######## uart_tx_flat ########
Figure 1. Wiring by layer (uart_tx_flat).
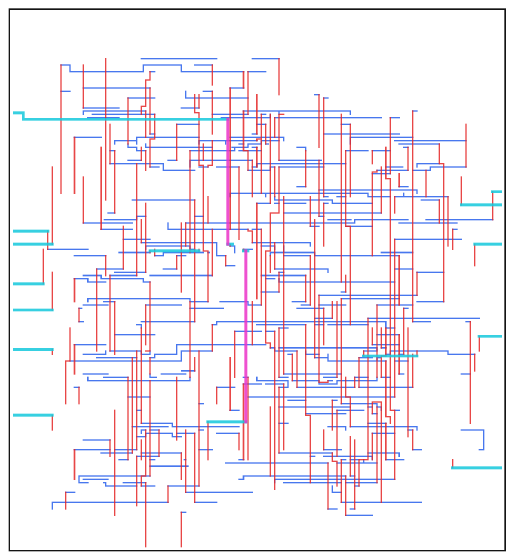

<file path="src/rtl/uart_pkg.sv">
// uart_pkg: shared UART constants and frame state encoding for the transmit and receive paths
package uart_pkg;
  localparam int DATA_W = 8;
  localparam int DEF_CLKS_PER_BIT = 16;
  localparam logic UART_IDLE_LEVEL = 1'b1;
  typedef enum logic [2:0] {IDLE, START, DATA, PARITY, STOP} uart_state_t;
endpackage

</file>
<file path="src/rtl/uart_tx_if.sv">
// uart_tx_if: valid/ready byte handshake between the requester and the UART transmitter
interface uart_tx_if;
  import uart_pkg::*;
  logic [DATA_W-1:0] txData;
  logic txValid;
  logic txReady;
  modport master(output txData, output txValid, input txReady);
  modport slave(input txData, input txValid, output txReady);
endinterface

</file>
<file path="src/rtl/uart_baud_cnt.sv">
// uart_baud_cnt: per-bit cycle counter with clear/enable, pulses bit_done on the last cycle of each bit
module uart_baud_cnt #(
  parameter int CLKS_PER_BIT = 16
) (
  input  logic clk,
  input  logic rstn,
  input  logic clr,
  input  logic en,
  output logic bit_done
);
  localparam int W = CLKS_PER_BIT > 1 ? $clog2(CLKS_PER_BIT) : 1;
  logic [W-1:0] cnt;
  assign bit_done = en && cnt == W'(CLKS_PER_BIT - 1);
  // count 0..CLKS_PER_BIT-1 while enabled, wrapping on each bit boundary
  always_ff @(posedge clk or negedge rstn)
    if (!rstn) cnt <= '0;
    else if (clr) cnt <= '0;
    else if (en) cnt <= bit_done ? '0 : cnt + 1'b1;
endmodule

</file>
<file path="src/rtl/uart_tx.sv">
// uart_tx: 8N1 serial transmitter, 8E1 when UART_TX_PARITY_EN is defined
module uart_tx
  import uart_pkg::*;
#(
  parameter int CLKS_PER_BIT = DEF_CLKS_PER_BIT
) (
  input  logic     clk,
  input  logic     rstn,
  uart_tx_if.slave bus,
  output logic     tx,
  output logic     busy
);
  uart_state_t state;
  logic [DATA_W-1:0] shift;
  logic [2:0] idx;
  logic rdy, accept, bit_done;
`ifdef UART_TX_PARITY_EN
  logic par;
`endif
  assign bus.txReady = rdy;
  assign accept = bus.txValid && rdy;
  uart_baud_cnt #(.CLKS_PER_BIT(CLKS_PER_BIT)) u_baud (
    .clk(clk),
    .rstn(rstn),
    .clr(accept),
    .en(busy),
    .bit_done(bit_done)
  );
  // frame sequencer; tx, txReady and busy are registered so the line never sees input glitches
  always_ff @(posedge clk or negedge rstn)
    if (!rstn) begin
      state <= IDLE;
      tx <= UART_IDLE_LEVEL;
      rdy <= 1'b1;
      busy <= 1'b0;
      shift <= '0;
      idx <= '0;
`ifdef UART_TX_PARITY_EN
      par <= 1'b0;
`endif
    end else
      case (state)
        IDLE: if (accept) begin
          state <= START;
          shift <= bus.txData;
          idx <= '0;
          tx <= 1'b0;
          rdy <= 1'b0;
          busy <= 1'b1;
`ifdef UART_TX_PARITY_EN
          par <= ^bus.txData;
`endif
        end
        START: if (bit_done) begin
          state <= DATA;
          tx <= shift[0];
        end
        DATA: if (bit_done) begin
          shift <= shift >> 1;
          idx <= idx + 3'd1;
          if (idx == 3'(DATA_W - 1)) begin
`ifdef UART_TX_PARITY_EN
            state <= PARITY;
            tx <= par;
`else
            state <= STOP;
            tx <= UART_IDLE_LEVEL;
`endif
          end else tx <= shift[1];
        end
`ifdef UART_TX_PARITY_EN
        PARITY: if (bit_done) begin
          state <= STOP;
          tx <= UART_IDLE_LEVEL;
        end
`endif
        STOP: if (bit_done) begin
          state <= IDLE;
          rdy <= 1'b1;
          busy <= 1'b0;
        end
        default: begin
          state <= IDLE;
          tx <= UART_IDLE_LEVEL;
          rdy <= 1'b1;
          busy <= 1'b0;
        end
      endcase
endmodule

</file>
<file path="src/flat_wrapper.sv">
// flat-port wrapper written by rule: the top's interface ports become plain ports
module uart_tx_flat import uart_pkg::*;
#(
  parameter int CLKS_PER_BIT = DEF_CLKS_PER_BIT
)
  (clk, rstn, tx, busy, bus_txData, bus_txValid, bus_txReady);
  uart_tx_if bus_i ();
  input  logic clk;
  input  logic rstn;
  output logic tx;
  output logic busy;
  input wire logic [$bits(bus_i.txData)-1:0] bus_txData;
  input wire logic [$bits(bus_i.txValid)-1:0] bus_txValid;
  output wire logic [$bits(bus_i.txReady)-1:0] bus_txReady;
  assign bus_i.txData = bus_txData;
  assign bus_i.txValid = bus_txValid;
  assign bus_txReady = bus_i.txReady;
  uart_tx #(.CLKS_PER_BIT(CLKS_PER_BIT)) u_core (.clk(clk), .rstn(rstn), .bus(bus_i), .tx(tx), .busy(busy));
endmodule
</file>
<file path="config.mk">
export PLATFORM = sky130hd
export DESIGN_NAME = uart_tx_flat
export DESIGN_NICKNAME = d
export VERILOG_FILES = /design/src/rtl/uart_pkg.sv /design/src/rtl/uart_tx_if.sv /design/src/rtl/uart_baud_cnt.sv /design/src/rtl/uart_tx.sv /design/src/flat_wrapper.sv
export SDC_FILE = /design/constraint.sdc
export NUM_CORES = 1
export LEC_CHECK = 0
export CELL_PAD_IN_SITES_DETAIL_PLACEMENT = 1
export CELL_PAD_IN_SITES_GLOBAL_PLACEMENT = 1
export CORE_ASPECT_RATIO = 1.1
export CORE_MARGIN = 2
export CORE_UTILIZATION = 45
export DETAILED_ROUTE_END_ITERATION = 8
export PLACE_DENSITY_LB_ADDON = 0.1
export SLEW_MARGIN = 40
export SYNTH_ARGS = -nofsm -noshare
export SYNTH_HDL_FRONTEND = slang
export SYNTH_SLANG_ARGS = --single-unit
</file>
<file path="constraint.sdc">
create_clock -name clk -period 3 [get_ports clk]
set_input_delay 0.3 -clock clk [delete_from_list [all_inputs] [get_ports clk]]
set_output_delay 0.3 -clock clk [all_outputs]
set_load 0.02 [all_outputs]
</file>
######## fifo_stream_reader ########
$ cat src/rtl/fifo_stream_reader.sv
// fifo_stream_reader
//
// Read-side consumer for the 8-bit synchronous FIFO. It pulls words through
// the FIFO's rd_en/empty/registered-data interface and presents them on a
// valid/ready stream. A 2-entry circular buffer absorbs the one-cycle read
// latency, so the stream runs at one word per cycle under backpressure with
// no loss. Every BURST_LEN-th transfer is tagged with m_last, and a wrapping
// count of accepted transfers is kept for status.
//
// Ports:
//   clk         rising-edge clock
//   rst_n       asynchronous active-low reset (synchronous release upstream)
//   enable      allows new FIFO reads while high
//   fifo_empty  FIFO empty flag, valid in the current cycle
//   fifo_data   FIFO registered read data, valid the cycle after fifo_rd_en
//   fifo_rd_en  FIFO read strobe (combinational)
//   m_valid     stream word available
//   m_ready     downstream accepts the word
//   m_data      stream word
//   m_last      final word of the current burst
//   xfer_count  total accepted transfers, wraps
//   busy        read in flight or buffer non-empty

module fifo_stream_reader #(
  parameter int DW        = 8,
  parameter int BURST_LEN = 4,
  parameter int CNT_W     = 16
) (
  input  logic             clk,
  input  logic             rst_n,
  input  logic             enable,
  input  logic             fifo_empty,
  input  logic [DW-1:0]    fifo_data,
  output logic             fifo_rd_en,
  output logic             m_valid,
  input  logic             m_ready,
  output logic [DW-1:0]    m_data,
  output logic             m_last,
  output logic [CNT_W-1:0] xfer_count,
  output logic             busy
);

  localparam logic [7:0]       LAST_BEAT = 8'(BURST_LEN - 1);
  localparam logic [CNT_W-1:0] CNT_ONE   = CNT_W'(1);

  logic [DW-1:0] entry0;
  logic [DW-1:0] entry1;
  logic          head;
  logic          tail;
  logic [1:0]    occ;
  logic          inflight;
  logic [7:0]    beat_cnt;

  logic          xfer;
  logic [2:0]    pending;
  logic [DW-1:0] head_data;

  assign head_data = head ? entry1 : entry0;

  // A word returning from the FIFO is offered on the stream in the same cycle
  // it arrives when the buffer is empty. This keeps the read-to-valid latency
  // at one cycle. If it is not taken, it is written to the tail entry anyway,
  // so the next cycle shows the same word from the buffer head.
  assign m_valid = (occ != 2'd0) || inflight;
  assign m_data  = ((occ == 2'd0) && inflight) ? fifo_data : head_data;
  assign xfer    = m_valid && m_ready;

  // Words that will be owned by the reader after this edge. xfer implies at
  // least one word is owned, so the subtraction cannot underflow.
  assign pending = {1'b0, occ} + {2'b00, inflight} - {2'b00, xfer};

  // Only issue a read if its returning word has a guaranteed buffer slot.
  assign fifo_rd_en = rst_n && enable && !fifo_empty && (pending < 3'd2);

  assign m_last = m_valid && (beat_cnt == LAST_BEAT);
  assign busy   = inflight || (occ != 2'd0);

  always_ff @(posedge clk or negedge rst_n) begin
    if (!rst_n) begin
      entry0     <= '0;
      entry1     <= '0;
      head       <= 1'b0;
      tail       <= 1'b0;
      occ        <= 2'd0;
      inflight   <= 1'b0;
      beat_cnt   <= 8'd0;
      xfer_count <= '0;
    end else begin
      inflight <= fifo_rd_en;
      occ      <= pending[1:0];

      // Writing the tail and advancing the head in the same cycle is fine
      // even when the buffer is empty and the word was taken straight away.
      // Both pointers move together and occ stays at zero.
      if (inflight) begin
        if (tail) begin
          entry1 <= fifo_data;
        end else begin
          entry0 <= fifo_data;
        end
        tail <= ~tail;
      end

      if (xfer) begin
        head       <= ~head;
        xfer_count <= xfer_count + CNT_ONE;
        if (beat_cnt == LAST_BEAT) begin
          beat_cnt <= 8'd0;
        end else begin
          beat_cnt <= beat_cnt + 8'd1;
        end
      end
    end
  end

endmodule

$ cat config.mk
export PLATFORM = sky130hd
export DESIGN_NAME = fifo_stream_reader
export DESIGN_NICKNAME = d
export VERILOG_FILES = /design/src/rtl/fifo_stream_reader.sv
export SDC_FILE = /design/constraint.sdc
export NUM_CORES = 1
export LEC_CHECK = 0
export CAP_MARGIN = 0
export CORE_MARGIN = 3
export CORE_UTILIZATION = 35
export DETAILED_ROUTE_END_ITERATION = 7
export GPL_ROUTABILITY_DRIVEN = 0
export REMOVE_ABC_BUFFERS = 1
export SLEW_MARGIN = 10
export SYNTH_ARGS = -nofsm -noshare
export SYNTH_HDL_FRONTEND = slang
export SYNTH_SLANG_ARGS = --single-unit
export TNS_END_PERCENT = 100
$ cat constraint.sdc
create_clock -name clk -period 3.61 [get_ports clk]
set_clock_uncertainty 0.1 [all_clocks]
set_input_delay 0.722 -clock clk [delete_from_list [all_inputs] [get_ports clk]]
set_output_delay 0.722 -clock clk [all_outputs]
set_load 0.01 [all_outputs]

## Gallery

Wiring heat map.
picture 1
The bar under the picture is 20 µm long. 17 x 17 tiles, from white (low) to dark blue (high), scaled to the fullest tile. Values are wire area over tile area, all layers added.
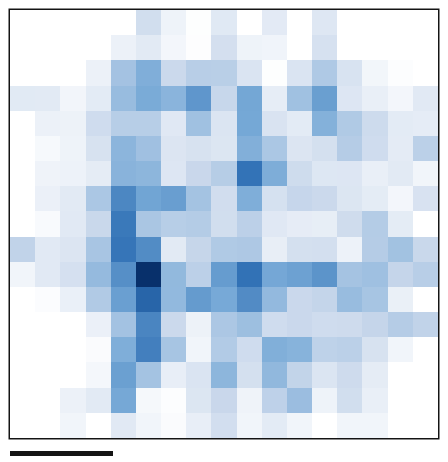
picture 2
The bar under the picture is 20 µm long. 10 x 11 tiles, from white (low) to dark blue (high), scaled to the fullest tile. Values are wire area over tile area, all layers added.
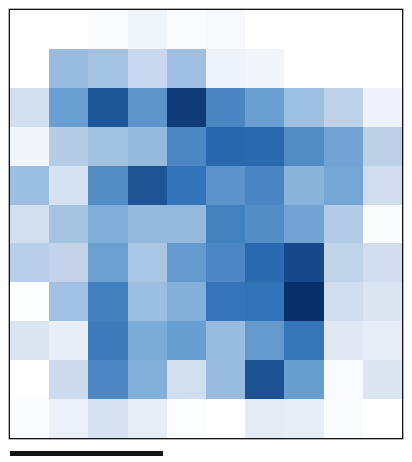
Picture 1 is fifo_stream_reader.
Picture 2 is uart_tx_flat.
The one with the largest die is picture 1.

Figure 2. Clock wires, drivers and flops (uart_tx_flat).
The bar under the picture is 20 µm long.
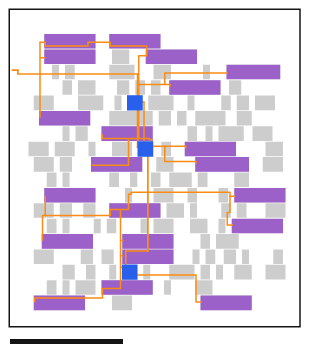
legend:
  orange:
    item: clock wires
    length: 286 µm
  purple:
    item: flip-flops
    count: 21
  blue:
    item: cells driving clock nets
    count: 3
flops lie: all over the die
Clock power frac: 14.6%
Clock Skew: 1.83 ps
clock group power: 141 µW
insertion delay of the later-clocked pin in the worst-skew pair: 310 ps

## Picture notes: Figure 1
legend:
  magenta:
    layer: met4
    wire_length: 30.6 µm
  red:
    layer: met2
    wire_length: 1,100 µm
  blue:
    layer: met1
    wire_length: 1,050 µm
  cyan:
    layer: met3
    wire_length: 74.5 µm
post-DR wirelength/cell: 15.2 µm
total number of vias: 874
final WL: 2.25 mm
total routing resource utilization after global routing: 18.4%

==> results.txt, uart_tx_flat <==
Results of an implementation run.

The flow ran to the end, and the final reports show no timing, DRC or antenna violations. The effective utilization at floorplan is 48.3%. The total stage count of the critical path is 1. The worst setup slack before clock tree synthesis is around 1300 ps.

The switching share of total power is 36.8%. The share of total power dissipated in combinational logic is 32.5%. Summing all placed instances gives a cell area of 1200 µm². After layout, the buffer instance count without clock buffers stands at 14. The final worst slack is 1150 ps.

The worst setup path is launched from a register. Measured along the x axis, the die boundary spans 51.1 µm. Entering global routing, the biggest net connects 22 pins. Looking at the clock tree report, the maximum root-to-sink buffer count equals 2. The post-synthesis net count is approximately 120.

The capture point of the critical path was reported as busy. The post-route cell area is 1240 µm². The OpenROAD report gives the critical path a data arrival time of around 1600 ps. In this run the power density over the cells is just under 800 nW/µm². The critical path data required time is 2700 ps. After legalization and detailed placement, the total HPWL measured ~1.6 mm.

The library cell used most frequently in the layout, excluding fill and tap cells, is sky130_fd_sc_hd__dfrtp_1.
-- uart_tx_flat: through the flow --
| step | utilization [%] | cells |
|---|---|---|
| after detailed placement | 53.0 | 143 |
| final | 54.6 | 148 |
| after floorplan | - | 106 |
| after global placement | 53.2 | 143 |
| after global routing | 54.6 | 148 |
| after CTS | 54.6 | 148 |
-- uart_tx_flat: repair_timing --
item                                    4_1_cts  5_1_grt
endpoints found under the hold margin        19        0
hold buffers                                  1        0
endpoints found under the setup margin        0        0
-- uart_tx_flat: kinds of logic after synthesis --
kind of cell	after synthesis	synth area share [%]
AND-OR/OR-AND	35	22.2
AND/OR/NAND/NOR	28	14.7
flip-flops	21	48.0
buffers and inverters	15	8.30
adder cells (fa/ha/maj)	3	3.41
XOR/XNOR	2	1.59
multiplexers	2	1.82
-- uart_tx_flat: metal layers --
metal,vias to the layer above,routed length [µm],GRT usage [%]
met3,4,74,3.23
met4,0,30,6.95
met1,439,1050,23.4
met5,-,0,0
li1,413,-,-
met2,18,1100,30.8
-- uart_tx_flat: state kept, by name (all words and copies together), names as in the netlist --
signal,flops
u_core.u_baud.cnt,4
u_core.busy,1
u_core.shift,8
u_core.bus.txReady,1
u_core.tx,1
u_core.idx,3
u_core.state,3
Figure 3. Clock wires, drivers and flops (fifo_stream_reader).
The bar under the picture is 20 µm long.
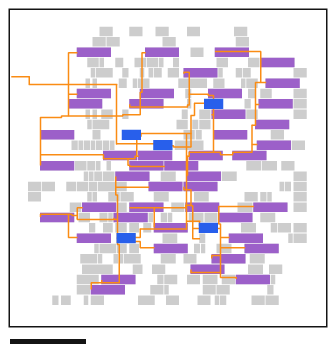
legend:
  orange:
    item: clock wires
    length: 582 µm
  blue:
    item: cells driving clock nets
    count: 5
  purple:
    item: flip-flops
    count: 45
routed clock nets: 6
Clock power frac: 15.6%
clock group power: 307 µW
insertion delay of the later-clocked pin in the worst-skew pair: 300 ps

==> results.txt, fifo_stream_reader <==
Results of an implementation run.

The total detailed-routing wirelength is 4.00 mm. The number of DRC violations after detailed-routing iteration 0 is between 70 and 80. The first global-routing pass estimated 7.07 mm of wire. The largest family of logic cells by area is simple AND/OR/NAND/NOR gates. The hold buffer count at cts is 0.

The total power per unit cell area is 730 nW/µm². The power consumption is 1.97 mW. sky130_fd_sc_hd__dfrtp_1 is the most common cell in the netlist. The switching share of total power is 34.6%.

The portion of synthesized cell area occupied by the leading cell type is 54.0%. Sorting the synthesized cells by how often they occur yields sky130_fd_sc_hd__dfrtp_1 (45), sky130_fd_sc_hd__nand2_1 (27), sky130_fd_sc_hd__xnor2_1 (17). The adder-cell share of the synthesized area is 3.36%.

The final number of hold-violating endpoints is 0. The cell type contributing the most total cell area after synthesis is sky130_fd_sc_hd__dfrtp_1. Measured on the finished design, the core utilization comes to 47.8%. The largest power group is registers. The area fraction in and, or, nand and nor cells is 14.8%.

In the global route stage, overall resource usage came out at 12.5%. The tally of max-capacitance violations is 0. Setup repair after global routing left no endpoint under its margin.

The synthesized cell area is 2080 µm². The H-tree was split into 2 levels. The post-placement cell area is 2580 µm².

The run finished with clean final reports. The transition time at the pin with the least slew margin is 570 ps. The maximum number of pins on one net before global-route repair is 46. The area overhead of the layout relative to synthesis is 29.4%. In this run the critical register-to-register path is captured at inflight. In this run the count of I/O pins placed on the die edge is 41. The xor/xnor cell area share of the yosys netlist is 9.66%. The leakage component of the power was reported as 1.18 nW. TritonRoute output was used to compute an average wire per cell of 13.4 µm. Per the detail_route report, the via count comes to about 1,400. The origin of the critical flop-to-flop path is inflight.

The non-filler instance count after layout is approximately 300. The cell-mix breakdown from Yosys lists the compound-gate area share as 3.00%.
-- fifo_stream_reader: critical path, cell delays in order, from the launching register on --
cell,delay (ps)
sky130_fd_sc_hd__dfrtp_1,450
sky130_fd_sc_hd__o31ai_2,290
sky130_fd_sc_hd__inv_1,90
sky130_fd_sc_hd__ha_1,270
sky130_fd_sc_hd__inv_1,40
sky130_fd_sc_hd__ha_1,190
sky130_fd_sc_hd__fa_2,370
sky130_fd_sc_hd__xnor2_2,170
sky130_fd_sc_hd__nor4_4,240
sky130_fd_sc_hd__buf_2,190
-- fifo_stream_reader: cell type report --
cell class,count,area share (%)
Sequential cell,45,41.8
Multi-Input combinational cell,122,34.6
Timing Repair Buffer,46,16.2
Tap cell,72,3.34
Clock buffer,5,2.55
Inverter,6,0.835
Clock inverter,3,0.650
-- fifo_stream_reader: layer usage --
metal / share of wire [%] / vias up / global-route usage, %
met5: 0 / - / 0
met4: 1.0 / 0 / 3.57
met3: 3.5 / 5 / 3.57
met2: 51 / 22 / 21.8
met1: 44 / 695 / 14.9
li1: - / 703 / -

######## branch_predictor ########
==> src/rtl/branch_predictor.sv <==
// Direct-mapped BTB with per-entry saturating direction counters; zero-latency lookup, one-cycle update.
// Optional statistics counters are built when BP_STATS_EN is defined.
module branch_predictor #(
  parameter int XLEN     = 32,
  parameter int ENTRIES  = 16,
  parameter int CTR_BITS = 2
) (
  input  logic            clk,
  input  logic            reset,
  input  logic [XLEN-1:0] lookup_pc,
  output logic            pred_hit,
  output logic            pred_taken,
  output logic [XLEN-1:0] pred_target,
  input  logic            update_valid,
  input  logic [XLEN-1:0] update_pc,
  input  logic            update_taken,
  input  logic [XLEN-1:0] update_target,
  input  logic            update_mispred,
  input  logic            inv_all,
  output logic [31:0]     stat_branches,
  output logic [31:0]     stat_mispreds
);

  localparam int IDX  = $clog2(ENTRIES);
  localparam int TAGW = XLEN - IDX - 2;
  localparam logic [CTR_BITS-1:0] CTR_MAX  = '1;
  // MSB-only pattern: the weakly-taken value given to a fresh allocation
  localparam logic [CTR_BITS-1:0] CTR_WEAK = CTR_MAX ^ (CTR_MAX >> 1);
  localparam logic [XLEN-1:0]     PC_STEP  = XLEN'(4);

  logic [ENTRIES-1:0]  validQ;
  logic [TAGW-1:0]     tagQ    [ENTRIES];
  logic [XLEN-1:0]     targetQ [ENTRIES];
  logic [CTR_BITS-1:0] ctrQ    [ENTRIES];

  logic [IDX-1:0]  lkIdx;
  logic [IDX-1:0]  upIdx;
  logic [TAGW-1:0] lkTag;
  logic [TAGW-1:0] upTag;
  logic            lkHit;
  logic            upHit;
  logic            upAccept;

  assign lkIdx = lookup_pc[IDX+1:2];
  assign lkTag = lookup_pc[XLEN-1:IDX+2];
  assign upIdx = update_pc[IDX+1:2];
  assign upTag = update_pc[XLEN-1:IDX+2];

  // Gating with reset keeps predictions quiet before the first clearing edge
  assign lkHit       = reset && validQ[lkIdx] && (tagQ[lkIdx] == lkTag);
  assign pred_hit    = lkHit;
  assign pred_taken  = lkHit && ctrQ[lkIdx][CTR_BITS-1];
  assign pred_target = pred_taken ? targetQ[lkIdx] : (lookup_pc + PC_STEP);

  assign upAccept = reset && update_valid && !inv_all;
  assign upHit    = validQ[upIdx] && (tagQ[upIdx] == upTag);

  always_ff @(posedge clk) begin
    if (!reset || inv_all) begin
      validQ <= '0;
    end else if (upAccept && !upHit && update_taken) begin
      validQ[upIdx] <= 1'b1;
    end
  end

  // Payload is not reset; it is only observable through a set valid bit
  always_ff @(posedge clk) begin
    if (upAccept) begin
      if (upHit) begin
        if (update_taken) begin
          targetQ[upIdx] <= update_target;
          if (ctrQ[upIdx] != CTR_MAX) ctrQ[upIdx] <= ctrQ[upIdx] + 1'b1;
        end else if (ctrQ[upIdx] != '0) begin
          ctrQ[upIdx] <= ctrQ[upIdx] - 1'b1;
        end
      end else if (update_taken) begin
        tagQ[upIdx]    <= upTag;
        targetQ[upIdx] <= update_target;
        ctrQ[upIdx]    <= CTR_WEAK;
      end
    end
  end

`ifdef BP_STATS_EN
  logic [31:0] statBranchesQ;
  logic [31:0] statMispredsQ;

  always_ff @(posedge clk) begin
    if (!reset) begin
      statBranchesQ <= '0;
      statMispredsQ <= '0;
    end else if (upAccept) begin
      if (statBranchesQ != 32'hFFFF_FFFF) statBranchesQ <= statBranchesQ + 32'd1;
      if (update_mispred && (statMispredsQ != 32'hFFFF_FFFF)) statMispredsQ <= statMispredsQ + 32'd1;
    end
  end

  assign stat_branches = statBranchesQ;
  assign stat_mispreds = statMispredsQ;

  logic unusedPcBits;
  assign unusedPcBits = ^update_pc[1:0];
`else
  assign stat_branches = 32'h0;
  assign stat_mispreds = 32'h0;

  logic unusedInputs;
  assign unusedInputs = ^{update_mispred, update_pc[1:0]};
`endif

endmodule

==> config.mk <==
export PLATFORM = sky130hd
export DESIGN_NAME = branch_predictor
export DESIGN_NICKNAME = d
export VERILOG_FILES = /design/src/rtl/branch_predictor.sv
export SDC_FILE = /design/constraint.sdc
export NUM_CORES = 1
export LEC_CHECK = 0
export CAP_MARGIN = 20
export CORE_MARGIN = 3
export CORE_UTILIZATION = 52
export DETAILED_ROUTE_END_ITERATION = 8
export GPL_TIMING_DRIVEN = 0
export PLACE_DENSITY_LB_ADDON = 0.15
export REMOVE_ABC_BUFFERS = 1
export SYNTH_ARGS = -nofsm -noshare
export SYNTH_HDL_FRONTEND = slang
export SYNTH_SLANG_ARGS = --single-unit
==> constraint.sdc <==
create_clock -name clk -period 6.2 [get_ports clk]
set_input_delay 1.24 -clock clk [delete_from_list [all_inputs] [get_ports clk]]
set_output_delay 1.24 -clock clk [all_outputs]
set_load 0.05 [all_outputs]
######## keypad_encoder ########
==> src/rtl/calc_pkg.sv <==
// Shared calculator definitions: operator codes, key codes,
// keypad FSM states and small keypad decode helpers.
package calc_pkg;

  localparam logic [1:0] OP_ADD = 2'd0;
  localparam logic [1:0] OP_SUB = 2'd1;
  localparam logic [1:0] OP_MUL = 2'd2;
  localparam logic [1:0] OP_DIV = 2'd3;

  // Key codes: 0-9 digits, A-D operators, then edit keys
  localparam logic [3:0] KEY_A    = 4'd10;
  localparam logic [3:0] KEY_BKSP = 4'd14;
  localparam logic [3:0] KEY_CLR  = 4'd15;

  typedef enum logic [1:0] {
    ST_SCAN     = 2'd0,
    ST_DEBOUNCE = 2'd1,
    ST_EMIT     = 2'd2,
    ST_HOLD     = 2'd3
  } kp_state_e;

  function automatic logic one_low(input logic [3:0] pat);
    return $countones(~pat) == 1;
  endfunction

  function automatic logic [1:0] col_idx(input logic [3:0] pat);
    logic [1:0] c;
    case (pat)
      4'b1110: c = 2'd0;
      4'b1101: c = 2'd1;
      4'b1011: c = 2'd2;
      default: c = 2'd3;
    endcase
    return c;
  endfunction

  function automatic logic [3:0] key_code(
    input logic [1:0] r,
    input logic [1:0] c
  );
    logic [3:0] k;
    k = 4'd0;
    unique case (1'b1)
      (c == 2'd3):
        k = 4'(KEY_A + {2'b00, r});
      (r == 2'd3 && c == 2'd0):
        k = KEY_BKSP;
      (r == 2'd3 && c == 2'd1):
        k = 4'd0;
      (r == 2'd3 && c == 2'd2):
        k = KEY_CLR;
      default:
        k = 4'({2'b00, r} * 4'd3
             + {2'b00, c} + 4'd1);
    endcase
    return k;
  endfunction

endpackage

==> src/rtl/sync_2ff.sv <==
// Two-flop synchronizer for asynchronous level inputs.
// Resets to all ones (idle for active-low lines).
module sync_2ff #(
  parameter int WIDTH = 4
) (
  input  logic             clock,
  input  logic             resetn,
  input  logic [WIDTH-1:0] d,
  output logic [WIDTH-1:0] q
);

  logic [WIDTH-1:0] meta;

  always_ff @(posedge clock or negedge resetn) begin
    if (!resetn) begin
      meta <= '1;
      q    <= '1;
    end else begin
      meta <= d;
      q    <= meta;
    end
  end

endmodule

==> src/rtl/keypad_encoder.sv <==
// 4x4 matrix keypad scanner: sync, debounce, and one
// single-cycle key event per press (digit/op/bksp/clr).
module keypad_encoder
  import calc_pkg::*;
#(
  parameter int SCAN_DIV   = 1000,
  parameter int DEB_CYCLES = 20000
) (
  input  logic       clock,
  input  logic       resetn,
  input  logic [3:0] col_in,
  output logic [3:0] row_out,
  output logic       dig_in,
  output logic [3:0] digit,
  output logic       op_in,
  output logic [1:0] op_code,
  output logic       bksp_in,
  output logic       clr_in
);

  localparam int SW = $clog2(SCAN_DIV);
  localparam int DW = $clog2(DEB_CYCLES + 1);
  localparam logic [SW-1:0] SCAN_LAST = SW'(SCAN_DIV - 1);
  localparam logic [DW-1:0] DEB_LAST  = DW'(DEB_CYCLES - 1);

  logic [3:0]    col_s;
  kp_state_e     state_q, state_d;
  logic [1:0]    row_q, row_d;
  logic [SW-1:0] scan_q, scan_d;
  logic [DW-1:0] deb_q, deb_d;
  logic [3:0]    lat_q, lat_d;
  logic          dig_q, dig_d;
  logic          op_q, op_d;
  logic          bk_q, bk_d;
  logic          cl_q, cl_d;
  logic [3:0]    digit_q, digit_d;
  logic [1:0]    opc_q, opc_d;
  logic [3:0]    key;

  sync_2ff #(.WIDTH(4)) u_sync (
    .clock  (clock),
    .resetn (resetn),
    .d      (col_in),
    .q      (col_s)
  );

  // row_q doubles as the latched row: frozen outside SCAN
  assign key = key_code(row_q, col_idx(lat_q));

  always_ff @(posedge clock or negedge resetn) begin
    if (!resetn) begin
      state_q <= ST_SCAN;
      row_q   <= 2'd0;
      scan_q  <= '0;
      deb_q   <= '0;
      lat_q   <= 4'b1111;
      dig_q   <= 1'b0;
      op_q    <= 1'b0;
      bk_q    <= 1'b0;
      cl_q    <= 1'b0;
      digit_q <= 4'd0;
      opc_q   <= OP_ADD;
    end else begin
      state_q <= state_d;
      row_q   <= row_d;
      scan_q  <= scan_d;
      deb_q   <= deb_d;
      lat_q   <= lat_d;
      dig_q   <= dig_d;
      op_q    <= op_d;
      bk_q    <= bk_d;
      cl_q    <= cl_d;
      digit_q <= digit_d;
      opc_q   <= opc_d;
    end
  end

  always_comb begin
    state_d = state_q;
    row_d   = row_q;
    scan_d  = scan_q;
    deb_d   = deb_q;
    lat_d   = lat_q;
    dig_d   = 1'b0;
    op_d    = 1'b0;
    bk_d    = 1'b0;
    cl_d    = 1'b0;
    digit_d = digit_q;
    opc_d   = opc_q;
    unique case (state_q)
      ST_SCAN: begin
        if (one_low(col_s)) begin
          lat_d   = col_s;
          deb_d   = '0;
          state_d = ST_DEBOUNCE;
        end else if (scan_q == SCAN_LAST) begin
          scan_d = '0;
          row_d  = row_q + 2'd1;
        end else begin
          scan_d = scan_q + SW'(1);
        end
      end
      ST_DEBOUNCE: begin
        if (col_s == lat_q) begin
          if (deb_q == DEB_LAST) begin
            state_d = ST_EMIT;
            unique case (1'b1)
              (key == KEY_BKSP): bk_d = 1'b1;
              (key == KEY_CLR):  cl_d = 1'b1;
              (key >= KEY_A && key < KEY_BKSP): begin
                op_d  = 1'b1;
                opc_d = 2'(key - KEY_A);
              end
              default: begin
                dig_d   = 1'b1;
                digit_d = key;
              end
            endcase
          end else begin
            deb_d = deb_q + DW'(1);
          end
        end else if (col_s != 4'b1111 && one_low(col_s)) begin
          lat_d = col_s;
          deb_d = '0;
        end else begin
          state_d = ST_SCAN;
        end
      end
      ST_EMIT: begin
        deb_d   = '0;
        state_d = ST_HOLD;
      end
      ST_HOLD: begin
        if (col_s != 4'b1111) begin
          deb_d = '0;
        end else if (deb_q == DEB_LAST) begin
          scan_d  = '0;
          state_d = ST_SCAN;
        end else begin
          deb_d = deb_q + DW'(1);
        end
      end
      default: state_d = ST_SCAN;
    endcase
  end

  assign row_out = ~(4'b0001 << row_q);
  assign dig_in  = dig_q;
  assign op_in   = op_q;
  assign bksp_in = bk_q;
  assign clr_in  = cl_q;
  assign digit   = digit_q;
  assign op_code = opc_q;

endmodule
==> config.mk <==
export PLATFORM = sky130hd
export DESIGN_NAME = keypad_encoder
export DESIGN_NICKNAME = d
export VERILOG_FILES = /design/src/rtl/calc_pkg.sv /design/src/rtl/sync_2ff.sv /design/src/rtl/keypad_encoder.sv
export SDC_FILE = /design/constraint.sdc
export NUM_CORES = 1
export LEC_CHECK = 0
export CORE_MARGIN = 2
export CORE_UTILIZATION = 50
export CTS_BUF_LIST = sky130_fd_sc_hd__clkbuf_16
export DETAILED_ROUTE_END_ITERATION = 8
export GPL_ROUTABILITY_DRIVEN = 0
export PLACE_DENSITY = 0.72
export SETUP_SLACK_MARGIN = 0.1
export SKIP_CTS_REPAIR_TIMING = 1
export SYNTH_ARGS = -nofsm -noshare
export SYNTH_HDL_FRONTEND = slang
export SYNTH_SLANG_ARGS = --single-unit
==> constraint.sdc <==
create_clock -name clock -period 3.81 [get_ports clock]
set_clock_uncertainty 0.2 [all_clocks]
set_input_delay 0.762 -clock clock [delete_from_list [all_inputs] [get_ports clock]]
set_output_delay 0.762 -clock clock [all_outputs]
set_load 0.005 [all_outputs]
######## fc_layer_seq ########
===== config.mk =====
export PLATFORM = sky130hd
export DESIGN_NAME = fc_layer_seq
export DESIGN_NICKNAME = d
export VERILOG_FILES = /design/src/rtl/fc_layer_seq.sv
export SDC_FILE = /design/constraint.sdc
export NUM_CORES = 1
export LEC_CHECK = 0
export ABC_AREA = 0
export CAP_MARGIN = 25
export CORE_UTILIZATION = 53
export CTS_BUF_LIST = sky130_fd_sc_hd__clkbuf_2
export CTS_CLUSTER_DIAMETER = 60
export DETAILED_ROUTE_END_ITERATION = 6
export HOLD_SLACK_MARGIN = 0.05
export PLACE_DENSITY = 0.84
export SLEW_MARGIN = 20
export SYNTH_ARGS = -nofsm -noshare
export SYNTH_HDL_FRONTEND = slang
export SYNTH_SLANG_ARGS = --single-unit
export TNS_END_PERCENT = 20

===== constraint.sdc =====
create_clock -name clk -period 4.6 [get_ports clk]
set_clock_uncertainty 0.2 [all_clocks]
set_input_delay 0.92 -clock clk [delete_from_list [all_inputs] [get_ports clk]]
set_output_delay 0.92 -clock clk [all_outputs]
set_load 0.01 [all_outputs]

===== src/rtl/fc_layer_seq.sv =====
// fc_layer_seq: load/compute/read-out sequencer for one FC layer on V x H CIM tiles
// Ports:
//   clk, rst                     clock, async active-high reset
//   i_start, i_shift             start an inference (ibuf full) and its requant shift
//   o_ready                      ibuf may be written (low only while loading the tiles)
//   o_shift_enable, o_cim_we     advance ibuf / write one beat into the tiles
//   o_cim_addr                   tile input address of the current beat
//   i_cim_ready                  tiles idle / compute done
//   o_obuf_addr, i_cim_data      obuf read address; partial sums one cycle later
//   i_next_ready                 next layer may accept data
//   o_next_data, o_next_we       requantised outputs and their strobe
//   o_next_start                 one-cycle pulse after the last o_next_we
// Build option: FC_SEQ_RELU_EN clamps negative results to zero after saturation.
module fc_layer_seq #(
    parameter int DATA_SIZE      = 8,
    parameter int XBAR_SIZE      = 512,
    parameter int V_CIM_TILES    = 8,
    parameter int H_CIM_TILES    = 1,
    parameter int NUM_CHANNELS   = 2,
    parameter int NUM_ADDR       = 16,
    parameter int NUM_ADDR_OBUF  = 32,
    parameter int OBUF_DATA_SIZE = 2 * DATA_SIZE + $clog2(XBAR_SIZE),
    localparam int SUM_SIZE      = OBUF_DATA_SIZE + $clog2(V_CIM_TILES),
    localparam int SW            = $clog2(SUM_SIZE),
    localparam int AW            = (NUM_ADDR > 1) ? $clog2(NUM_ADDR) : 1,
    localparam int OW            = (NUM_ADDR_OBUF > 1) ? $clog2(NUM_ADDR_OBUF) : 1
) (
    input  logic clk,
    input  logic rst,
    input  logic i_start,
    input  logic [SW-1:0] i_shift,
    output logic o_ready,
    output logic o_shift_enable,
    output logic o_cim_we,
    output logic [AW-1:0] o_cim_addr,
    input  logic i_cim_ready,
    output logic [OW-1:0] o_obuf_addr,
    input  logic [H_CIM_TILES-1:0][NUM_CHANNELS-1:0][V_CIM_TILES-1:0][OBUF_DATA_SIZE-1:0] i_cim_data,
    input  logic i_next_ready,
    output logic [H_CIM_TILES-1:0][NUM_CHANNELS-1:0][DATA_SIZE-1:0] o_next_data,
    output logic o_next_we,
    output logic o_next_start
);
    typedef enum logic [1:0] {L_IDLE, L_LOAD, L_GUARD, L_WAIT} l_state_t;
    typedef enum logic [2:0] {R_IDLE, R_WAITNX, R_READ, R_DRAIN, R_DONE} r_state_t;

    localparam logic signed [SUM_SIZE-1:0] SAT_HI = SUM_SIZE'((1 << (DATA_SIZE - 1)) - 1);
`ifdef FC_SEQ_RELU_EN
    localparam logic signed [SUM_SIZE-1:0] SAT_LO = '0;
`else
    localparam logic signed [SUM_SIZE-1:0] SAT_LO = -SAT_HI - SUM_SIZE'(1);
`endif

    l_state_t r_lst, w_lst_nx;
    r_state_t r_rst_st, w_rst_nx;
    logic [AW-1:0] r_ld_cnt;
    logic [OW-1:0] r_rd_cnt;
    logic r_pend;
    logic [SW-1:0] r_shift_pend, r_shift_load, r_shift_read;
    logic r_v1, r_next_we;
    logic [H_CIM_TILES-1:0][NUM_CHANNELS-1:0][DATA_SIZE-1:0] r_next_data, w_q;
    logic signed [SUM_SIZE-1:0] w_acc, w_shr, w_clip;
    logic w_can, w_go, w_ld_last, w_rd_last, w_handoff;

    // Only one inference may sit in the tiles: a load needs the read side idle or still waiting.
    assign w_can     = (r_lst == L_IDLE) && i_cim_ready && (r_rst_st == R_IDLE || r_rst_st == R_WAITNX);
    assign w_go      = w_can && (i_start || r_pend);
    assign w_ld_last = r_ld_cnt == AW'(NUM_ADDR - 1);
    assign w_rd_last = r_rd_cnt == OW'(NUM_ADDR_OBUF - 1);
    assign w_handoff = (r_lst == L_WAIT) && i_cim_ready && (r_rst_st == R_IDLE);

    always_ff @(posedge clk or posedge rst) begin
        if (rst) begin
            r_lst    <= L_IDLE;
            r_rst_st <= R_IDLE;
        end else begin
            r_lst    <= w_lst_nx;
            r_rst_st <= w_rst_nx;
        end
    end

    // L_GUARD masks i_cim_ready for one cycle: the tiles need a cycle to drop it after the last write.
    always_comb begin
        w_lst_nx       = r_lst;
        w_rst_nx       = r_rst_st;
        o_ready        = r_lst != L_LOAD;
        o_cim_we       = r_lst == L_LOAD;
        o_shift_enable = r_lst == L_LOAD;
        o_next_start   = r_rst_st == R_DONE;
        case (r_lst)
            L_IDLE:  w_lst_nx = w_go ? L_LOAD : L_IDLE;
            L_LOAD:  w_lst_nx = w_ld_last ? L_GUARD : L_LOAD;
            L_GUARD: w_lst_nx = L_WAIT;
            default: w_lst_nx = w_handoff ? L_IDLE : L_WAIT;
        endcase
        case (r_rst_st)
            R_IDLE:   w_rst_nx = w_handoff ? R_WAITNX : R_IDLE;
            R_WAITNX: w_rst_nx = i_next_ready ? R_READ : R_WAITNX;
            R_READ:   w_rst_nx = w_rd_last ? R_DRAIN : R_READ;
            R_DRAIN:  w_rst_nx = r_v1 ? R_DRAIN : R_DONE;
            default:  w_rst_nx = R_IDLE;
        endcase
    end

    // Reduce across vertical tiles, arithmetic shift (floor), then clamp.
    always_comb begin
        w_q    = '0;
        w_acc  = '0;
        w_shr  = '0;
        w_clip = '0;
        for (int h = 0; h < H_CIM_TILES; h++) begin
            for (int c = 0; c < NUM_CHANNELS; c++) begin
                w_acc = '0;
                for (int v = 0; v < V_CIM_TILES; v++)
                    w_acc = w_acc + SUM_SIZE'($signed(i_cim_data[h][c][v]));
                w_shr     = w_acc >>> r_shift_read;
                w_clip    = (w_shr > SAT_HI) ? SAT_HI : (w_shr < SAT_LO) ? SAT_LO : w_shr;
                w_q[h][c] = w_clip[DATA_SIZE-1:0];
            end
        end
    end

    always_ff @(posedge clk or posedge rst) begin
        if (rst) begin
            r_ld_cnt     <= '0;
            r_rd_cnt     <= '0;
            r_pend       <= 1'b0;
            r_shift_pend <= '0;
            r_shift_load <= '0;
            r_shift_read <= '0;
            r_v1         <= 1'b0;
            r_next_we    <= 1'b0;
            r_next_data  <= '0;
        end else begin
            r_ld_cnt  <= (r_lst == L_LOAD && !w_ld_last) ? r_ld_cnt + AW'(1) : '0;
            r_rd_cnt  <= (r_rst_st == R_READ && !w_rd_last) ? r_rd_cnt + OW'(1) : '0;
            r_v1      <= r_rst_st == R_READ;
            r_next_we <= r_v1;
            if (r_v1)
                r_next_data <= w_q;
            // A start that cannot be taken now fills the single pending slot; when the pending
            // start is consumed, a coincident new pulse takes its place.
            if (i_start && (r_pend ? w_can : !w_can)) begin
                r_pend       <= 1'b1;
                r_shift_pend <= i_shift;
            end else if (w_can)
                r_pend <= 1'b0;
            if (w_go)
                r_shift_load <= r_pend ? r_shift_pend : i_shift;
            if (w_handoff)
                r_shift_read <= r_shift_load;
        end
    end

    assign o_cim_addr  = r_ld_cnt;
    assign o_obuf_addr = r_rd_cnt;
    assign o_next_we   = r_next_we;
    assign o_next_data = r_next_data;
endmodule


==> gallery <==
Metal 3.
Plate I
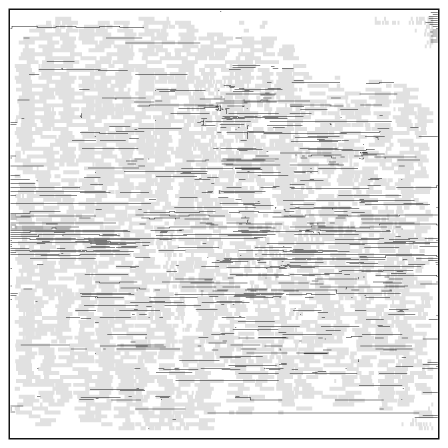
Plate II
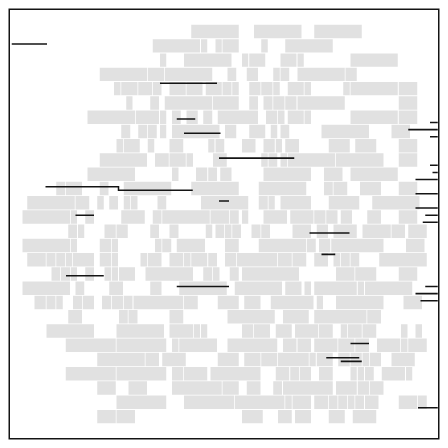
Plate III
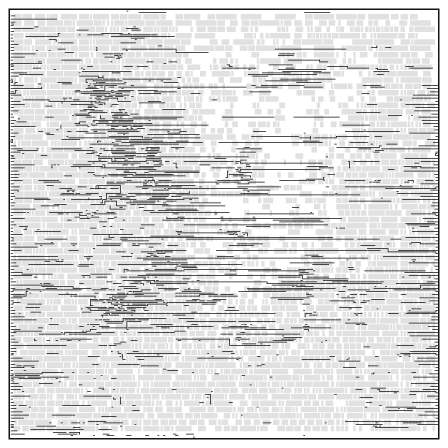
| picture | from |
|---|---|
| Plate III | fc_layer_seq |
| Plate I | branch_predictor |
| Plate II | keypad_encoder |

Figure 4. Wiring heat map (branch_predictor).
The bar under the picture is 100 µm long. 30 x 30 tiles, from white (low) to dark blue (high), scaled to the fullest tile. Values are wire area over tile area, all layers added.
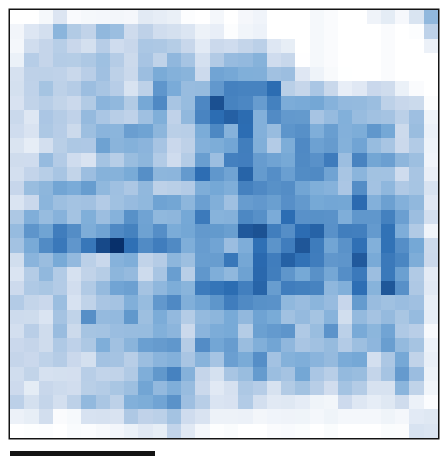
nearly empty tiles: 6.0%
mean over tiles: 0.23
emptiest ninth of the die: north-east
final WL: 120 mm
total routing resource utilization after global routing: 27.8%
total number of vias: 23,600

==> results.txt, branch_predictor <==
Results of an implementation run.

The flow ran to the end, and the final reports show no timing, DRC or antenna violations. The CTS buffer count is between 90 and 100. For reference, the post-synthesis area per instance comes to 19.7 µm². The worst setup path is launched from a primary input. According to the tapcell log, the count of inserted taps is 1,070. The number of non-clock inverters is 24.

The xor/xnor cell area share of the yosys netlist is 1.77%. The aggregate negative setup slack is 0 ps. The number of clock sinks is 976. The DRC violations left is 0. The critical path data arrival time is 4870 ps. Across the whole layout, storage elements make up between 50% and 60% of the cell area. The number of flip-flops and latches is 976.

The number of cells traversed by the worst register-to-register path is 11. The start point of the critical path is lookup_pc[9]. Multi-input gates account for 27.0% of the area. Sorting the synthesized cells by how often they occur yields sky130_fd_sc_hd__edfxtp_1 (960), sky130_fd_sc_hd__mux4_2 (366), sky130_fd_sc_hd__mux2i_1 (126). Excluding fillers, the count of instances in the completed layout stands at 3,566. The via count of the first global-routing pass is about 24,000. The final setup skew is roughly 34 ps.

Counting the clock-network buffers in the layout gives around 110. Once the floorplan was initialized, standard cells occupied 52.8% of the core. The transition time at the pin with the least slew margin is 1040 ps. Multi-input combinational cells in the finished layout were counted as approximately 1,100. The share of the cycle needed by the critical path after routing is 98.5%. The final-layout clock-cell area share is 6.64%. The initial antenna violation count is 13.
==> branch_predictor: sequential cells by signal (all words and copies together), names as in the netlist <==
register,count
targetQ,512
ctrQ,32
validQ,16
tagQ,416
==> branch_predictor: routing by layer <==
metal	share of wire, %	track usage, %	vias to the layer above
li1	-	-	9571
met1	38	38.0	12700
met2	50	45.6	1189
met3	9.1	6.00	218
met4	3.1	8.55	12
met5	0.059	0	-
==> branch_predictor: critical path: cells and delay by family <==
family / cells / cell delay [ps]
AND/OR/NAND/NOR: 6 / 1930
buffers and inverters: 2 / 1170
multiplexers: 1 / 300
XOR/XNOR: 1 / 190
==> branch_predictor: layout by cell type (no fill, tap or decap), drive strengths merged, types with 15 or more instances in the layout <==
cell             n
a21oi           29
buf            106
bufinv          15
clkbuf         110
clkdlybuf4s15   24
clkdlybuf4s50   90
clkinv          54
conb            64
dfxtp           16
edfxtp         960
inv             24
mux2            60
mux2i          126
mux4           366
nand2           53
nand3           17
nor2            48
nor2b           20
nor3            22
o21ai           17
o31ai           15
xnor2           51
xor2            37
Figure 5. Layout detail (keypad_encoder).
Window x 21 to 61, y 21 to 61 µm. Cells in gray, sequential cells in the stronger gray; small squares are vias.
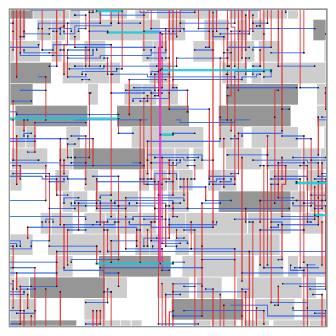
legend:
  cyan:
    layer: met3
  blue:
    layer: met1
  magenta:
    layer: met4
  red:
    layer: met2
sequential cells in the window: 10
cells with their middle in the window: 104
most frequent: o21ai_0 (11), nand2_1 (10), dfrtp_1 (9)
netlist names of flops here include: deb_q (4), scan_q (2)

==> results.txt, keypad_encoder <==
Results of an implementation run.

The flow ran to the end, and the final reports show no timing, DRC or antenna violations. Summed over all nets, wire length on met2 after detailed routing comes to 2.95 mm.

The cell count listed in synth_stat.txt is 304. The number of clock sinks came to 51. According to the floorplan report, the die height is 81.6 µm. The overall global routing resource usage is 19.1%. The number of max-slew violations in the final report is 0.

The fill cell total of the finished layout is ~500. The effective utilization at floorplan is 51.2%. In this run, synthesis inferred 0 flip-flops with an integrated enable. Counting endpoints that fail hold in the final report gives 0. The critical register-to-register path endpoint is op_code[0]. The fraction of cell area in sequential cells is reported as 36.2%. The shortest period the worst path allows is 3680 ps. The relative slew slack is approximately 29%.

The well tap count is 75. The critical path in the final layout is reported with a setup slack of 126 ps. The area overhead of the layout relative to synthesis is 18.3%. STA classifies the critical path endpoint as a register.
==> keypad_encoder: logic make-up (layout without fill, tap and decap cells) <==
logic type,after synthesis,after routing,synth area share (%)
buffers and inverters,28,60,4.19
multiplexers,10,10,3.78
AND-OR/OR-AND,62,62,14.1
adder cells (fa/ha/maj),15,15,6.97
AND/OR/NAND/NOR,121,121,23.2
XOR/XNOR,17,17,4.94
flip-flops,51,51,42.8
==> keypad_encoder: sequential cells by signal (all words and copies together), names as in the netlist, named ones only <==
| name | cells |
|---|---|
| digit | 4 |
| u_sync.q | 4 |
| row_q | 2 |
| op_in | 1 |
| state_q | 1 |
| clr_in | 1 |
| bksp_in | 1 |
| dig_in | 1 |
| lat_q | 4 |
| deb_q | 15 |
| op_code | 2 |
| scan_q | 10 |
| u_sync.meta | 4 |
Figure 6. Layout detail (fc_layer_seq).
Window x 72 to 112, y 72 to 112 µm. Cells in gray, sequential cells in the stronger gray; small squares are vias.
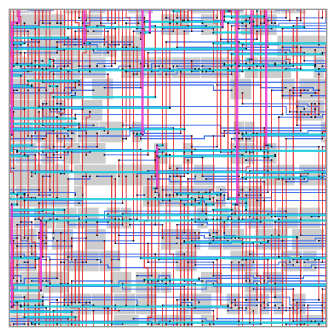
legend:
  magenta:
    layer: met4
  blue:
    layer: met1
  cyan:
    layer: met3
  red:
    layer: met2
most frequent: buf_4 (31), nand2_1 (12), nor2_1 (11)
sequential cells in the window: 0
cells with their middle in the window: 128

==> results.txt, fc_layer_seq <==
Results of an implementation run.

The flow ran to the end, but the final reports show violations. The final reports fail on DRC, setup timing. The area overhead of the layout relative to synthesis is 55.5%. The total detailed-routing wirelength is 79.9 mm. In this design, the critical path's most frequently occurring cell is sky130_fd_sc_hd__fa_1. The via count of the first global-routing pass is 20,600. The number of instances in the synthesized netlist is between 2,000 and 2,500. The largest family of logic cells by area is adder cells. The count of antenna diodes in the layout is 4.

For this run, the final setup violation count is recorded as 16. Input and output buffers added on the ports amount to 439. Clock cells make up less than 1% of the layout cell area. The portion of synthesized cell area occupied by the leading cell type is 35.0%. The DRC violations left is 34. The final timing report gives a worst setup slack of -2700 ps. The number of non-clock inverters is roughly 530. A synthesized cell averages 8.36 µm². Pins over their slew limit in the final report were tallied at 0. The flow inserted 442 tap cells. Per the timing report, the most critical flop-to-flop path finishes at o_next_data[10].
## fc_layer_seq: what timing repair did
action                                  4_1_cts  5_1_grt
gates resized                               437      354
endpoints found under the setup margin       16       16
pin swaps                                   209      171
setup buffers                                40       22
## fc_layer_seq: per-stage QoR
step | worst slack [ps] | utilization [%] | cell area, µm²
global placement | -3000 | 76.0 | 24700
global route | -2760 | 83.7 | 27200
detailed placement | -3130 | 76.0 | 24700
finish | -2700 | 83.7 | 27200
CTS | -2270 | 79.9 | 26000
floorplan | -1970 | - | 17600
## fc_layer_seq: state kept, by name, summed over array words and instances (netlist names)
signal / count
r_lst: 2
o_cim_addr: 4
o_obuf_addr: 5
r_shift_read: 5
r_shift_load: 5
r_rst_st: 3
r_v1: 1
o_next_we: 1
r_pend: 1
o_next_data: 16
r_shift_pend: 5

######## fft_addr_seq ########
Figure 7. Clock routing (fft_addr_seq).
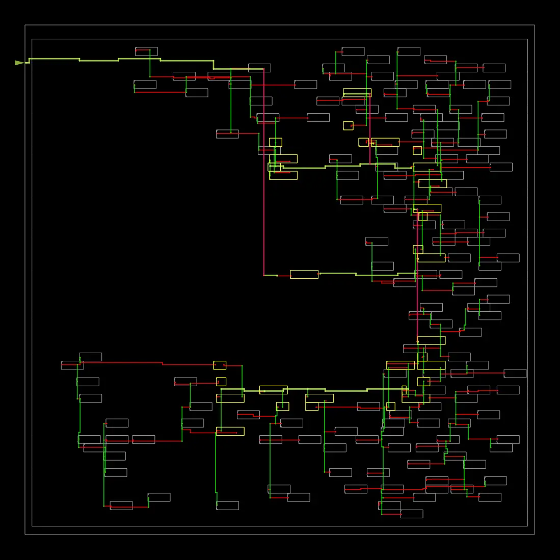

==> src/rtl/fft_addr_seq.sv <==
// rtl/fft_addr_seq.sv - radix-2 DIT FFT address sequencer
// Issues read/twiddle addresses for every stage and a delayed write-back stream.
module fft_addr_seq #(
    parameter int LOG2N      = 11,
    parameter int BF_LATENCY = 4
) (
    input  logic             clock_i,
    input  logic             reset_i,
    input  logic             start_i,
    input  logic             inverse_i,
    input  logic             hold_i,
    output logic             busy_o,
    output logic             done_o,
    output logic             rd_valid_o,
    output logic [LOG2N-1:0] rd_addr0_o,
    output logic [LOG2N-1:0] rd_addr1_o,
    output logic [LOG2N-1:0] tf_addr_o,
    output logic             wr_en_o,
    output logic [LOG2N-1:0] wr_addr0_o,
    output logic [LOG2N-1:0] wr_addr1_o
);

    localparam int SW = (LOG2N > 1) ? $clog2(LOG2N) : 1;

    typedef enum logic [1:0] {IDLE, READ, DRAIN, DONE} state_t;

    state_t             state_q, state_d;
    logic [SW-1:0]      stage_q, stage_d;
    logic [LOG2N-2:0]   pair_q, pair_d;
    logic [3:0]         drain_q, drain_d;
    logic               inv_q, inv_d;
    logic               busy_q, busy_d;
    logic               done_q, done_d;
    logic               rdv_q, rdv_d;
    logic [LOG2N-1:0]   a0_q, a0_d, a1_q, a1_d, tf_q, tf_d;

    logic [BF_LATENCY-1:0] wv_q;
    logic [LOG2N-1:0]      wa0_q [BF_LATENCY];
    logic [LOG2N-1:0]      wa1_q [BF_LATENCY];

    function automatic logic [LOG2N-1:0] bitrev(input logic [LOG2N-1:0] x);
        logic [LOG2N-1:0] r;
        for (int i = 0; i < LOG2N; i++) r[i] = x[LOG2N-1-i];
        return r;
    endfunction

    function automatic logic [LOG2N-1:0] rotr(input logic [LOG2N-1:0] x, input logic [SW-1:0] s);
        logic [2*LOG2N-1:0] dbl;
        dbl = {x, x} >> s;
        return dbl[LOG2N-1:0];
    endfunction

    logic [LOG2N-1:0] j_addr, k_addr, tw;
    int               sh_hi, sh_lo;

    always_comb begin
        j_addr = {pair_q, 1'b0};
        k_addr = {pair_q, 1'b1};
        sh_hi  = LOG2N - int'(stage_q);
        sh_lo  = LOG2N - 1 - int'(stage_q);
        // j >> (LOG2N-s) keeps at most s bits, so the left shift never overflows
        tw     = (j_addr >> sh_hi) << sh_lo;
    end

    always_comb begin
        state_d = state_q;
        stage_d = stage_q;
        pair_d  = pair_q;
        drain_d = drain_q;
        inv_d   = inv_q;
        busy_d  = busy_q;
        done_d  = 1'b0;
        rdv_d   = 1'b0;
        a0_d    = a0_q;
        a1_d    = a1_q;
        tf_d    = tf_q;
        case (state_q)
            IDLE: begin
                if (start_i) begin
                    state_d = READ;
                    inv_d   = inverse_i;
                    stage_d = '0;
                    pair_d  = '0;
                    busy_d  = 1'b1;
                end
            end
            READ: begin
                if (!hold_i) begin
                    rdv_d = 1'b1;
                    a0_d  = rotr(bitrev(j_addr), stage_q);
                    a1_d  = rotr(bitrev(k_addr), stage_q);
                    tf_d  = inv_q ? (LOG2N'(0) - tw) : tw;
                    if (&pair_q) begin
                        state_d = DRAIN;
                        pair_d  = '0;
                        drain_d = 4'(BF_LATENCY);
                    end else begin
                        pair_d = pair_q + 1'b1;
                    end
                end
            end
            DRAIN: begin
                // leave on the edge that empties the counter so the next read lands right after the last write
                drain_d = drain_q - 4'd1;
                if (drain_d == 4'd0) begin
                    if (stage_q == SW'(LOG2N - 1)) begin
                        state_d = DONE;
                    end else begin
                        stage_d = stage_q + 1'b1;
                        pair_d  = '0;
                        state_d = READ;
                    end
                end
            end
            DONE: begin
                done_d  = 1'b1;
                busy_d  = 1'b0;
                state_d = IDLE;
            end
            default: state_d = IDLE;
        endcase
    end

    always_ff @(posedge clock_i) begin
        if (reset_i) begin
            state_q <= IDLE;
            stage_q <= '0;
            pair_q  <= '0;
            drain_q <= '0;
            inv_q   <= 1'b0;
            busy_q  <= 1'b0;
            done_q  <= 1'b0;
            rdv_q   <= 1'b0;
            a0_q    <= '0;
            a1_q    <= '0;
            tf_q    <= '0;
        end else begin
            state_q <= state_d;
            stage_q <= stage_d;
            pair_q  <= pair_d;
            drain_q <= drain_d;
            inv_q   <= inv_d;
            busy_q  <= busy_d;
            done_q  <= done_d;
            rdv_q   <= rdv_d;
            a0_q    <= a0_d;
            a1_q    <= a1_d;
            tf_q    <= tf_d;
        end
    end

    always_ff @(posedge clock_i) begin
        if (reset_i) begin
            wv_q <= '0;
            for (int i = 0; i < BF_LATENCY; i++) begin
                wa0_q[i] <= '0;
                wa1_q[i] <= '0;
            end
        end else begin
            wv_q[0]  <= rdv_q;
            wa0_q[0] <= a0_q;
            wa1_q[0] <= a1_q;
            for (int i = 1; i < BF_LATENCY; i++) begin
                wv_q[i]  <= wv_q[i-1];
                wa0_q[i] <= wa0_q[i-1];
                wa1_q[i] <= wa1_q[i-1];
            end
        end
    end

    assign busy_o     = busy_q;
    assign done_o     = done_q;
    assign rd_valid_o = rdv_q;
    assign rd_addr0_o = a0_q;
    assign rd_addr1_o = a1_q;
    assign tf_addr_o  = tf_q;
    assign wr_en_o    = wv_q[BF_LATENCY-1];
    assign wr_addr0_o = wa0_q[BF_LATENCY-1];
    assign wr_addr1_o = wa1_q[BF_LATENCY-1];

endmodule
==> config.mk <==
export PLATFORM = sky130hd
export DESIGN_NAME = fft_addr_seq
export DESIGN_NICKNAME = d
export VERILOG_FILES = /design/src/rtl/fft_addr_seq.sv
export SDC_FILE = /design/constraint.sdc
export NUM_CORES = 1
export LEC_CHECK = 0
export ABC_CLOCK_PERIOD_IN_PS = 10900
export CAP_MARGIN = 20
export CELL_PAD_IN_SITES_DETAIL_PLACEMENT = 1
export CELL_PAD_IN_SITES_GLOBAL_PLACEMENT = 2
export CORE_MARGIN = 2
export CORE_UTILIZATION = 25
export CTS_BUF_LIST = sky130_fd_sc_hd__clkbuf_16
export DETAILED_ROUTE_END_ITERATION = 10
export PLACE_DENSITY_LB_ADDON = 0.1
export SETUP_SLACK_MARGIN = 0.1
export SKIP_CTS_REPAIR_TIMING = 1
export SLEW_MARGIN = 0
export SYNTH_ARGS = -nofsm -noshare
export SYNTH_HDL_FRONTEND = slang
export SYNTH_SLANG_ARGS = --single-unit
==> constraint.sdc <==
create_clock -name clock_i -period 10.9 [get_ports clock_i]
set_input_delay 1.09 -clock clock_i [delete_from_list [all_inputs] [get_ports clock_i]]
set_output_delay 1.09 -clock clock_i [all_outputs]
set_load 0.1 [all_outputs]
######## wb_stage ########
File: config.mk
export PLATFORM = sky130hd
export DESIGN_NAME = wb_stage
export DESIGN_NICKNAME = d
export VERILOG_FILES = /design/src/rtl/wb_pkg.sv /design/src/rtl/load_extend.sv /design/src/rtl/wb_stage.sv
export SDC_FILE = /design/constraint.sdc
export NUM_CORES = 1
export LEC_CHECK = 0
export CAP_MARGIN = 10
export CORE_ASPECT_RATIO = 1.25
export CORE_UTILIZATION = 25
export CTS_BUF_LIST = sky130_fd_sc_hd__clkbuf_4
export CTS_CLUSTER_DIAMETER = 40
export DETAILED_ROUTE_END_ITERATION = 6
export GPL_TIMING_DRIVEN = 0
export HOLD_SLACK_MARGIN = 0.02
export PLACE_DENSITY = 0.6
export RECOVER_POWER = 50
export SETUP_SLACK_MARGIN = 0.1
export SLEW_MARGIN = 20
export SYNTH_ARGS = -nofsm -noshare
export SYNTH_HDL_FRONTEND = slang
export SYNTH_HIERARCHICAL = 1
export SYNTH_SLANG_ARGS = --single-unit
File: constraint.sdc
create_clock -name clk -period 2.3 [get_ports clk]
set_input_delay 0.23 -clock clk [delete_from_list [all_inputs] [get_ports clk]]
set_output_delay 0.23 -clock clk [all_outputs]
set_load 0.05 [all_outputs]
File: src/rtl/wb_pkg.sv
// Shared constants and types for the registered write-back stage.
package wb_pkg;

    localparam logic [1:0] WB_SEL_ALU = 2'd0;
    localparam logic [1:0] WB_SEL_MEM = 2'd1;
    localparam logic [1:0] WB_SEL_PC4 = 2'd2;

    localparam logic [2:0] F3_LB  = 3'd0;
    localparam logic [2:0] F3_LH  = 3'd1;
    localparam logic [2:0] F3_LW  = 3'd2;
    localparam logic [2:0] F3_LBU = 3'd4;
    localparam logic [2:0] F3_LHU = 3'd5;

    typedef enum logic {
        WB_IDLE     = 1'b0,
        WB_WAIT_MEM = 1'b1
    } wb_state_t;

endpackage

File: src/rtl/load_extend.sv
// Byte/halfword/word extraction and sign/zero extension of returned load data.
module load_extend
    import wb_pkg::*;
#(
    parameter int unsigned XLEN = 32
) (
    input  logic [XLEN-1:0] mem_rdata,
    input  logic [2:0]      funct3,
    input  logic [1:0]      addr_lo,
    output logic [XLEN-1:0] load_val
);

    logic [31:0] word_v;
    logic [15:0] half_v;
    logic [7:0]  byte_v;
    logic        unused_hi;

    // Upper bits of a 64-bit data word never contribute to a load result.
    assign unused_hi = ^mem_rdata;

    always_comb begin
        word_v = mem_rdata[31:0];
        byte_v = word_v[7:0];
        case (addr_lo)
            2'd0:    byte_v = word_v[7:0];
            2'd1:    byte_v = word_v[15:8];
            2'd2:    byte_v = word_v[23:16];
            default: byte_v = word_v[31:24];
        endcase
        half_v = addr_lo[1] ? word_v[31:16] : word_v[15:0];

        // Reserved encodings fall through to a full-word load.
        case (funct3)
            F3_LB:   load_val = XLEN'($signed(byte_v));
            F3_LBU:  load_val = XLEN'(byte_v);
            F3_LH:   load_val = XLEN'($signed(half_v));
            F3_LHU:  load_val = XLEN'(half_v);
            default: load_val = XLEN'($signed(word_v));
        endcase
    end

endmodule

File: src/rtl/wb_stage.sv
// Registered write-back stage: ALU / load / PC+4 select with a variable-latency load wait.
// Optional load extraction is enabled by defining WB_LOAD_EXT_EN.
module wb_stage
    import wb_pkg::*;
#(
    parameter int unsigned XLEN = 32,
    parameter int unsigned RD_W = 5
) (
    input  logic            clk,
    input  logic            rst_n,
    input  logic            in_valid,
    output logic            in_ready,
    input  logic [1:0]      wb_sel,
    input  logic [2:0]      funct3,
    input  logic [1:0]      addr_lo,
    input  logic [XLEN-1:0] alu_result,
    input  logic [XLEN-1:0] pc_4,
    input  logic [RD_W-1:0] rd,
    input  logic            mem_rvalid,
    input  logic [XLEN-1:0] mem_rdata,
    input  logic            flush,
    output logic            out_valid,
    output logic            rf_we,
    output logic [RD_W-1:0] out_rd,
    output logic [XLEN-1:0] out_data
);

    wb_state_t       state_q, state_d;
    logic            accept;
    logic            load_done;
    logic [RD_W-1:0] ld_rd_q;
    logic [XLEN-1:0] sel_val;
    logic [XLEN-1:0] load_val;

    always_ff @(posedge clk or negedge rst_n) begin
        if (!rst_n) state_q <= WB_IDLE;
        else        state_q <= state_d;
    end

    always_comb begin
        state_d = state_q;
        if (flush) begin
            state_d = WB_IDLE;
        end else begin
            case (state_q)
                WB_IDLE:     if (accept && wb_sel == WB_SEL_MEM) state_d = WB_WAIT_MEM;
                WB_WAIT_MEM: if (mem_rvalid) state_d = WB_IDLE;
                default:     state_d = WB_IDLE;
            endcase
        end
    end

    // flush has priority over both acceptance and returning load data.
    always_comb begin
        in_ready  = 1'b0;
        accept    = 1'b0;
        load_done = 1'b0;
        in_ready  = (state_q == WB_IDLE) && !flush;
        accept    = in_valid && in_ready;
        load_done = (state_q == WB_WAIT_MEM) && mem_rvalid && !flush;
    end

    assign sel_val = (wb_sel == WB_SEL_ALU) ? alu_result : pc_4;

`ifdef WB_LOAD_EXT_EN
    logic [2:0] ld_f3_q;
    logic [1:0] ld_lo_q;

    always_ff @(posedge clk or negedge rst_n) begin
        if (!rst_n) begin
            ld_f3_q <= 3'd0;
            ld_lo_q <= 2'd0;
        end else if (accept && wb_sel == WB_SEL_MEM) begin
            ld_f3_q <= funct3;
            ld_lo_q <= addr_lo;
        end
    end

    load_extend #(.XLEN(XLEN)) u_load_extend (
        .mem_rdata (mem_rdata),
        .funct3    (ld_f3_q),
        .addr_lo   (ld_lo_q),
        .load_val  (load_val)
    );
`else
    logic unused_ld;
    assign unused_ld = ^{funct3, addr_lo};
    assign load_val  = mem_rdata;
`endif

    // One registered write per instruction; data and rd hold between pulses.
    always_ff @(posedge clk or negedge rst_n) begin
        if (!rst_n) begin
            out_valid <= 1'b0;
            rf_we     <= 1'b0;
            out_rd    <= RD_W'(0);
            out_data  <= XLEN'(0);
            ld_rd_q   <= RD_W'(0);
        end else begin
            out_valid <= 1'b0;
            rf_we     <= 1'b0;
            if (accept && wb_sel != WB_SEL_MEM) begin
                out_valid <= 1'b1;
                rf_we     <= (rd != RD_W'(0));
                out_rd    <= rd;
                out_data  <= sel_val;
            end else if (load_done) begin
                out_valid <= 1'b1;
                rf_we     <= (ld_rd_q != RD_W'(0));
                out_rd    <= ld_rd_q;
                out_data  <= load_val;
            end
            if (accept && wb_sel == WB_SEL_MEM) ld_rd_q <= rd;
        end
    end

endmodule

######## ccir656_frame_feeder ########
[config.mk]
export PLATFORM = sky130hd
export DESIGN_NAME = ccir656_frame_feeder
export DESIGN_NICKNAME = d
export VERILOG_FILES = /design/src/rtl/ccir656_frame_feeder.sv
export SDC_FILE = /design/constraint.sdc
export NUM_CORES = 1
export LEC_CHECK = 0
export CELL_PAD_IN_SITES_DETAIL_PLACEMENT = 2
export CELL_PAD_IN_SITES_GLOBAL_PLACEMENT = 2
export CORE_UTILIZATION = 37
export CTS_CLUSTER_SIZE = 14
export DETAILED_ROUTE_END_ITERATION = 8
export GPL_TIMING_DRIVEN = 0
export HOLD_SLACK_MARGIN = 0.03
export PLACE_DENSITY = 0.82
export SLEW_MARGIN = 10
export SYNTH_ARGS = -nofsm -noshare
export SYNTH_HDL_FRONTEND = slang
export SYNTH_SLANG_ARGS = --single-unit
[constraint.sdc]
create_clock -name clk -period 3.6 [get_ports clk]
set_input_delay 0.54 -clock clk [delete_from_list [all_inputs] [get_ports clk]]
set_output_delay 0.54 -clock clk [all_outputs]
set_load 0.005 [all_outputs]
[src/rtl/ccir656_frame_feeder.sv]
// BT.656 4:2:2 front end for the frame-to-macroblock manager: decodes timing
// reference codes, crops field-0 active video and reorders Cb Y Cr Y to Y Cb Y Cr.
module ccir656_frame_feeder #(
  parameter int frame_width  = 144,
  parameter int frame_height = 80
) (
  input  logic       clk,
  input  logic       rst,
  input  logic       ena,
  input  logic [7:0] vin,
  input  logic       vin_strb,
  output logic [7:0] dout,
  output logic       dstrb,
  output logic       dclr,
  output logic       trc_err,
  output logic [9:0] line_cnt
);

  localparam int            LINE_BYTES = 2 * frame_width;
  localparam int            KW         = $clog2(LINE_BYTES + 1);
  localparam logic [KW-1:0] K_LAST     = KW'(LINE_BYTES);
  localparam logic [9:0]    LINES      = 10'(frame_height);

  typedef enum logic [2:0] {HUNT, T1, T2, T3, ACTIVE} state_t;

  state_t        state_q, state_d;
  logic          step_p0;
  logic [KW-1:0] k_q, k_d;
  logic [7:0]    chroma_q, chroma_d;
  logic          chroma_full_q, chroma_full_d;
  logic          vblank_q, vblank_d;
  logic          armed_q, armed_d;
  logic [9:0]    line_d;
  logic          vld_p0;
  logic [7:0]    byte_p0;
  logic          dclr_p0;
  logic          err_p0;
  logic          xy_f, xy_v, xy_h;
  logic          sav_f0;
  logic          line_go;

  // Protection bits of the XY word must match the Hamming-style parity of F/V/H.
  function automatic logic xy_valid(input logic [7:0] b);
    logic f, v, h;
    f = b[6];
    v = b[5];
    h = b[4];
    return b[7] && (b[3] == (v ^ h)) && (b[2] == (f ^ h)) &&
           (b[1] == (f ^ v)) && (b[0] == (f ^ v ^ h));
  endfunction

  assign step_p0 = ena & vin_strb;
  assign xy_f    = vin[6];
  assign xy_v    = vin[5];
  assign xy_h    = vin[4];
  assign sav_f0  = !xy_f && !xy_v && !xy_h;
  // A pending frame start resets line_cnt to 0, so that SAV always opens line 0.
  assign line_go = vblank_q || (armed_q && (line_cnt < LINES));

  always_comb begin
    state_d       = state_q;
    k_d           = k_q;
    chroma_d      = chroma_q;
    chroma_full_d = chroma_full_q;
    vblank_d      = vblank_q;
    armed_d       = armed_q;
    line_d        = line_cnt;
    vld_p0        = 1'b0;
    byte_p0       = chroma_q;
    dclr_p0       = 1'b0;
    err_p0        = 1'b0;
    if (step_p0) begin
      unique case (state_q)
        HUNT: begin
          if (vin == 8'hFF) state_d = T1;
        end
        T1: begin
          if (vin == 8'h00)      state_d = T2;
          else if (vin != 8'hFF) state_d = HUNT;
        end
        T2: begin
          state_d = (vin == 8'h00) ? T3 : HUNT;
        end
        T3: begin
          state_d = HUNT;
          if (!xy_valid(vin)) begin
            err_p0 = 1'b1;
          end else begin
            if (xy_v) vblank_d = 1'b1;
            if (sav_f0) begin
              if (vblank_q) begin
                vblank_d = 1'b0;
                armed_d  = 1'b1;
                line_d   = '0;
                dclr_p0  = 1'b1;
              end
              if (line_go) begin
                state_d       = ACTIVE;
                k_d           = '0;
                chroma_full_d = 1'b0;
              end
            end
          end
        end
        ACTIVE: begin
          if (vin == 8'hFF) begin
            // EAV preamble: flush the last held chroma and close the line.
            state_d       = T1;
            vld_p0        = chroma_full_q;
            chroma_full_d = 1'b0;
            if (line_cnt < LINES) line_d = line_cnt + 10'd1;
            if (line_cnt + 10'd1 >= LINES) armed_d = 1'b0;
          end else if (k_q < K_LAST) begin
            k_d = k_q + KW'(1);
            if (k_q[0]) begin
              vld_p0  = 1'b1;
              byte_p0 = vin;
            end else begin
              vld_p0        = chroma_full_q;
              chroma_d      = vin;
              chroma_full_d = 1'b1;
            end
          end
        end
        default: state_d = HUNT;
      endcase
    end
  end

  always_ff @(posedge clk or negedge rst) begin
    if (!rst) state_q <= HUNT;
    else      state_q <= state_d;
  end

  always_ff @(posedge clk) begin
    chroma_q <= chroma_d;
  end

  always_ff @(posedge clk or negedge rst) begin
    if (!rst) begin
      k_q           <= '0;
      chroma_full_q <= 1'b0;
      vblank_q      <= 1'b0;
      armed_q       <= 1'b0;
      line_cnt      <= '0;
      dout          <= '0;
      dstrb         <= 1'b0;
      dclr          <= 1'b0;
      trc_err       <= 1'b0;
    end else begin
      k_q           <= k_d;
      chroma_full_q <= chroma_full_d;
      vblank_q      <= vblank_d;
      armed_q       <= armed_d;
      line_cnt      <= line_d;
      // p0 -> p1: registered output stage
      dstrb         <= vld_p0;
      dclr          <= dclr_p0;
      trc_err       <= err_p0;
      if (vld_p0) dout <= byte_p0;
    end
  end

endmodule

Figure 8. Wiring heat map (wb_stage).
The bar under the picture is 20 µm long. 18 x 23 tiles, from white (low) to dark blue (high), scaled to the fullest tile. Values are wire area over tile area, all layers added.
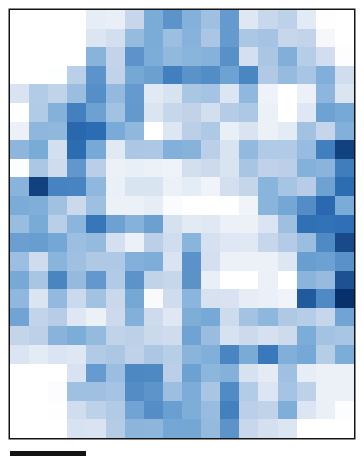
nearly empty tiles: 11%
mean over tiles: 0.11
fullest tile: 0.33
tiles over half the peak: 20%
total number of vias: 2,034
final WL: 6.90 mm
post-DR wirelength/cell: 14.9 µm
total routing resource utilization after global routing: 13.8%

==> results.txt, wb_stage <==
Results of an implementation run.

The final cell utilization of the core is 43.3%. STA lists the endpoint of the worst register-to-register path as out_data[8]. For the worst reg-to-reg path, the startpoint reported by OpenROAD is state_q. In the hold timing report, the worst path depth is 3.

Setup repair after global routing left no endpoint under its margin. The post-placement cell count is 455. The die height is 113 µm. The flow ran to the end, and the final reports show no timing, DRC or antenna violations. The most common cell after layout, fill and taps aside is sky130_fd_sc_hd__clkdlybuf4s50_1. Entering global routing, the biggest net connects 24 pins.

The highest clock frequency the design can meet is 486 MHz. The total die size is 10,200 µm². The number of clock buffers added by TritonCTS is 5. The clock period could shrink to 2060 ps. The worst-skew pair later-pin latency is 350 ps. The switching component of the power was reported as 1.15 mW. Max-slew check failures listed in the final report amount to 0. For the final routed database, the setup TNS stands at 0 ps.

The final timing report lists clock skew as 9.32 ps. Hold-check failures listed in the final report amount to 0. The stage delay of the slowest cell on the critical path is 840 ps.
wb_stage: cells by family (layout without fill, tap and decap cells):
group / after synthesis / in the layout / synth area share (%)
muxes: 111 / 111 / 46.9
DFF: 45 / 45 / 45.8
and+or+nand+nor: 12 / 12 / 3.51
buffers and inverters: 11 / 167 / 3.26
AOI/OAI and AO/OA: 2 / 2 / 0.458
wb_stage: routing by layer:
metal	track usage [%]	vias up	wire, µm
li1	-	971	-
met1	15.4	984	2790
met2	26.0	75	3660
met3	3.09	4	407
met4	3.55	0	46
met5	0	-	0
wb_stage: cell type report:
| cell class | instances | area share [%] |
|---|---|---|
| clock buffer | 6 | 1.09 |
| tap | 126 | 3.81 |
| timing repair buffer | 149 | 36.1 |
| clock inverter | 1 | 0.0907 |
| multi-input combinational | 125 | 29.9 |
| buffer | 11 | 1.75 |
| sequential | 45 | 27.2 |
wb_stage: timing repair:
action | CTS | global route
buffers inserted | 0 | 0
endpoints found under the hold margin | 22 | 0
hold buffers | 1 | 0
wb_stage: state kept, by name, indices dropped and copies added (netlist names):
register	flops
out_data	32
ld_rd_q	5
out_rd	5
out_valid	1
rf_we	1
state_q	1
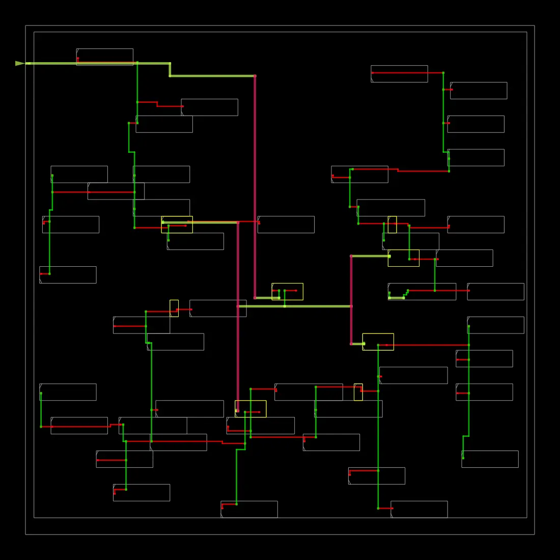
Figure 9: ccir656_frame_feeder, clock routing.
Layout clock buffers: 8
CTS Sinks: 44
number of buffers created by CTS: 5

Figure 10. Clock wires, drivers and flops (ccir656_frame_feeder).
The bar under the picture is 20 µm long.
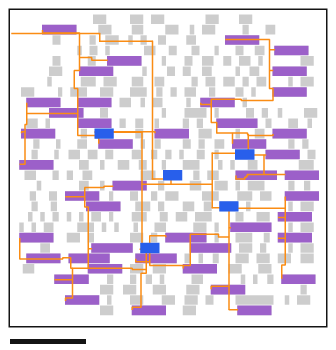
legend:
  purple:
    item: flip-flops
    count: 44
  orange:
    item: clock wires
    length: 618 µm
  blue:
    item: cells driving clock nets
    count: 5
routed clock nets: 6
insertion delay of the later-clocked pin in the worst-skew pair: 300 ps
Clock Skew: 10.9 ps
Clock power frac: 26.9%
clock group power: 302 µW

==> results.txt, ccir656_frame_feeder <==
Results of an implementation run.

The share of the yosys chip area belonging to registers is 47.4%. Hold is met by 204 ps. Per the timing report, the achievable frequency comes out to 332 MHz. Setup repair after global routing left no endpoint under its margin. The top layer reached by signal wires is met4. The effective utilization at floorplan is between 30% and 40%. The stage delay of the slowest cell on the critical path is between 600 and 700 ps. The flow inserted 77 tap cells.

The floorplan has 29 rows. The distinct cell type count after synthesis is 52. The final antenna diode tally reported by the flow is 0. The pre-CTS setup check shows a worst slack of roughly 310 ps. The flow ran to the end, and the final reports show no timing, DRC or antenna violations. The met3 global-route usage is 3.30%. The non-clock buffer instance count of the final layout is 45.

The maximum clock path buffer count is 2. The placement report lists the number of port buffers as 32. The area of the multi-input gates is 1180 µm². The layout cell share with drive strength beyond 1 is 6.01%. The total die size is just under 7000 µm². Of the available clock period, the critical path in the final layout requires 83.5%. The stage-log warning count is 29. The first-pass GRT wire length is 11.1 mm. Per the placement report, the placed cell count is 352. The number of non-clock inverters is 7. TritonCTS built the clock tree.

The critical path startpoint category is a primary input. The detailed-routing wirelength on met1 is between 3 and 4 mm. The floorplan step set the die height to approximately 83 µm. According to the report, the first pass of detailed routing completed in 4 iterations. For this block, the routed nets add up to 6.85 mm of wire. Cells fill about 46% of the core in the end. The number of nets at the end of the flow is 300.

The detailed-routed wire length on met2 is 3.41 mm. For this run, the final setup violation count is recorded as 0. After synthesis, the share of flip-flops with an asynchronous set or reset is 81.8%.

Per the log, the first TritonRoute iteration ended with a DRC count of 81. The number of instances in the synthesized netlist is 242.
-- ccir656_frame_feeder: registers in the layout (all words and copies together), names as in the netlist, 3 cells and up --
signal	flops
dout	8
k_q	9
chroma_q	8
state_q	3
line_cnt	10
-- ccir656_frame_feeder: power breakdown --
group          internal (mW)  switching, mW  total, mW  leakage, nW
combinational          0.107          0.114      0.220        0.669
sequential             0.558         0.0432      0.601        0.516
clock                  0.138          0.164      0.302       0.0395
total                  0.802          0.321       1.12         1.22
-- ccir656_frame_feeder: cell families after synthesis --
logic type | count (synthesis) | synth area share, %
multiplexers | 12 | 5.04
buffers and inverters | 19 | 3.64
AND/OR/NAND/NOR | 93 | 21.1
adder cells (fa/ha/maj) | 6 | 3.12
AND-OR/OR-AND | 64 | 18.3
flip-flops | 44 | 47.4
XOR/XNOR | 4 | 1.46
-- ccir656_frame_feeder: final timing paths --
path,end,cells after the start,slack [ps],from
worst min-delay path,dout[5],1,200,rst
worst min register to register,armed_q,1,530,armed_q
min in group clk,armed_q,1,530,armed_q
worst max register to register,chroma_q[5],4,1120,state_q[1]
max in group asynchronous,k_q[8],2,2910,rst
worst max-delay path,k_q[6],8,590,vin[6]
Figure 11. Wiring heat map (fft_addr_seq).
The bar under the picture is 50 µm long. 34 x 34 tiles, from white (low) to dark blue (high), scaled to the fullest tile. Values are wire area over tile area, all layers added.
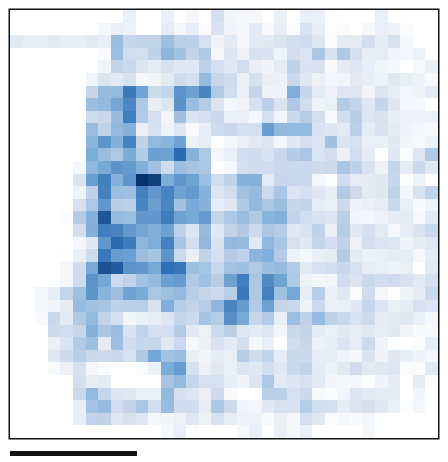
nearly empty tiles: 21%
densest ninth of the die: center
tiles over half the peak: 7.2%
mean over tiles: 0.11
fullest tile: 0.58
total routing resource utilization after global routing: 14.3%
post-DR wirelength/cell: 17.1 µm
total number of vias: 5,621
final WL: 19.8 mm

## Picture notes: Figure 7
CTS Sinks: 149
insertion delay of the later-clocked pin in the worst-skew pair: 420 ps
number of buffers created by CTS: 17

==> results.txt, fft_addr_seq <==
Results of an implementation run.

The area of the multi-input gates is 3460 µm². The area-dominant cell class after layout is multi-input combinational cells. Global routing finished with a remaining overflow of 0.

The clock H-tree reported by CTS has 4 levels. Hold is met by 427 ps. For reference, XOR and XNOR gates occupy 2.61% of the area reported after synthesis. The cell count listed in synth_stat.txt is 778. After layout, the worst path uses 41.1% of the clock period. Summing the sequential cell areas from Yosys gives around 44% of the chip area. The flow ran to the end, and the final reports show no timing, DRC or antenna violations.

Once placement completed, the tool counted placed cells totaling 1,127. The final number of hold-violating endpoints is 0. Multi-input combinational cells in the finished layout were counted as 560.

The cell-mix breakdown from Yosys lists the simple-gate area share as 25.2%. The effective utilization at floorplan is 25.6%. The area occupied by registers is 2980 µm². Checking hold timing, the worst path is listed with class register to register. The routed wirelength on the met1 layer is recorded as 9.38 mm. The start point of the critical path is stage_q[2]. In the final layout, the share of cells above drive strength 1 is 7.27%. OpenROAD emitted warnings numbering 31.
## fft_addr_seq: critical path, cell delays in order, from the launching register on
cell	delay, ps
sky130_fd_sc_hd__dfxtp_1	320
sky130_fd_sc_hd__buf_4	440
sky130_fd_sc_hd__inv_1	530
sky130_fd_sc_hd__ha_1	730
sky130_fd_sc_hd__nand3b_1	200
sky130_fd_sc_hd__o32ai_1	130
sky130_fd_sc_hd__nor2_1	210
sky130_fd_sc_hd__a21oi_1	130
sky130_fd_sc_hd__o31ai_1	420
sky130_fd_sc_hd__o211ai_1	200
sky130_fd_sc_hd__or3_1	460
sky130_fd_sc_hd__or4_1	420
sky130_fd_sc_hd__a31oi_1	180
## fft_addr_seq: flip-flops by register name, indices dropped and copies added, names as in the netlist
| name | cells |
|---|---|
| state_q | 2 |
| tf_addr_o | 11 |
| rd_valid_o | 1 |
| wa0_q | 44 |
| wv_q | 4 |
| done_o | 1 |
| stage_q | 4 |
| pair_q | 10 |
| busy_o | 1 |
| drain_q | 4 |
| rd_addr0_o | 11 |
| rd_addr1_o | 11 |
| inv_q | 1 |
| wa1_q | 44 |

######## controller_monitor ########
Figure 12. Clock wires, drivers and flops (controller_monitor).
The bar under the picture is 20 µm long.
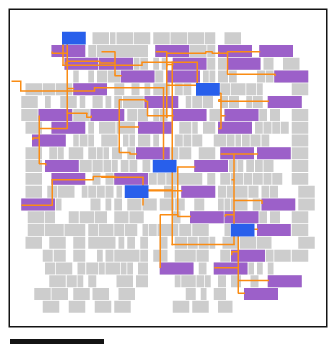

`config.mk`:
```
export PLATFORM = sky130hd
export DESIGN_NAME = controller_monitor
export DESIGN_NICKNAME = d
export VERILOG_FILES = /design/src/rtl/controller_monitor.sv
export SDC_FILE = /design/constraint.sdc
export NUM_CORES = 1
export LEC_CHECK = 0
export CAP_MARGIN = 15
export CORE_MARGIN = 2
export CORE_UTILIZATION = 55
export CTS_BUF_LIST = sky130_fd_sc_hd__clkbuf_4 sky130_fd_sc_hd__clkbuf_8
export CTS_CLUSTER_DIAMETER = 150
export CTS_CLUSTER_SIZE = 25
export DETAILED_ROUTE_END_ITERATION = 10
export PLACE_DENSITY = 0.95
export REMOVE_ABC_BUFFERS = 1
export SLEW_MARGIN = 20
export SYNTH_ARGS = -nofsm -noshare
export SYNTH_HDL_FRONTEND = slang
export SYNTH_SLANG_ARGS = --single-unit
```
`constraint.sdc`:
```
create_clock -name clk -period 6 [get_ports clk]
set_input_delay 1.8 -clock clk [delete_from_list [all_inputs] [get_ports clk]]
set_output_delay 1.8 -clock clk [all_outputs]
set_load 0.01 [all_outputs]
```
`src/rtl/controller_monitor.sv`:
```
// controller_monitor
//   Passive observer of the multicycle ARM controller. Every rising edge the
//   control vector is mapped back to a controller state and the transition
//   from the previously classified state is checked. Each completed
//   instruction produces a one-cycle record pulse.
//
// Ports
//   clk, reset         rising-edge clock, synchronous active-high reset
//   PCWrite .. ALUControl  controller outputs (RegSrc, ImmSrc, ALUControl unused)
//   cur_state          last classified state (0 IDLE .. 9 BRANCH)
//   rec_valid          one-cycle pulse, record fields valid
//   rec_class          0 DP_REG, 1 DP_IMM, 2 LDR, 3 STR, 4 BRANCH
//   rec_cycles         states spent, FETCH included (saturates at 15)
//   rec_taken          PCWrite seen in BRANCH
//   rec_regwr          instruction asserted RegWrite
//   instr_count        retired instructions, wraps
//   err, err_code      sticky error flag and code of the first error
//
// state      | meaning
// -----------+------------------------------------------------------------
// IDLE       | after reset or error; waiting for a FETCH signature
// FETCH      | IRWrite cycle, starts an instruction
// DECODE     | register read / PC+8
// ADR_EXI    | address or immediate ALU op; class resolved by its successor
// EXECR      | register-register ALU op
// MEMRD      | data memory read
// MEMWB      | load write-back (terminal)
// MEMWR      | store (terminal)
// ALUWB      | ALU result write-back (terminal)
// BRANCH     | branch target (terminal)
module controller_monitor #(
   parameter int CNT_W = 16
) (
   input  logic             clk,
   input  logic             reset,
   input  logic             PCWrite,
   input  logic             MemWrite,
   input  logic             RegWrite,
   input  logic             IRWrite,
   input  logic             AdrSrc,
   input  logic [1:0]       RegSrc,
   input  logic [1:0]       ALUSrcA,
   input  logic [1:0]       ALUSrcB,
   input  logic [1:0]       ResultSrc,
   input  logic [1:0]       ImmSrc,
   input  logic [1:0]       ALUControl,
   output logic [3:0]       cur_state,
   output logic             rec_valid,
   output logic [2:0]       rec_class,
   output logic [3:0]       rec_cycles,
   output logic             rec_taken,
   output logic             rec_regwr,
   output logic [CNT_W-1:0] instr_count,
   output logic             err,
   output logic [2:0]       err_code
);

   typedef enum logic [3:0] {
      ST_IDLE    = 4'd0,
      ST_FETCH   = 4'd1,
      ST_DECODE  = 4'd2,
      ST_ADR_EXI = 4'd3,
      ST_EXECR   = 4'd4,
      ST_MEMRD   = 4'd5,
      ST_MEMWB   = 4'd6,
      ST_MEMWR   = 4'd7,
      ST_ALUWB   = 4'd8,
      ST_BRANCH  = 4'd9,
      ST_ILLEGAL = 4'd15
   } state_t;

   localparam logic [2:0] C_DP_REG = 3'd0;
   localparam logic [2:0] C_DP_IMM = 3'd1;
   localparam logic [2:0] C_LDR    = 3'd2;
   localparam logic [2:0] C_STR    = 3'd3;
   localparam logic [2:0] C_BRANCH = 3'd4;

   logic unused_ctl;
   assign unused_ctl = ^{RegSrc, ImmSrc, ALUControl};

   state_t           cur_state_q, cur_state_d, sig;
   logic             fresh_q, fresh_d;
   logic [3:0]       cyc_q, cyc_d, cyc_inc;
   logic             regwr_q, regwr_d;
   logic             rec_valid_q, rec_valid_d;
   logic [2:0]       rec_class_q, rec_class_d;
   logic [3:0]       rec_cycles_q, rec_cycles_d;
   logic             rec_taken_q, rec_taken_d;
   logic             rec_regwr_q, rec_regwr_d;
   logic [CNT_W-1:0] instr_count_q, instr_count_d;
   logic             err_q, err_d;
   logic [2:0]       err_code_q, err_code_d;
   logic             accept, legal, terminal, any_err;
   logic             e1, e2, e3, e4, e5;
   logic [2:0]       code;

   always_comb begin
      sig = ST_ILLEGAL;
      if (IRWrite)                                   sig = ST_FETCH;
      else if (MemWrite)                             sig = ST_MEMWR;
      else if (RegWrite && ResultSrc == 2'b01)       sig = ST_MEMWB;
      else if (RegWrite && ResultSrc == 2'b00)       sig = ST_ALUWB;
      else if (AdrSrc)                               sig = ST_MEMRD;
      else if (ALUSrcA == 2'b10)                     sig = ST_BRANCH;
      else if (ALUSrcA == 2'b01)                     sig = ST_DECODE;
      else if (ALUSrcA == 2'b00 && ALUSrcB == 2'b01) sig = ST_ADR_EXI;
      else if (ALUSrcA == 2'b00 && ALUSrcB == 2'b00) sig = ST_EXECR;
   end

   always_comb begin
      legal = 1'b0;
      case (cur_state_q)
         ST_IDLE:    legal = (sig == ST_FETCH);
         ST_FETCH:   legal = (sig == ST_DECODE);
         ST_DECODE:  legal = (sig == ST_ADR_EXI) || (sig == ST_EXECR) || (sig == ST_BRANCH);
         ST_ADR_EXI: legal = (sig == ST_MEMRD) || (sig == ST_MEMWR) || (sig == ST_ALUWB);
         ST_EXECR:   legal = (sig == ST_ALUWB);
         ST_MEMRD:   legal = (sig == ST_MEMWB);
         ST_MEMWB, ST_MEMWR, ST_ALUWB, ST_BRANCH: legal = (sig == ST_FETCH);
         default:    legal = 1'b0;
      endcase
   end

   // In IDLE a non-FETCH sample is only an error on the very first sample
   // after reset; after an error it is simply skipped while resyncing.
   always_comb begin
      accept = 1'b1;
      e2 = 1'b0;
      e3 = 1'b0;
      if (cur_state_q == ST_IDLE) begin
         if (sig != ST_FETCH) begin
            if (fresh_q) e3 = 1'b1;
            else         accept = 1'b0;
         end
      end else begin
         e2 = !legal;
      end
      e1 = accept && (sig == ST_ILLEGAL);
      e4 = accept && (sig == ST_FETCH) && (!PCWrite || AdrSrc);
      e5 = accept && PCWrite && (sig != ST_FETCH) && (sig != ST_BRANCH);
      any_err = e1 || e2 || e3 || e4 || e5;
      code = 3'd0;
      if (e1)      code = 3'd1;
      else if (e2) code = 3'd2;
      else if (e3) code = 3'd3;
      else if (e4) code = 3'd4;
      else if (e5) code = 3'd5;
   end

   assign terminal = (sig == ST_MEMWB) || (sig == ST_MEMWR) ||
                     (sig == ST_ALUWB) || (sig == ST_BRANCH);
   assign cyc_inc  = (cyc_q == 4'd15) ? 4'd15 : cyc_q + 4'd1;

   always_comb begin
      cur_state_d   = cur_state_q;
      fresh_d       = 1'b0;
      cyc_d         = cyc_q;
      regwr_d       = regwr_q;
      rec_valid_d   = 1'b0;
      rec_class_d   = rec_class_q;
      rec_cycles_d  = rec_cycles_q;
      rec_taken_d   = rec_taken_q;
      rec_regwr_d   = rec_regwr_q;
      instr_count_d = instr_count_q;
      err_d         = err_q || any_err;
      err_code_d    = err_q ? err_code_q : code;
      if (any_err) begin
         cur_state_d = ST_IDLE;
      end else if (accept) begin
         cur_state_d = sig;
         if (sig == ST_FETCH) begin
            cyc_d   = 4'd1;
            regwr_d = RegWrite;
         end else begin
            cyc_d   = cyc_inc;
            regwr_d = regwr_q || RegWrite;
         end
         if (terminal) begin
            rec_valid_d   = 1'b1;
            rec_cycles_d  = cyc_inc;
            rec_taken_d   = (sig == ST_BRANCH) && PCWrite;
            rec_regwr_d   = regwr_q || RegWrite;
            instr_count_d = instr_count_q + CNT_W'(1);
            case (sig)
               ST_MEMWB:  rec_class_d = C_LDR;
               ST_MEMWR:  rec_class_d = C_STR;
               ST_BRANCH: rec_class_d = C_BRANCH;
               default:   rec_class_d = (cur_state_q == ST_EXECR) ? C_DP_REG : C_DP_IMM;
            endcase
         end
      end
   end

   always_ff @(posedge clk) begin
      if (reset) begin
         cur_state_q   <= ST_IDLE;
         fresh_q       <= 1'b1;
         cyc_q         <= 4'd0;
         regwr_q       <= 1'b0;
         rec_valid_q   <= 1'b0;
         rec_class_q   <= 3'd0;
         rec_cycles_q  <= 4'd0;
         rec_taken_q   <= 1'b0;
         rec_regwr_q   <= 1'b0;
         instr_count_q <= '0;
         err_q         <= 1'b0;
         err_code_q    <= 3'd0;
      end else begin
         cur_state_q   <= cur_state_d;
         fresh_q       <= fresh_d;
         cyc_q         <= cyc_d;
         regwr_q       <= regwr_d;
         rec_valid_q   <= rec_valid_d;
         rec_class_q   <= rec_class_d;
         rec_cycles_q  <= rec_cycles_d;
         rec_taken_q   <= rec_taken_d;
         rec_regwr_q   <= rec_regwr_d;
         instr_count_q <= instr_count_d;
         err_q         <= err_d;
         err_code_q    <= err_code_d;
      end
   end

   assign cur_state   = cur_state_q;
   assign rec_valid   = rec_valid_q;
   assign rec_class   = rec_class_q;
   assign rec_cycles  = rec_cycles_q;
   assign rec_taken   = rec_taken_q;
   assign rec_regwr   = rec_regwr_q;
   assign instr_count = instr_count_q;
   assign err         = err_q;
   assign err_code    = err_code_q;

endmodule

```
######## pipe_stage_chain ########
## src/rtl/pipe_stage_chain.sv

```systemverilog
// pipe_stage_chain: elastic register chain with per-slot hold, per-slot flush and debug statistics.
// Optional feature macro: PIPE_FLUSH_EN (flush_mask is honoured only when it is defined).
module pipe_stage_chain #(
  parameter int WIDTH  = 32,
  parameter int STAGES = 4,
  parameter int CNT_W  = 32
) (
  input  logic                          clk,
  input  logic                          reset,
  input  logic                          in_valid,
  input  logic [WIDTH-1:0]              in_data,
  output logic                          in_ready,
  output logic                          out_valid,
  output logic [WIDTH-1:0]              out_data,
  input  logic                          out_ready,
  input  logic [STAGES-1:0]             hold,
  input  logic [STAGES-1:0]             flush_mask,
  output logic [$clog2(STAGES+1)-1:0]   occupancy,
  output logic [CNT_W-1:0]              stall_cnt
);

  localparam int OCC_W = $clog2(STAGES+1);

  // Handshake: a beat transfers on any edge where valid && ready are both high;
  // ready never depends on the valid of the same interface.
  logic [STAGES-1:0] valid;
  logic [STAGES-1:0] valid_nxt;
  logic [STAGES-1:0] kill;
  logic [STAGES-1:0] go;
  logic [STAGES-1:0] rdy;
  logic [STAGES-1:0] load;
  logic [WIDTH-1:0]  data [STAGES];
  logic [OCC_W-1:0]  occ_nxt;

`ifdef PIPE_FLUSH_EN
  assign kill = flush_mask;
`else
  logic unused_flush;
  assign kill         = '0;
  assign unused_flush = ^flush_mask;
`endif

  // Readiness ripples from the output back toward the input.
  always_comb begin
    logic down_rdy;
    go       = '0;
    rdy      = '0;
    down_rdy = out_ready;
    for (int k = STAGES - 1; k >= 0; k--) begin
      go[k]    = valid[k] && !kill[k] && !hold[k] && down_rdy;
      rdy[k]   = !valid[k] || kill[k] || go[k];
      down_rdy = rdy[k];
    end
  end

  // load[k] already implies rdy[k]; a ready slot with nothing arriving empties.
  always_comb begin
    load      = '0;
    valid_nxt = valid;
    occ_nxt   = '0;
    load[0]   = in_valid && rdy[0];
    for (int k = 1; k < STAGES; k++) load[k] = go[k-1];
    for (int k = 0; k < STAGES; k++) begin
      if (rdy[k]) valid_nxt[k] = load[k];
    end
    for (int k = 0; k < STAGES; k++) occ_nxt = occ_nxt + OCC_W'(valid_nxt[k]);
  end

  always_ff @(posedge clk or negedge reset) begin
    if (!reset) begin
      valid     <= '0;
      occupancy <= '0;
      stall_cnt <= '0;
      for (int k = 0; k < STAGES; k++) data[k] <= '0;
    end else begin
      valid     <= valid_nxt;
      occupancy <= occ_nxt;
      if (in_valid && !rdy[0] && (stall_cnt != '1)) stall_cnt <= stall_cnt + CNT_W'(1);
      if (load[0]) data[0] <= in_data;
      for (int k = 1; k < STAGES; k++) begin
        if (load[k]) data[k] <= data[k-1];
      end
    end
  end

  assign in_ready  = rdy[0];
  assign out_valid = valid[STAGES-1] && !kill[STAGES-1] && !hold[STAGES-1];
  assign out_data  = data[STAGES-1];

endmodule

```

## config.mk

```make
export PLATFORM = sky130hd
export DESIGN_NAME = pipe_stage_chain
export DESIGN_NICKNAME = d
export VERILOG_FILES = /design/src/rtl/pipe_stage_chain.sv
export SDC_FILE = /design/constraint.sdc
export NUM_CORES = 1
export LEC_CHECK = 0
export ABC_AREA = 0
export CORE_AREA = 2 2 134 136
export CTS_CLUSTER_DIAMETER = 60
export CTS_CLUSTER_SIZE = 16
export DETAILED_ROUTE_END_ITERATION = 10
export DIE_AREA = 0 0 136 138
export GPL_TIMING_DRIVEN = 0
export PLACE_DENSITY = 0.61
export SLEW_MARGIN = 10
export SYNTH_ARGS = -nofsm -noshare
export SYNTH_HDL_FRONTEND = slang
export SYNTH_SLANG_ARGS = --single-unit
```

## constraint.sdc

```tcl
create_clock -name clk -period 2.35 [get_ports clk]
set_clock_uncertainty 0.2 [all_clocks]
set_input_delay 0.3525 -clock clk [delete_from_list [all_inputs] [get_ports clk]]
set_output_delay 0.3525 -clock clk [all_outputs]
set_load 0.05 [all_outputs]
```

Figure 13. Clock wires, drivers and flops (pipe_stage_chain).
The bar under the picture is 50 µm long.
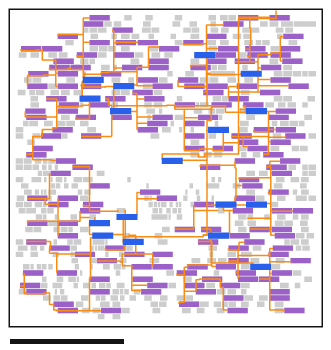
legend:
  blue:
    item: cells driving clock nets
    count: 17
  orange:
    item: clock wires
    length: 1,990 µm
  purple:
    item: flip-flops
    count: 167
flops lie: all over the die
Clock power frac: 23.3%
clock group power: 2.66 mW
insertion delay of the later-clocked pin in the worst-skew pair: 420 ps

Figure 14. Clock routing (pipe_stage_chain).
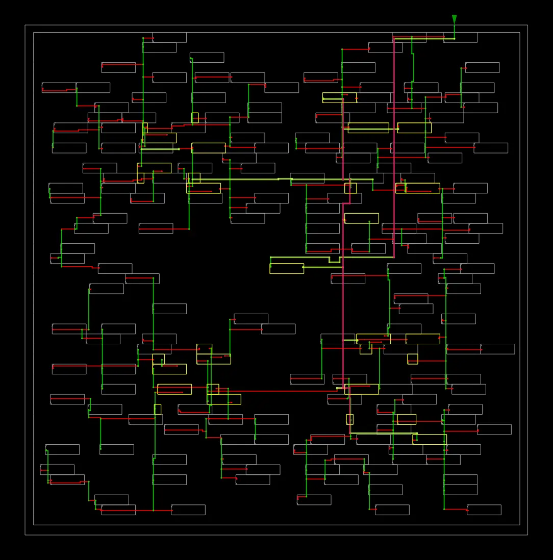
total number of sequential cells: 167
CTS Sinks: 167
number of buffers created by CTS: 17
Layout clock buffers: 19

==> results.txt, pipe_stage_chain <==
Results of an implementation run.

The run finished with clean final reports. The layout cell share with drive strength beyond 1 is 37.1%. The cell type contributing the most total cell area after synthesis is sky130_fd_sc_hd__dfrtp_1. The number of max-slew violations in the final report is 0. The detail-routed net length per standard cell is 15.7 µm. The most numerous cell in the Yosys netlist is sky130_fd_sc_hd__dfrtp_1. The switching share of total power is 34.0%. The first detailed-routing pass ran for 4 iterations. Yosys attributes the largest share of cell area to sky130_fd_sc_hd__dfrtp_1 (61%), sky130_fd_sc_hd__mux2_2 (21%), sky130_fd_sc_hd__xnor2_1 (3.7%). Combinational cells account for 36.2% of the total power. The overall via count from detail_route is 3,934. The highest clock frequency the design can meet is 438 MHz.

The run reported a max-capacitance violation count of 0. Once detailed placement completed, the half-perimeter wirelength came to 8.86 mm. In this run, post-CTS repair resized a total of 4 instances. The critical path starts at hold[3].

The critical register-to-register path endpoint is occupancy[1]. The detailed router reported a total wirelength of 13.1 mm. The stage delay of the slowest cell on the critical path is 450 ps. After synthesis, the largest area contributor takes up 61.3% of total cell area. The die is 138 µm tall. The final tally of setup violations is 0. The critical path data required time is approximately 2500 ps. The synthesis report names the predominant flop master as sky130_fd_sc_hd__dfrtp_1.

The share of the yosys chip area belonging to registers is 61.3%.
## pipe_stage_chain: power by group through the flow
stage          sequential (mW)  combinational [mW]  clock (mW)
3_5_place_dp              4.69                4.20           0
5_1_grt                   4.80                4.42        2.88
3_3_place_gp              4.63                4.11           0
2_1_floorplan             4.75                2.84           0
6_report                  4.62                4.14        2.66
4_1_cts                   4.65                4.21        2.76
## pipe_stage_chain: flip-flops by register name, summed over array words and instances, names as in the netlist
signal and count:
stall_cnt 32, data 96, valid 4, occupancy 3
out_data 32
## pipe_stage_chain: routing by layer
| metal | GRT usage [%] | wire (µm) |
|---|---|---|
| met1 | 20.2 | 5960 |
| met2 | 24.8 | 6460 |
| met3 | 4.36 | 510 |
| met4 | 4.61 | 167 |
| met5 | 0 | 0 |
## pipe_stage_chain: area by class of cell
cell class	instances	area, µm²
Inverter	3	11.3
Timing Repair Buffer	110	1130
Clock buffer	19	443
Fill cell	1593	8730
Multi-Input combinational cell	246	2310
Sequential cell	167	4180
Clock inverter	13	120
Buffer	48	332
Tap cell	229	287
## pipe_stage_chain: worst reg2reg max path: cells and delay by family (launching register included)
kind	cells	cell delay (ps)
fa+ha+maj	3	920
compound gates	3	490
flops	1	440
simple gates	1	70
Figure 15. Layout detail (controller_monitor).
Window x 14 to 54, y 14 to 54 µm. Cells in gray, sequential cells in the stronger gray; small squares are vias.
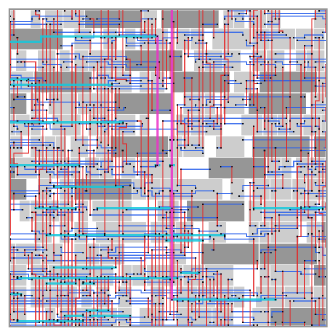
legend:
  blue:
    layer: met1
  cyan:
    layer: met3
  magenta:
    layer: met4
  red:
    layer: met2
sequential cells in the window: 17
netlist names of flops here include: instr_count (6), cyc_q (3), cur_state (2)
most frequent: dfxtp_1 (17), nor2_1 (16), a21oi_1 (13)
cells with their middle in the window: 171

## Picture notes: Figure 12
legend:
  purple:
    item: flip-flops
    count: 40
  orange:
    item: clock wires
    length: 502 µm
  blue:
    item: cells driving clock nets
    count: 5
flops lie: all over the die
Clock Skew: 13.3 ps
clock group power: 229 µW
insertion delay of the later-clocked pin in the worst-skew pair: 310 ps
Clock power frac: 39.1%

==> results.txt, controller_monitor <==
Results of an implementation run.

The register share of total power is 47.4%. The number of storage elements in the synthesis netlist is about 40. The post-DP HPWL is 3.67 mm. The hold-critical path depth is 2. Before any placement, the netlist area is recorded as 2200 µm². The critical register-to-register path endpoint is instr_count[14]. For reference, the critical path cell chain is clkdlybuf4s50_1 > nor2_1 > and4b_1 > nand3_1 > a2111oi_2 > o31ai_4 > buf_4 > or3_1 > a21oi_1. The total cell area reported by yosys after synthesis is 2200 µm². sky130_fd_sc_hd__dfxtp_1 takes more of the synthesized area than any other cell. The highest clock rate this design can be run at is 211 MHz. The iteration count recorded for the first detailed-route pass is 5.

The combinational share of power is 13.5%. Dividing total power by cell area gives a power density of between 200 and 250 nW/µm². Per the detailed-route log, wirelength across all metal layers totals 5.19 mm. The net switching power of the design is 154 µW. Routability-driven placement finished with a final weighted congestion of 0.943. After detailed routing, the met2 layer carries 2.41 mm of wire. The most common logic cells in the final layout are sky130_fd_sc_hd__clkdlybuf4s50_1 (46), sky130_fd_sc_hd__dfxtp_1 (40), sky130_fd_sc_hd__nor2_1 (27). The run finished with clean final reports.

For the pin with the worst max-slew slack, the measured transition is roughly 900 ps. On met2, the global router reports a usage of 39.9%. The post-route netlist has under 10% of its cells at a drive strength greater than 1. The sequential cells in the finished layout cover a total of 801 µm². For this block, wires on met1 add up to 2.37 mm.

Endpoints with negative setup slack in the final report add up to 0. The share of the yosys chip area belonging to registers is 36.5%. Counting only logic cells after layout, the most numerous master is sky130_fd_sc_hd__clkdlybuf4s50_1. Yosys reports the multiplexer fraction of the synthesized area as 4.56%. The number of instances in the synthesized netlist is 270. CTS placed an instance of sky130_fd_sc_hd__clkbuf_8 at the clock tree root.
-- controller_monitor: Yosys cell counts (all sizes together), types with 6 or more instances --
library cell,count
dfxtp,40
nor2,27
a21oi,25
o21ai,20
nand3,14
or3,14
nand2,13
inv,10
mux2i,10
clkbuf,8
nor3,8
and3,7
and2,6
buf,6
-- controller_monitor: state kept, by name (all words and copies together), names as in the netlist --
signal,flops
cur_state,4
cyc_q,4
err,1
err_code,3
fresh_q,1
instr_count,16
rec_class,3
rec_cycles,4
rec_regwr,1
rec_taken,1
rec_valid,1
regwr_q,1
-- controller_monitor: final cells by class --
class	count	share of cell area, %
timing repair buffer	48	17.1
inverter	10	1.35
multi-input combinational	206	46.5
sequential	40	28.8
tap	48	2.16
clock inverter	3	1.66
clock buffer	5	2.47
-- controller_monitor: through the flow --
stage	hold WS, ps	instance area (µm²)
global placement	441	2670
finish	460	2780
detailed placement	448	2670
global route	479	2780
floorplan	448	2120
CTS	463	2780
-- controller_monitor: critical path: cells and delay by family --
family                 cells  cell delay (ps)
buffers and inverters      2              980
and+or+nand+nor            4             1110
AOI/OAI and AO/OA          3             1080

==> layout pictures side by side <==
Wiring heat map.
shot_01.png
The bar under the picture is 50 µm long. 27 x 28 tiles, from white (low) to dark blue (high), scaled to the fullest tile. Values are wire area over tile area, all layers added.
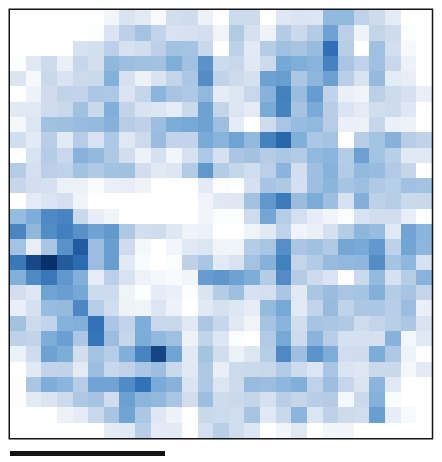
shot_02.png
The bar under the picture is 20 µm long. 13 x 13 tiles, from white (low) to dark blue (high), scaled to the fullest tile. Values are wire area over tile area, all layers added.
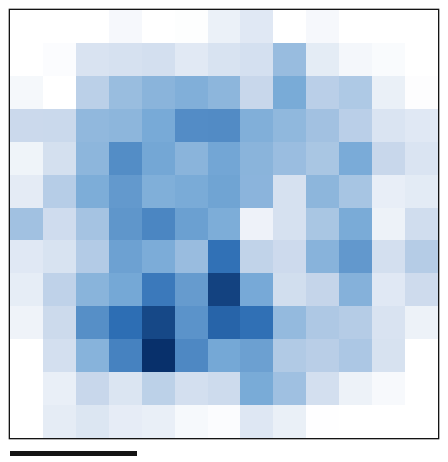
The one with the largest die is shot_01.png.
controller_monitor is shot_02.png.
pipe_stage_chain is shot_01.png.


######## irrigation_sequencer ########
Figure 16. Metal 3 (irrigation_sequencer).
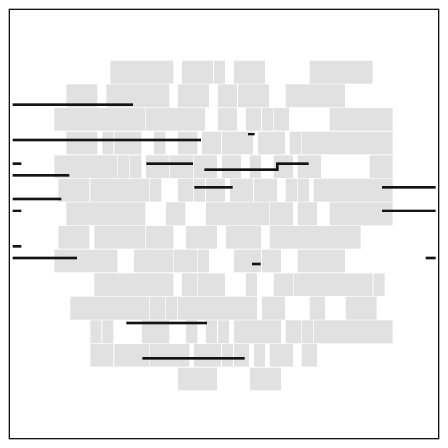

`config.mk`:
```
export PLATFORM = sky130hd
export DESIGN_NAME = irrigation_sequencer
export DESIGN_NICKNAME = d
export VERILOG_FILES = /design/src/rtl/irrigation_sequencer.sv
export SDC_FILE = /design/constraint.sdc
export NUM_CORES = 1
export LEC_CHECK = 0
export ABC_CLOCK_PERIOD_IN_PS = 2050
export CORE_MARGIN = 5
export CORE_UTILIZATION = 47
export DETAILED_ROUTE_END_ITERATION = 10
export GPL_ROUTABILITY_DRIVEN = 0
export PLACE_DENSITY = 0.75
export SYNTH_ARGS = -nofsm -noshare
export SYNTH_HDL_FRONTEND = slang
export SYNTH_SLANG_ARGS = --single-unit
```
`constraint.sdc`:
```
create_clock -name clock -period 2.05 [get_ports clock]
set_input_delay 0.41 -clock clock [delete_from_list [all_inputs] [get_ports clock]]
set_output_delay 0.41 -clock clock [all_outputs]
set_load 0.1 [all_outputs]
```
`src/rtl/irrigation_sequencer.sv`:
```
// rtl/irrigation_sequencer.sv - timed FILL/IRRIGATE/REST irrigation sequencer with latched level-sensor FAULT
// Optional FILL_TIMEOUT_EN: FILL faults after FILL_TIMEOUT_TICKS ticks without reaching the high level.
module irrigation_sequencer #(
  parameter int IRRIGATE_TICKS     = 8,
  parameter int REST_TICKS         = 4,
  parameter int FILL_TIMEOUT_TICKS = 16
) (
  input  logic       clock,
  input  logic       reset,
  input  logic       tick,
  input  logic       low_water_level,
  input  logic       mid_water_level,
  input  logic       high_water_level,
  input  logic       earth_humidity,
  input  logic       air_humidity,
  input  logic       low_temperature,
  input  logic       fault_clear,
  output logic       water_supply_valvule,
  output logic       splinker_bomb,
  output logic       dripper_valvule,
  output logic       alarm,
  output logic [2:0] state,
  output logic       cycle_done
);

  localparam int MAX_AB    = (IRRIGATE_TICKS > REST_TICKS) ? IRRIGATE_TICKS : REST_TICKS;
  localparam int MAX_TICKS = (MAX_AB > FILL_TIMEOUT_TICKS) ? MAX_AB : FILL_TIMEOUT_TICKS;
  localparam int CW        = $clog2(MAX_TICKS + 1);

  typedef enum logic [2:0] {
    S_IDLE     = 3'd0,
    S_FILL     = 3'd1,
    S_IRRIGATE = 3'd2,
    S_REST     = 3'd3,
    S_FAULT    = 3'd4
  } state_t;

  state_t        cur, nxt;
  logic [CW-1:0] count;
  logic          splinker_mode;
  logic          conflict;
  logic          expire;
  logic          done_next;

  // A higher level sensor wet while a lower one is dry can only be a sensor fault.
  assign conflict = (high_water_level & ~mid_water_level) | (mid_water_level & ~low_water_level);
  assign expire   = tick && (count == CW'(1));

  always_comb begin
    nxt       = cur;
    done_next = 1'b0;
    if (conflict) begin
      nxt = S_FAULT;
    end else begin
      case (cur)
        S_IDLE: begin
          if (!earth_humidity) nxt = high_water_level ? S_IRRIGATE : S_FILL;
        end
        S_FILL: begin
          if (high_water_level) nxt = S_IRRIGATE;
`ifdef FILL_TIMEOUT_EN
          else if (expire) nxt = S_FAULT;
`endif
        end
        S_IRRIGATE: begin
          if (!low_water_level)   nxt = S_FILL;
          else if (earth_humidity) nxt = S_REST;
          else if (expire)         nxt = S_REST;
        end
        S_REST: begin
          if (expire) begin
            nxt       = S_IDLE;
            done_next = 1'b1;
          end
        end
        S_FAULT: begin
          if (fault_clear) nxt = S_IDLE;
        end
        default: nxt = S_IDLE;
      endcase
    end
  end

  always_ff @(posedge clock or posedge reset) begin
    if (reset) begin
      cur        <= S_IDLE;
      cycle_done <= 1'b0;
    end else begin
      cur        <= nxt;
      cycle_done <= done_next;
    end
  end

  // Counter reloads on the entering edge, so a coincident tick is not counted.
  always_ff @(posedge clock or posedge reset) begin
    if (reset) begin
      count         <= '0;
      splinker_mode <= 1'b0;
    end else if (nxt != cur) begin
      case (nxt)
        S_IRRIGATE: begin
          count         <= CW'(IRRIGATE_TICKS);
          splinker_mode <= mid_water_level & ~air_humidity & ~low_temperature;
        end
        S_REST:  count <= CW'(REST_TICKS);
`ifdef FILL_TIMEOUT_EN
        S_FILL:  count <= CW'(FILL_TIMEOUT_TICKS);
`endif
        default: count <= '0;
      endcase
    end else if (tick && count != '0) begin
      count <= count - CW'(1);
    end
  end

  assign state                = cur;
  assign water_supply_valvule = (cur == S_FILL);
  assign splinker_bomb        = (cur == S_IRRIGATE) &&  splinker_mode;
  assign dripper_valvule      = (cur == S_IRRIGATE) && !splinker_mode;
  assign alarm                = (cur == S_FAULT);

endmodule

```
######## program_sequencer_stacked ########
## src/rtl/program_sequencer_stacked_pkg.sv

```systemverilog
// Shared types and helpers for the stacked program sequencer.
// Defines the next-pc source selector and a constant-foldable clog2.
package program_sequencer_stacked_pkg;

   typedef enum logic [1:0] {
      SRC_SEQ,
      SRC_JMP,
      SRC_STACK,
      SRC_IRQ
   } pc_src_e;

   function automatic int clog2(input int value);
      int r;
      r = 0;
      while ((1 << r) < value) r = r + 1;
      return r;
   endfunction

endpackage

```

## src/rtl/program_sequencer_stacked_return_stack.sv

```systemverilog
// Level-counter based LIFO of return addresses.
// A push onto a full stack or a pop from an empty one is refused and flagged for one cycle.
module program_sequencer_stacked_return_stack
   import program_sequencer_stacked_pkg::*;
#(
   parameter int W     = 8,
   parameter int DEPTH = 4,
   localparam int LVL_W = clog2(DEPTH) + 1,
   localparam int IDX_W = clog2(DEPTH)
) (
   input  logic             clk,
   input  logic             reset_n,
   input  logic             push,
   input  logic             pop,
   input  logic [W-1:0]     push_data,
   output logic [W-1:0]     top,
   output logic [LVL_W-1:0] level,
   output logic             overflow,
   output logic             underflow
);

   logic [W-1:0]     mem_q [DEPTH];
   logic [W-1:0]     mem_d [DEPTH];
   logic [LVL_W-1:0] level_q, level_d;
   logic [IDX_W-1:0] wr_idx, top_idx;
   logic             full, empty;

   assign full    = (level_q == LVL_W'(DEPTH));
   assign empty   = (level_q == '0);
   assign wr_idx  = level_q[IDX_W-1:0];
   // Wraps when empty; the read is unused then because the pop is refused.
   assign top_idx = IDX_W'(level_q - LVL_W'(1));
   assign top     = mem_q[top_idx];
   assign level   = level_q;

   always_comb begin
      mem_d     = mem_q;
      level_d   = level_q;
      overflow  = 1'b0;
      underflow = 1'b0;
      if (push) begin
         if (full) begin
            overflow = 1'b1;
         end else begin
            mem_d[wr_idx] = push_data;
            level_d       = level_q + LVL_W'(1);
         end
      end else if (pop) begin
         if (empty) begin
            underflow = 1'b1;
         end else begin
            level_d = level_q - LVL_W'(1);
         end
      end
   end

   always_ff @(posedge clk) begin
      if (!reset_n) begin
         level_q <= '0;
      end else begin
         level_q <= level_d;
      end
   end

   always_ff @(posedge clk) begin
      mem_q <= mem_d;
   end

endmodule

```

## src/rtl/program_sequencer_stacked.sv

```systemverilog
// Program sequencer: registered pc with prioritised jump/call/return/interrupt selection,
// wait-state stalls via pm_ready, and a hardware return-address stack.
module program_sequencer_stacked
   import program_sequencer_stacked_pkg::*;
#(
   parameter int                   PM_ADDR_W    = 8,
   parameter int                   STACK_DEPTH  = 4,
   parameter logic [PM_ADDR_W-1:0] RESET_VECTOR = '0,
   parameter logic [PM_ADDR_W-1:0] IRQ_VECTOR   = PM_ADDR_W'(8'hF0),
   localparam int                  LVL_W        = clog2(STACK_DEPTH) + 1
) (
   input  logic                 clk,
   input  logic                 reset_n,
   input  logic                 pm_ready,
   input  logic                 jmp,
   input  logic                 jmp_nz,
   input  logic                 dont_jmp,
   input  logic                 call,
   input  logic                 ret,
   input  logic                 reti,
   input  logic [PM_ADDR_W-1:0] jmp_addr,
   input  logic                 irq,
   input  logic                 irq_en,
   output logic [PM_ADDR_W-1:0] pm_addr,
   output logic                 irq_ack,
   output logic                 in_isr,
   output logic [LVL_W-1:0]     stack_level,
   output logic                 stack_err
);

   logic [PM_ADDR_W-1:0] pc_q, pc_d, pc_inc, stack_top;
   logic                 in_isr_q, in_isr_d;
   logic                 pend_q, pend_d;
   logic                 ack_q, ack_d;
   logic                 err_q, err_d;
   logic                 push, pop, take;
   logic                 overflow, underflow;
   pc_src_e              src;

   assign pc_inc = pc_q + PM_ADDR_W'(1);

   program_sequencer_stacked_return_stack #(
      .W     (PM_ADDR_W),
      .DEPTH (STACK_DEPTH)
   ) u_stack (
      .clk       (clk),
      .reset_n   (reset_n),
      .push      (push),
      .pop       (pop),
      .push_data (pc_inc),
      .top       (stack_top),
      .level     (stack_level),
      .overflow  (overflow),
      .underflow (underflow)
   );

   always_comb begin
      src      = SRC_SEQ;
      push     = 1'b0;
      pop      = 1'b0;
      take     = 1'b0;
      in_isr_d = in_isr_q;
      ack_d    = 1'b0;
      pc_d     = pc_q;
      if (pm_ready) begin
         // A suppressed jmp_nz still counts as a strobe and blocks call/interrupt.
         if (reti) begin
            src      = SRC_STACK;
            pop      = 1'b1;
            in_isr_d = 1'b0;
         end else if (ret) begin
            src = SRC_STACK;
            pop = 1'b1;
         end else if (jmp) begin
            src = SRC_JMP;
         end else if (jmp_nz) begin
            src = dont_jmp ? SRC_SEQ : SRC_JMP;
         end else if (call) begin
            src  = SRC_JMP;
            push = 1'b1;
         end else if (pend_q && irq_en && !in_isr_q) begin
            src      = SRC_IRQ;
            push     = 1'b1;
            take     = 1'b1;
            in_isr_d = 1'b1;
            ack_d    = 1'b1;
         end
         case (src)
            SRC_SEQ:   pc_d = pc_inc;
            SRC_JMP:   pc_d = jmp_addr;
            SRC_STACK: pc_d = underflow ? pc_inc : stack_top;
            SRC_IRQ:   pc_d = IRQ_VECTOR;
            default:   pc_d = pc_inc;
         endcase
      end
      // A request arriving on the take cycle stays latched for the next opportunity.
      pend_d = (pend_q & ~take) | irq;
      err_d  = err_q | overflow | underflow;
   end

   always_ff @(posedge clk) begin
      if (!reset_n) begin
         pc_q     <= RESET_VECTOR;
         in_isr_q <= 1'b0;
         pend_q   <= 1'b0;
         ack_q    <= 1'b0;
         err_q    <= 1'b0;
      end else begin
         pc_q     <= pc_d;
         in_isr_q <= in_isr_d;
         pend_q   <= pend_d;
         ack_q    <= ack_d;
         err_q    <= err_d;
      end
   end

   assign pm_addr   = pc_q;
   assign irq_ack   = ack_q;
   assign in_isr    = in_isr_q;
   assign stack_err = err_q;

endmodule

```

## config.mk

```make
export PLATFORM = sky130hd
export DESIGN_NAME = program_sequencer_stacked
export DESIGN_NICKNAME = d
export VERILOG_FILES = /design/src/rtl/program_sequencer_stacked_pkg.sv /design/src/rtl/program_sequencer_stacked_return_stack.sv /design/src/rtl/program_sequencer_stacked.sv
export SDC_FILE = /design/constraint.sdc
export NUM_CORES = 1
export LEC_CHECK = 0
export CAP_MARGIN = 10
export CORE_ASPECT_RATIO = 0.9
export CORE_MARGIN = 4
export CORE_UTILIZATION = 40
export DETAILED_ROUTE_END_ITERATION = 8
export SYNTH_ARGS = -nofsm -noshare
export SYNTH_HDL_FRONTEND = slang
export SYNTH_SLANG_ARGS = --single-unit
```

## constraint.sdc

```tcl
create_clock -name clk -period 2.5 [get_ports clk]
set_input_delay 0.5 -clock clk [delete_from_list [all_inputs] [get_ports clk]]
set_output_delay 0.5 -clock clk [all_outputs]
set_load 0.01 [all_outputs]
```

Figure 17. Clock wires, drivers and flops (irrigation_sequencer).
The bar under the picture is 10 µm long.
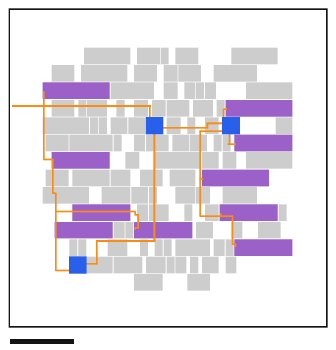
legend:
  orange:
    item: clock wires
    length: 157 µm
  purple:
    item: flip-flops
    count: 10
  blue:
    item: cells driving clock nets
    count: 3
routed clock nets: 4
clock group power: 146 µW
Clock power frac: 15.5%
Clock Skew: 4.19 ps
insertion delay of the later-clocked pin in the worst-skew pair: 270 ps

Figure 18. Wiring by layer (irrigation_sequencer).
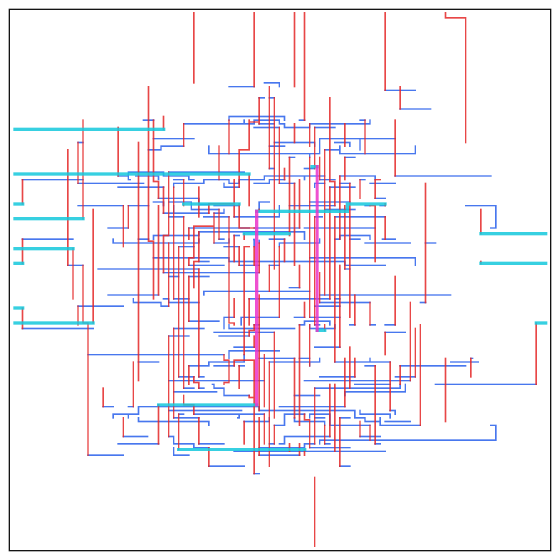
legend:
  magenta:
    layer: met4
    wire_length: 32.6 µm
  cyan:
    layer: met3
    wire_length: 111 µm
  blue:
    layer: met1
    wire_length: 748 µm
  red:
    layer: met2
    wire_length: 787 µm
final WL: 1.68 mm
total number of vias: 689
post-DR wirelength/cell: 14.0 µm

About Figure 16:
wire length on this layer: 111 µm
share of all routed wire: 6.6%
longest straight run: 21.4 µm
global-route met3 utilization: 6.42%

==> results.txt, irrigation_sequencer <==
Results of an implementation run.

The stage delay of the slowest cell on the critical path is 550 ps. The data required time reported for the critical path is 1640 ps. The synthesized design contains 0 enable-type register cells. Among logic cells in the layout, the one with the most instances is sky130_fd_sc_hd__nor2_1. Multi-input logic gates represent a cell area share of 45.0%. In this run, the synthesized area fraction spent on xor and xnor cells is recorded as 2.41%. In the per-layer breakdown of the detailed-route log, met1 shows 747 µm. The flow ran to the end, and the final reports show no timing, DRC or antenna violations. After synthesis, the share of flip-flops with an asynchronous set or reset is 100%. The category of the worst setup path capture point is a primary output. The region available for standard cell placement spans around 1500 µm².

The finished cells cover around 1100 µm². The number of cells traversed by the worst register-to-register path is 5. The well tap count is 16. The origin of the critical flop-to-flop path is state[1].
==> irrigation_sequencer: repair_timing <==
item | in CTS | in global routing
setup endpoints to repair | 0 | 1
gates resized | 0 | 1
buffers inserted | 0 | 0
==> irrigation_sequencer: registers in the layout, indices dropped and copies added (netlist names) <==
name and flops:
count 5, cycle_done 1, splinker_mode 1, state 3
==> irrigation_sequencer: power breakdown <==
group | leakage (nW) | internal (mW) | total (mW) | switching (mW)
sequential | 0.130 | 0.244 | 0.310 | 0.0659
clock | 0.0150 | 0.0755 | 0.146 | 0.0707
combinational | 0.304 | 0.218 | 0.485 | 0.266
Figure 19. Wiring heat map (program_sequencer_stacked).
The bar under the picture is 20 µm long. 18 x 16 tiles, from white (low) to dark blue (high), scaled to the fullest tile. Values are wire area over tile area, all layers added.
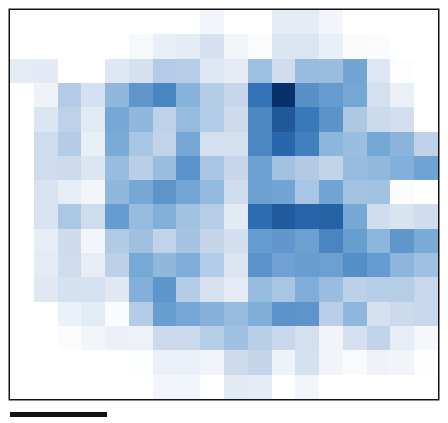
fullest tile: 0.46
emptiest ninth of the die: south-west
nearly empty tiles: 22%
tiles over half the peak: 18%
post-DR wirelength/cell: 18.2 µm
final WL: 5.23 mm
total number of vias: 1,568
total routing resource utilization after global routing: 15.5%

Figure 20. Metal 3 (program_sequencer_stacked).
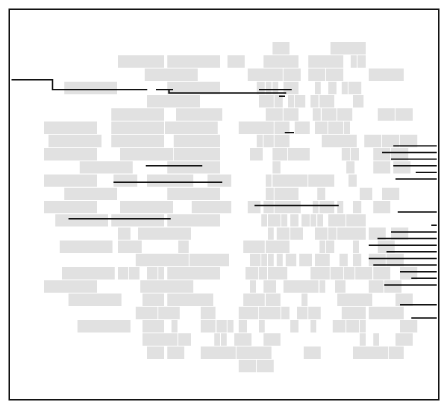
nets with wire on the layer: 26
share of all routed wire: 5.8%
wire length on this layer: 301 µm
main direction: horizontal
global-route met3 utilization: 3.72%

==> results.txt, program_sequencer_stacked <==
Results of an implementation run.

The run finished with clean final reports. The final antenna diode tally reported by the flow is 0. The detailed-routed wire length on met2 is 2.42 mm. Setup repair after global routing left no endpoint under its margin. Port buffering added 32 buffers. The non-filler instance count after layout is 288. The flow reported a cell area power density of around 840 nW/µm². The register-to-register setup slack is 420 ps.

Total power for the finished layout comes to 2.36 mW. The highest clock frequency the design can meet is ~480 MHz. The worst setup path is captured at a register. The final setup skew is 14.9 ps. The critical register-to-register path endpoint is u_stack.mem_q[9]. Before placement the cells fill a little over two fifths of the core. In this run, power in the clock network comes to just under 500 µW. The CTS buffer count is 5.
==> program_sequencer_stacked: registers in the layout, indices dropped and copies added (netlist names) <==
signal	flops
stack_err	1
pm_addr	8
in_isr	1
u_stack.mem_q	32
irq_ack	1
pend_q	1
u_stack.level	3
==> program_sequencer_stacked: cells by family (layout without fill, tap and decap cells) <==
kind of cell             after synthesis  count (layout)  synth area share (%)
AND/OR/NAND/NOR                       51              51                  12.1
flip-flops                            47              47                  54.8
AND-OR/OR-AND                         41              41                  12.1
multiplexers                          14              14                  11.7
buffers and inverters                 12              53                  2.39
XOR/XNOR                               8               8                  3.05
adder cells (fa/ha/maj)                7               7                  3.81
==> program_sequencer_stacked: cell type report <==
cell class	count	area, µm²	area share (%)
inverters	6	22.5	0.799
flip-flops and latches	47	1260	44.7
repair buffers	39	373	13.2
well taps	67	83.8	2.97
multi-input cells	121	983	34.9
clock inverters	3	27.5	0.976
clock buffers	5	68.8	2.44
==> program_sequencer_stacked: worst min-delay path: cells and delay by family (launching register included) <==
family          cells  cell delay, ps
simple gates        1              70
compound gates      1              60
flops               1             360

==> layout pictures side by side <==
Clock routing.
image #1
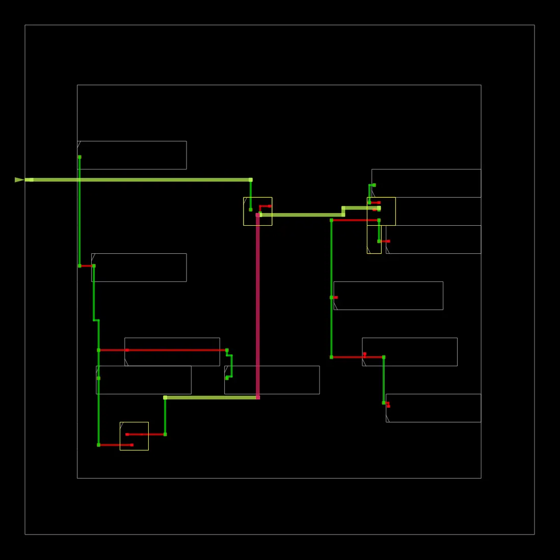
image #2
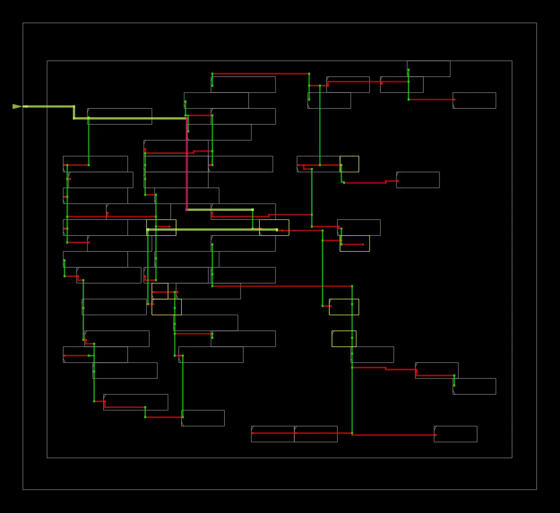
The one with the most sequential cells is image #2.
| from | picture |
|---|---|
| program_sequencer_stacked | image #2 |
| irrigation_sequencer | image #1 |



==> notes/layouts.md <==
Pictures saved along the way, in no particular order.

Clock wires, drivers and flops.
panel A
The bar under the picture is 50 µm long.
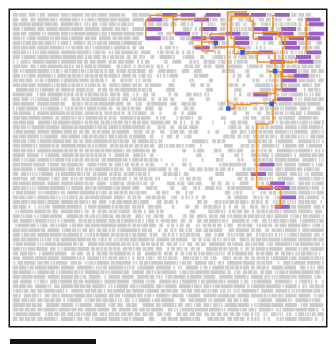
panel B
The bar under the picture is 20 µm long.
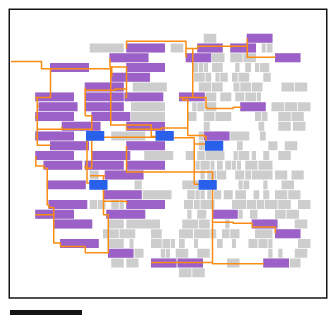
panel C
The bar under the picture is 50 µm long.
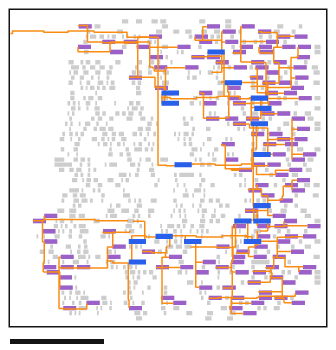
panel D
The bar under the picture is 20 µm long.
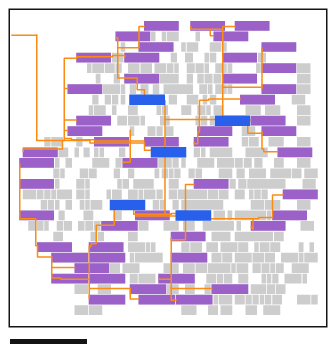
panel E
The bar under the picture is 20 µm long.
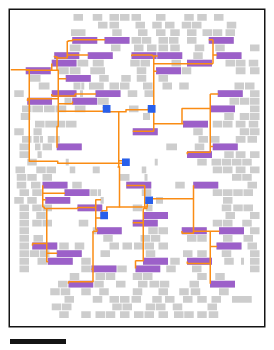
panel F
The bar under the picture is 100 µm long.
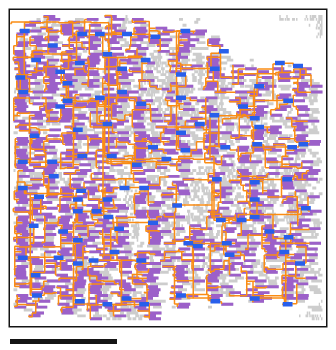
Panel C is fft_addr_seq.
Panel D is keypad_encoder.
Panel A is fc_layer_seq.
Panel E is wb_stage.
Panel F is branch_predictor.
Panel B is program_sequencer_stacked.

Key to panel C:
legend:
  blue:
    item: cells driving clock nets
    count: 17
  purple:
    item: flip-flops
    count: 149
  orange:
    item: clock wires
    length: 2,180 µm
flops lie: all over the die


==> notes/layouts.md <==
Pictures saved along the way, in no particular order.

Wiring heat map.
(a)
The bar under the picture is 20 µm long. 16 x 16 tiles, from white (low) to dark blue (high), scaled to the fullest tile. Values are wire area over tile area, all layers added.
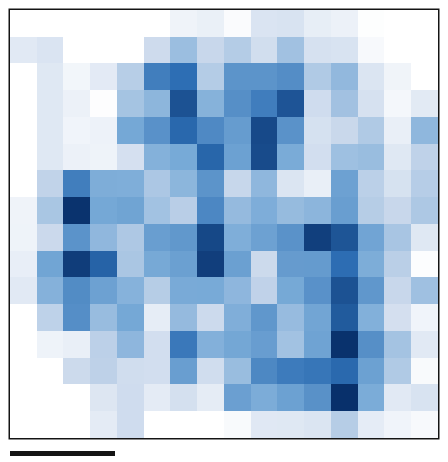
(b)
The bar under the picture is 50 µm long. 37 x 37 tiles, from white (low) to dark blue (high), scaled to the fullest tile. Values are wire area over tile area, all layers added.
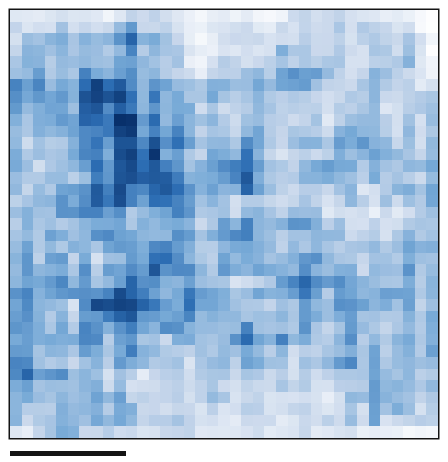
(c)
The bar under the picture is 20 µm long. 17 x 17 tiles, from white (low) to dark blue (high), scaled to the fullest tile. Values are wire area over tile area, all layers added.
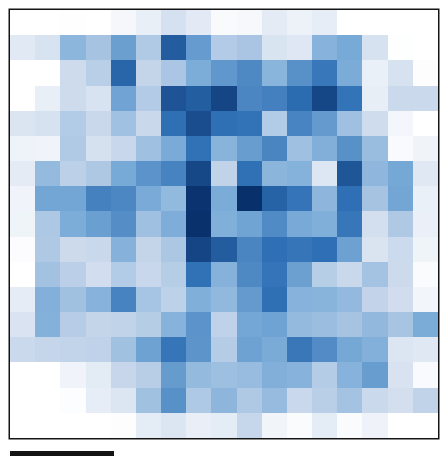
(d)
The bar under the picture is 10 µm long. 10 x 10 tiles, from white (low) to dark blue (high), scaled to the fullest tile. Values are wire area over tile area, all layers added.
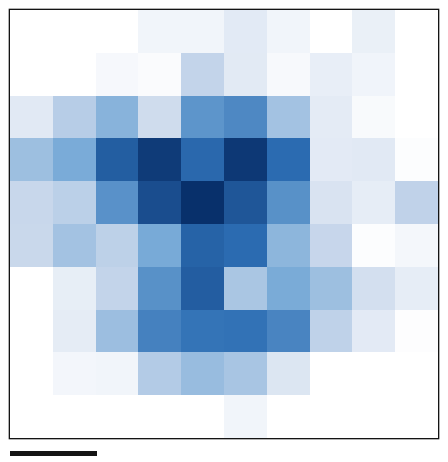
fc_layer_seq is (b).
irrigation_sequencer is (d).
ccir656_frame_feeder is (c).
keypad_encoder is (a).

Power and IR drop assume default switching activity.
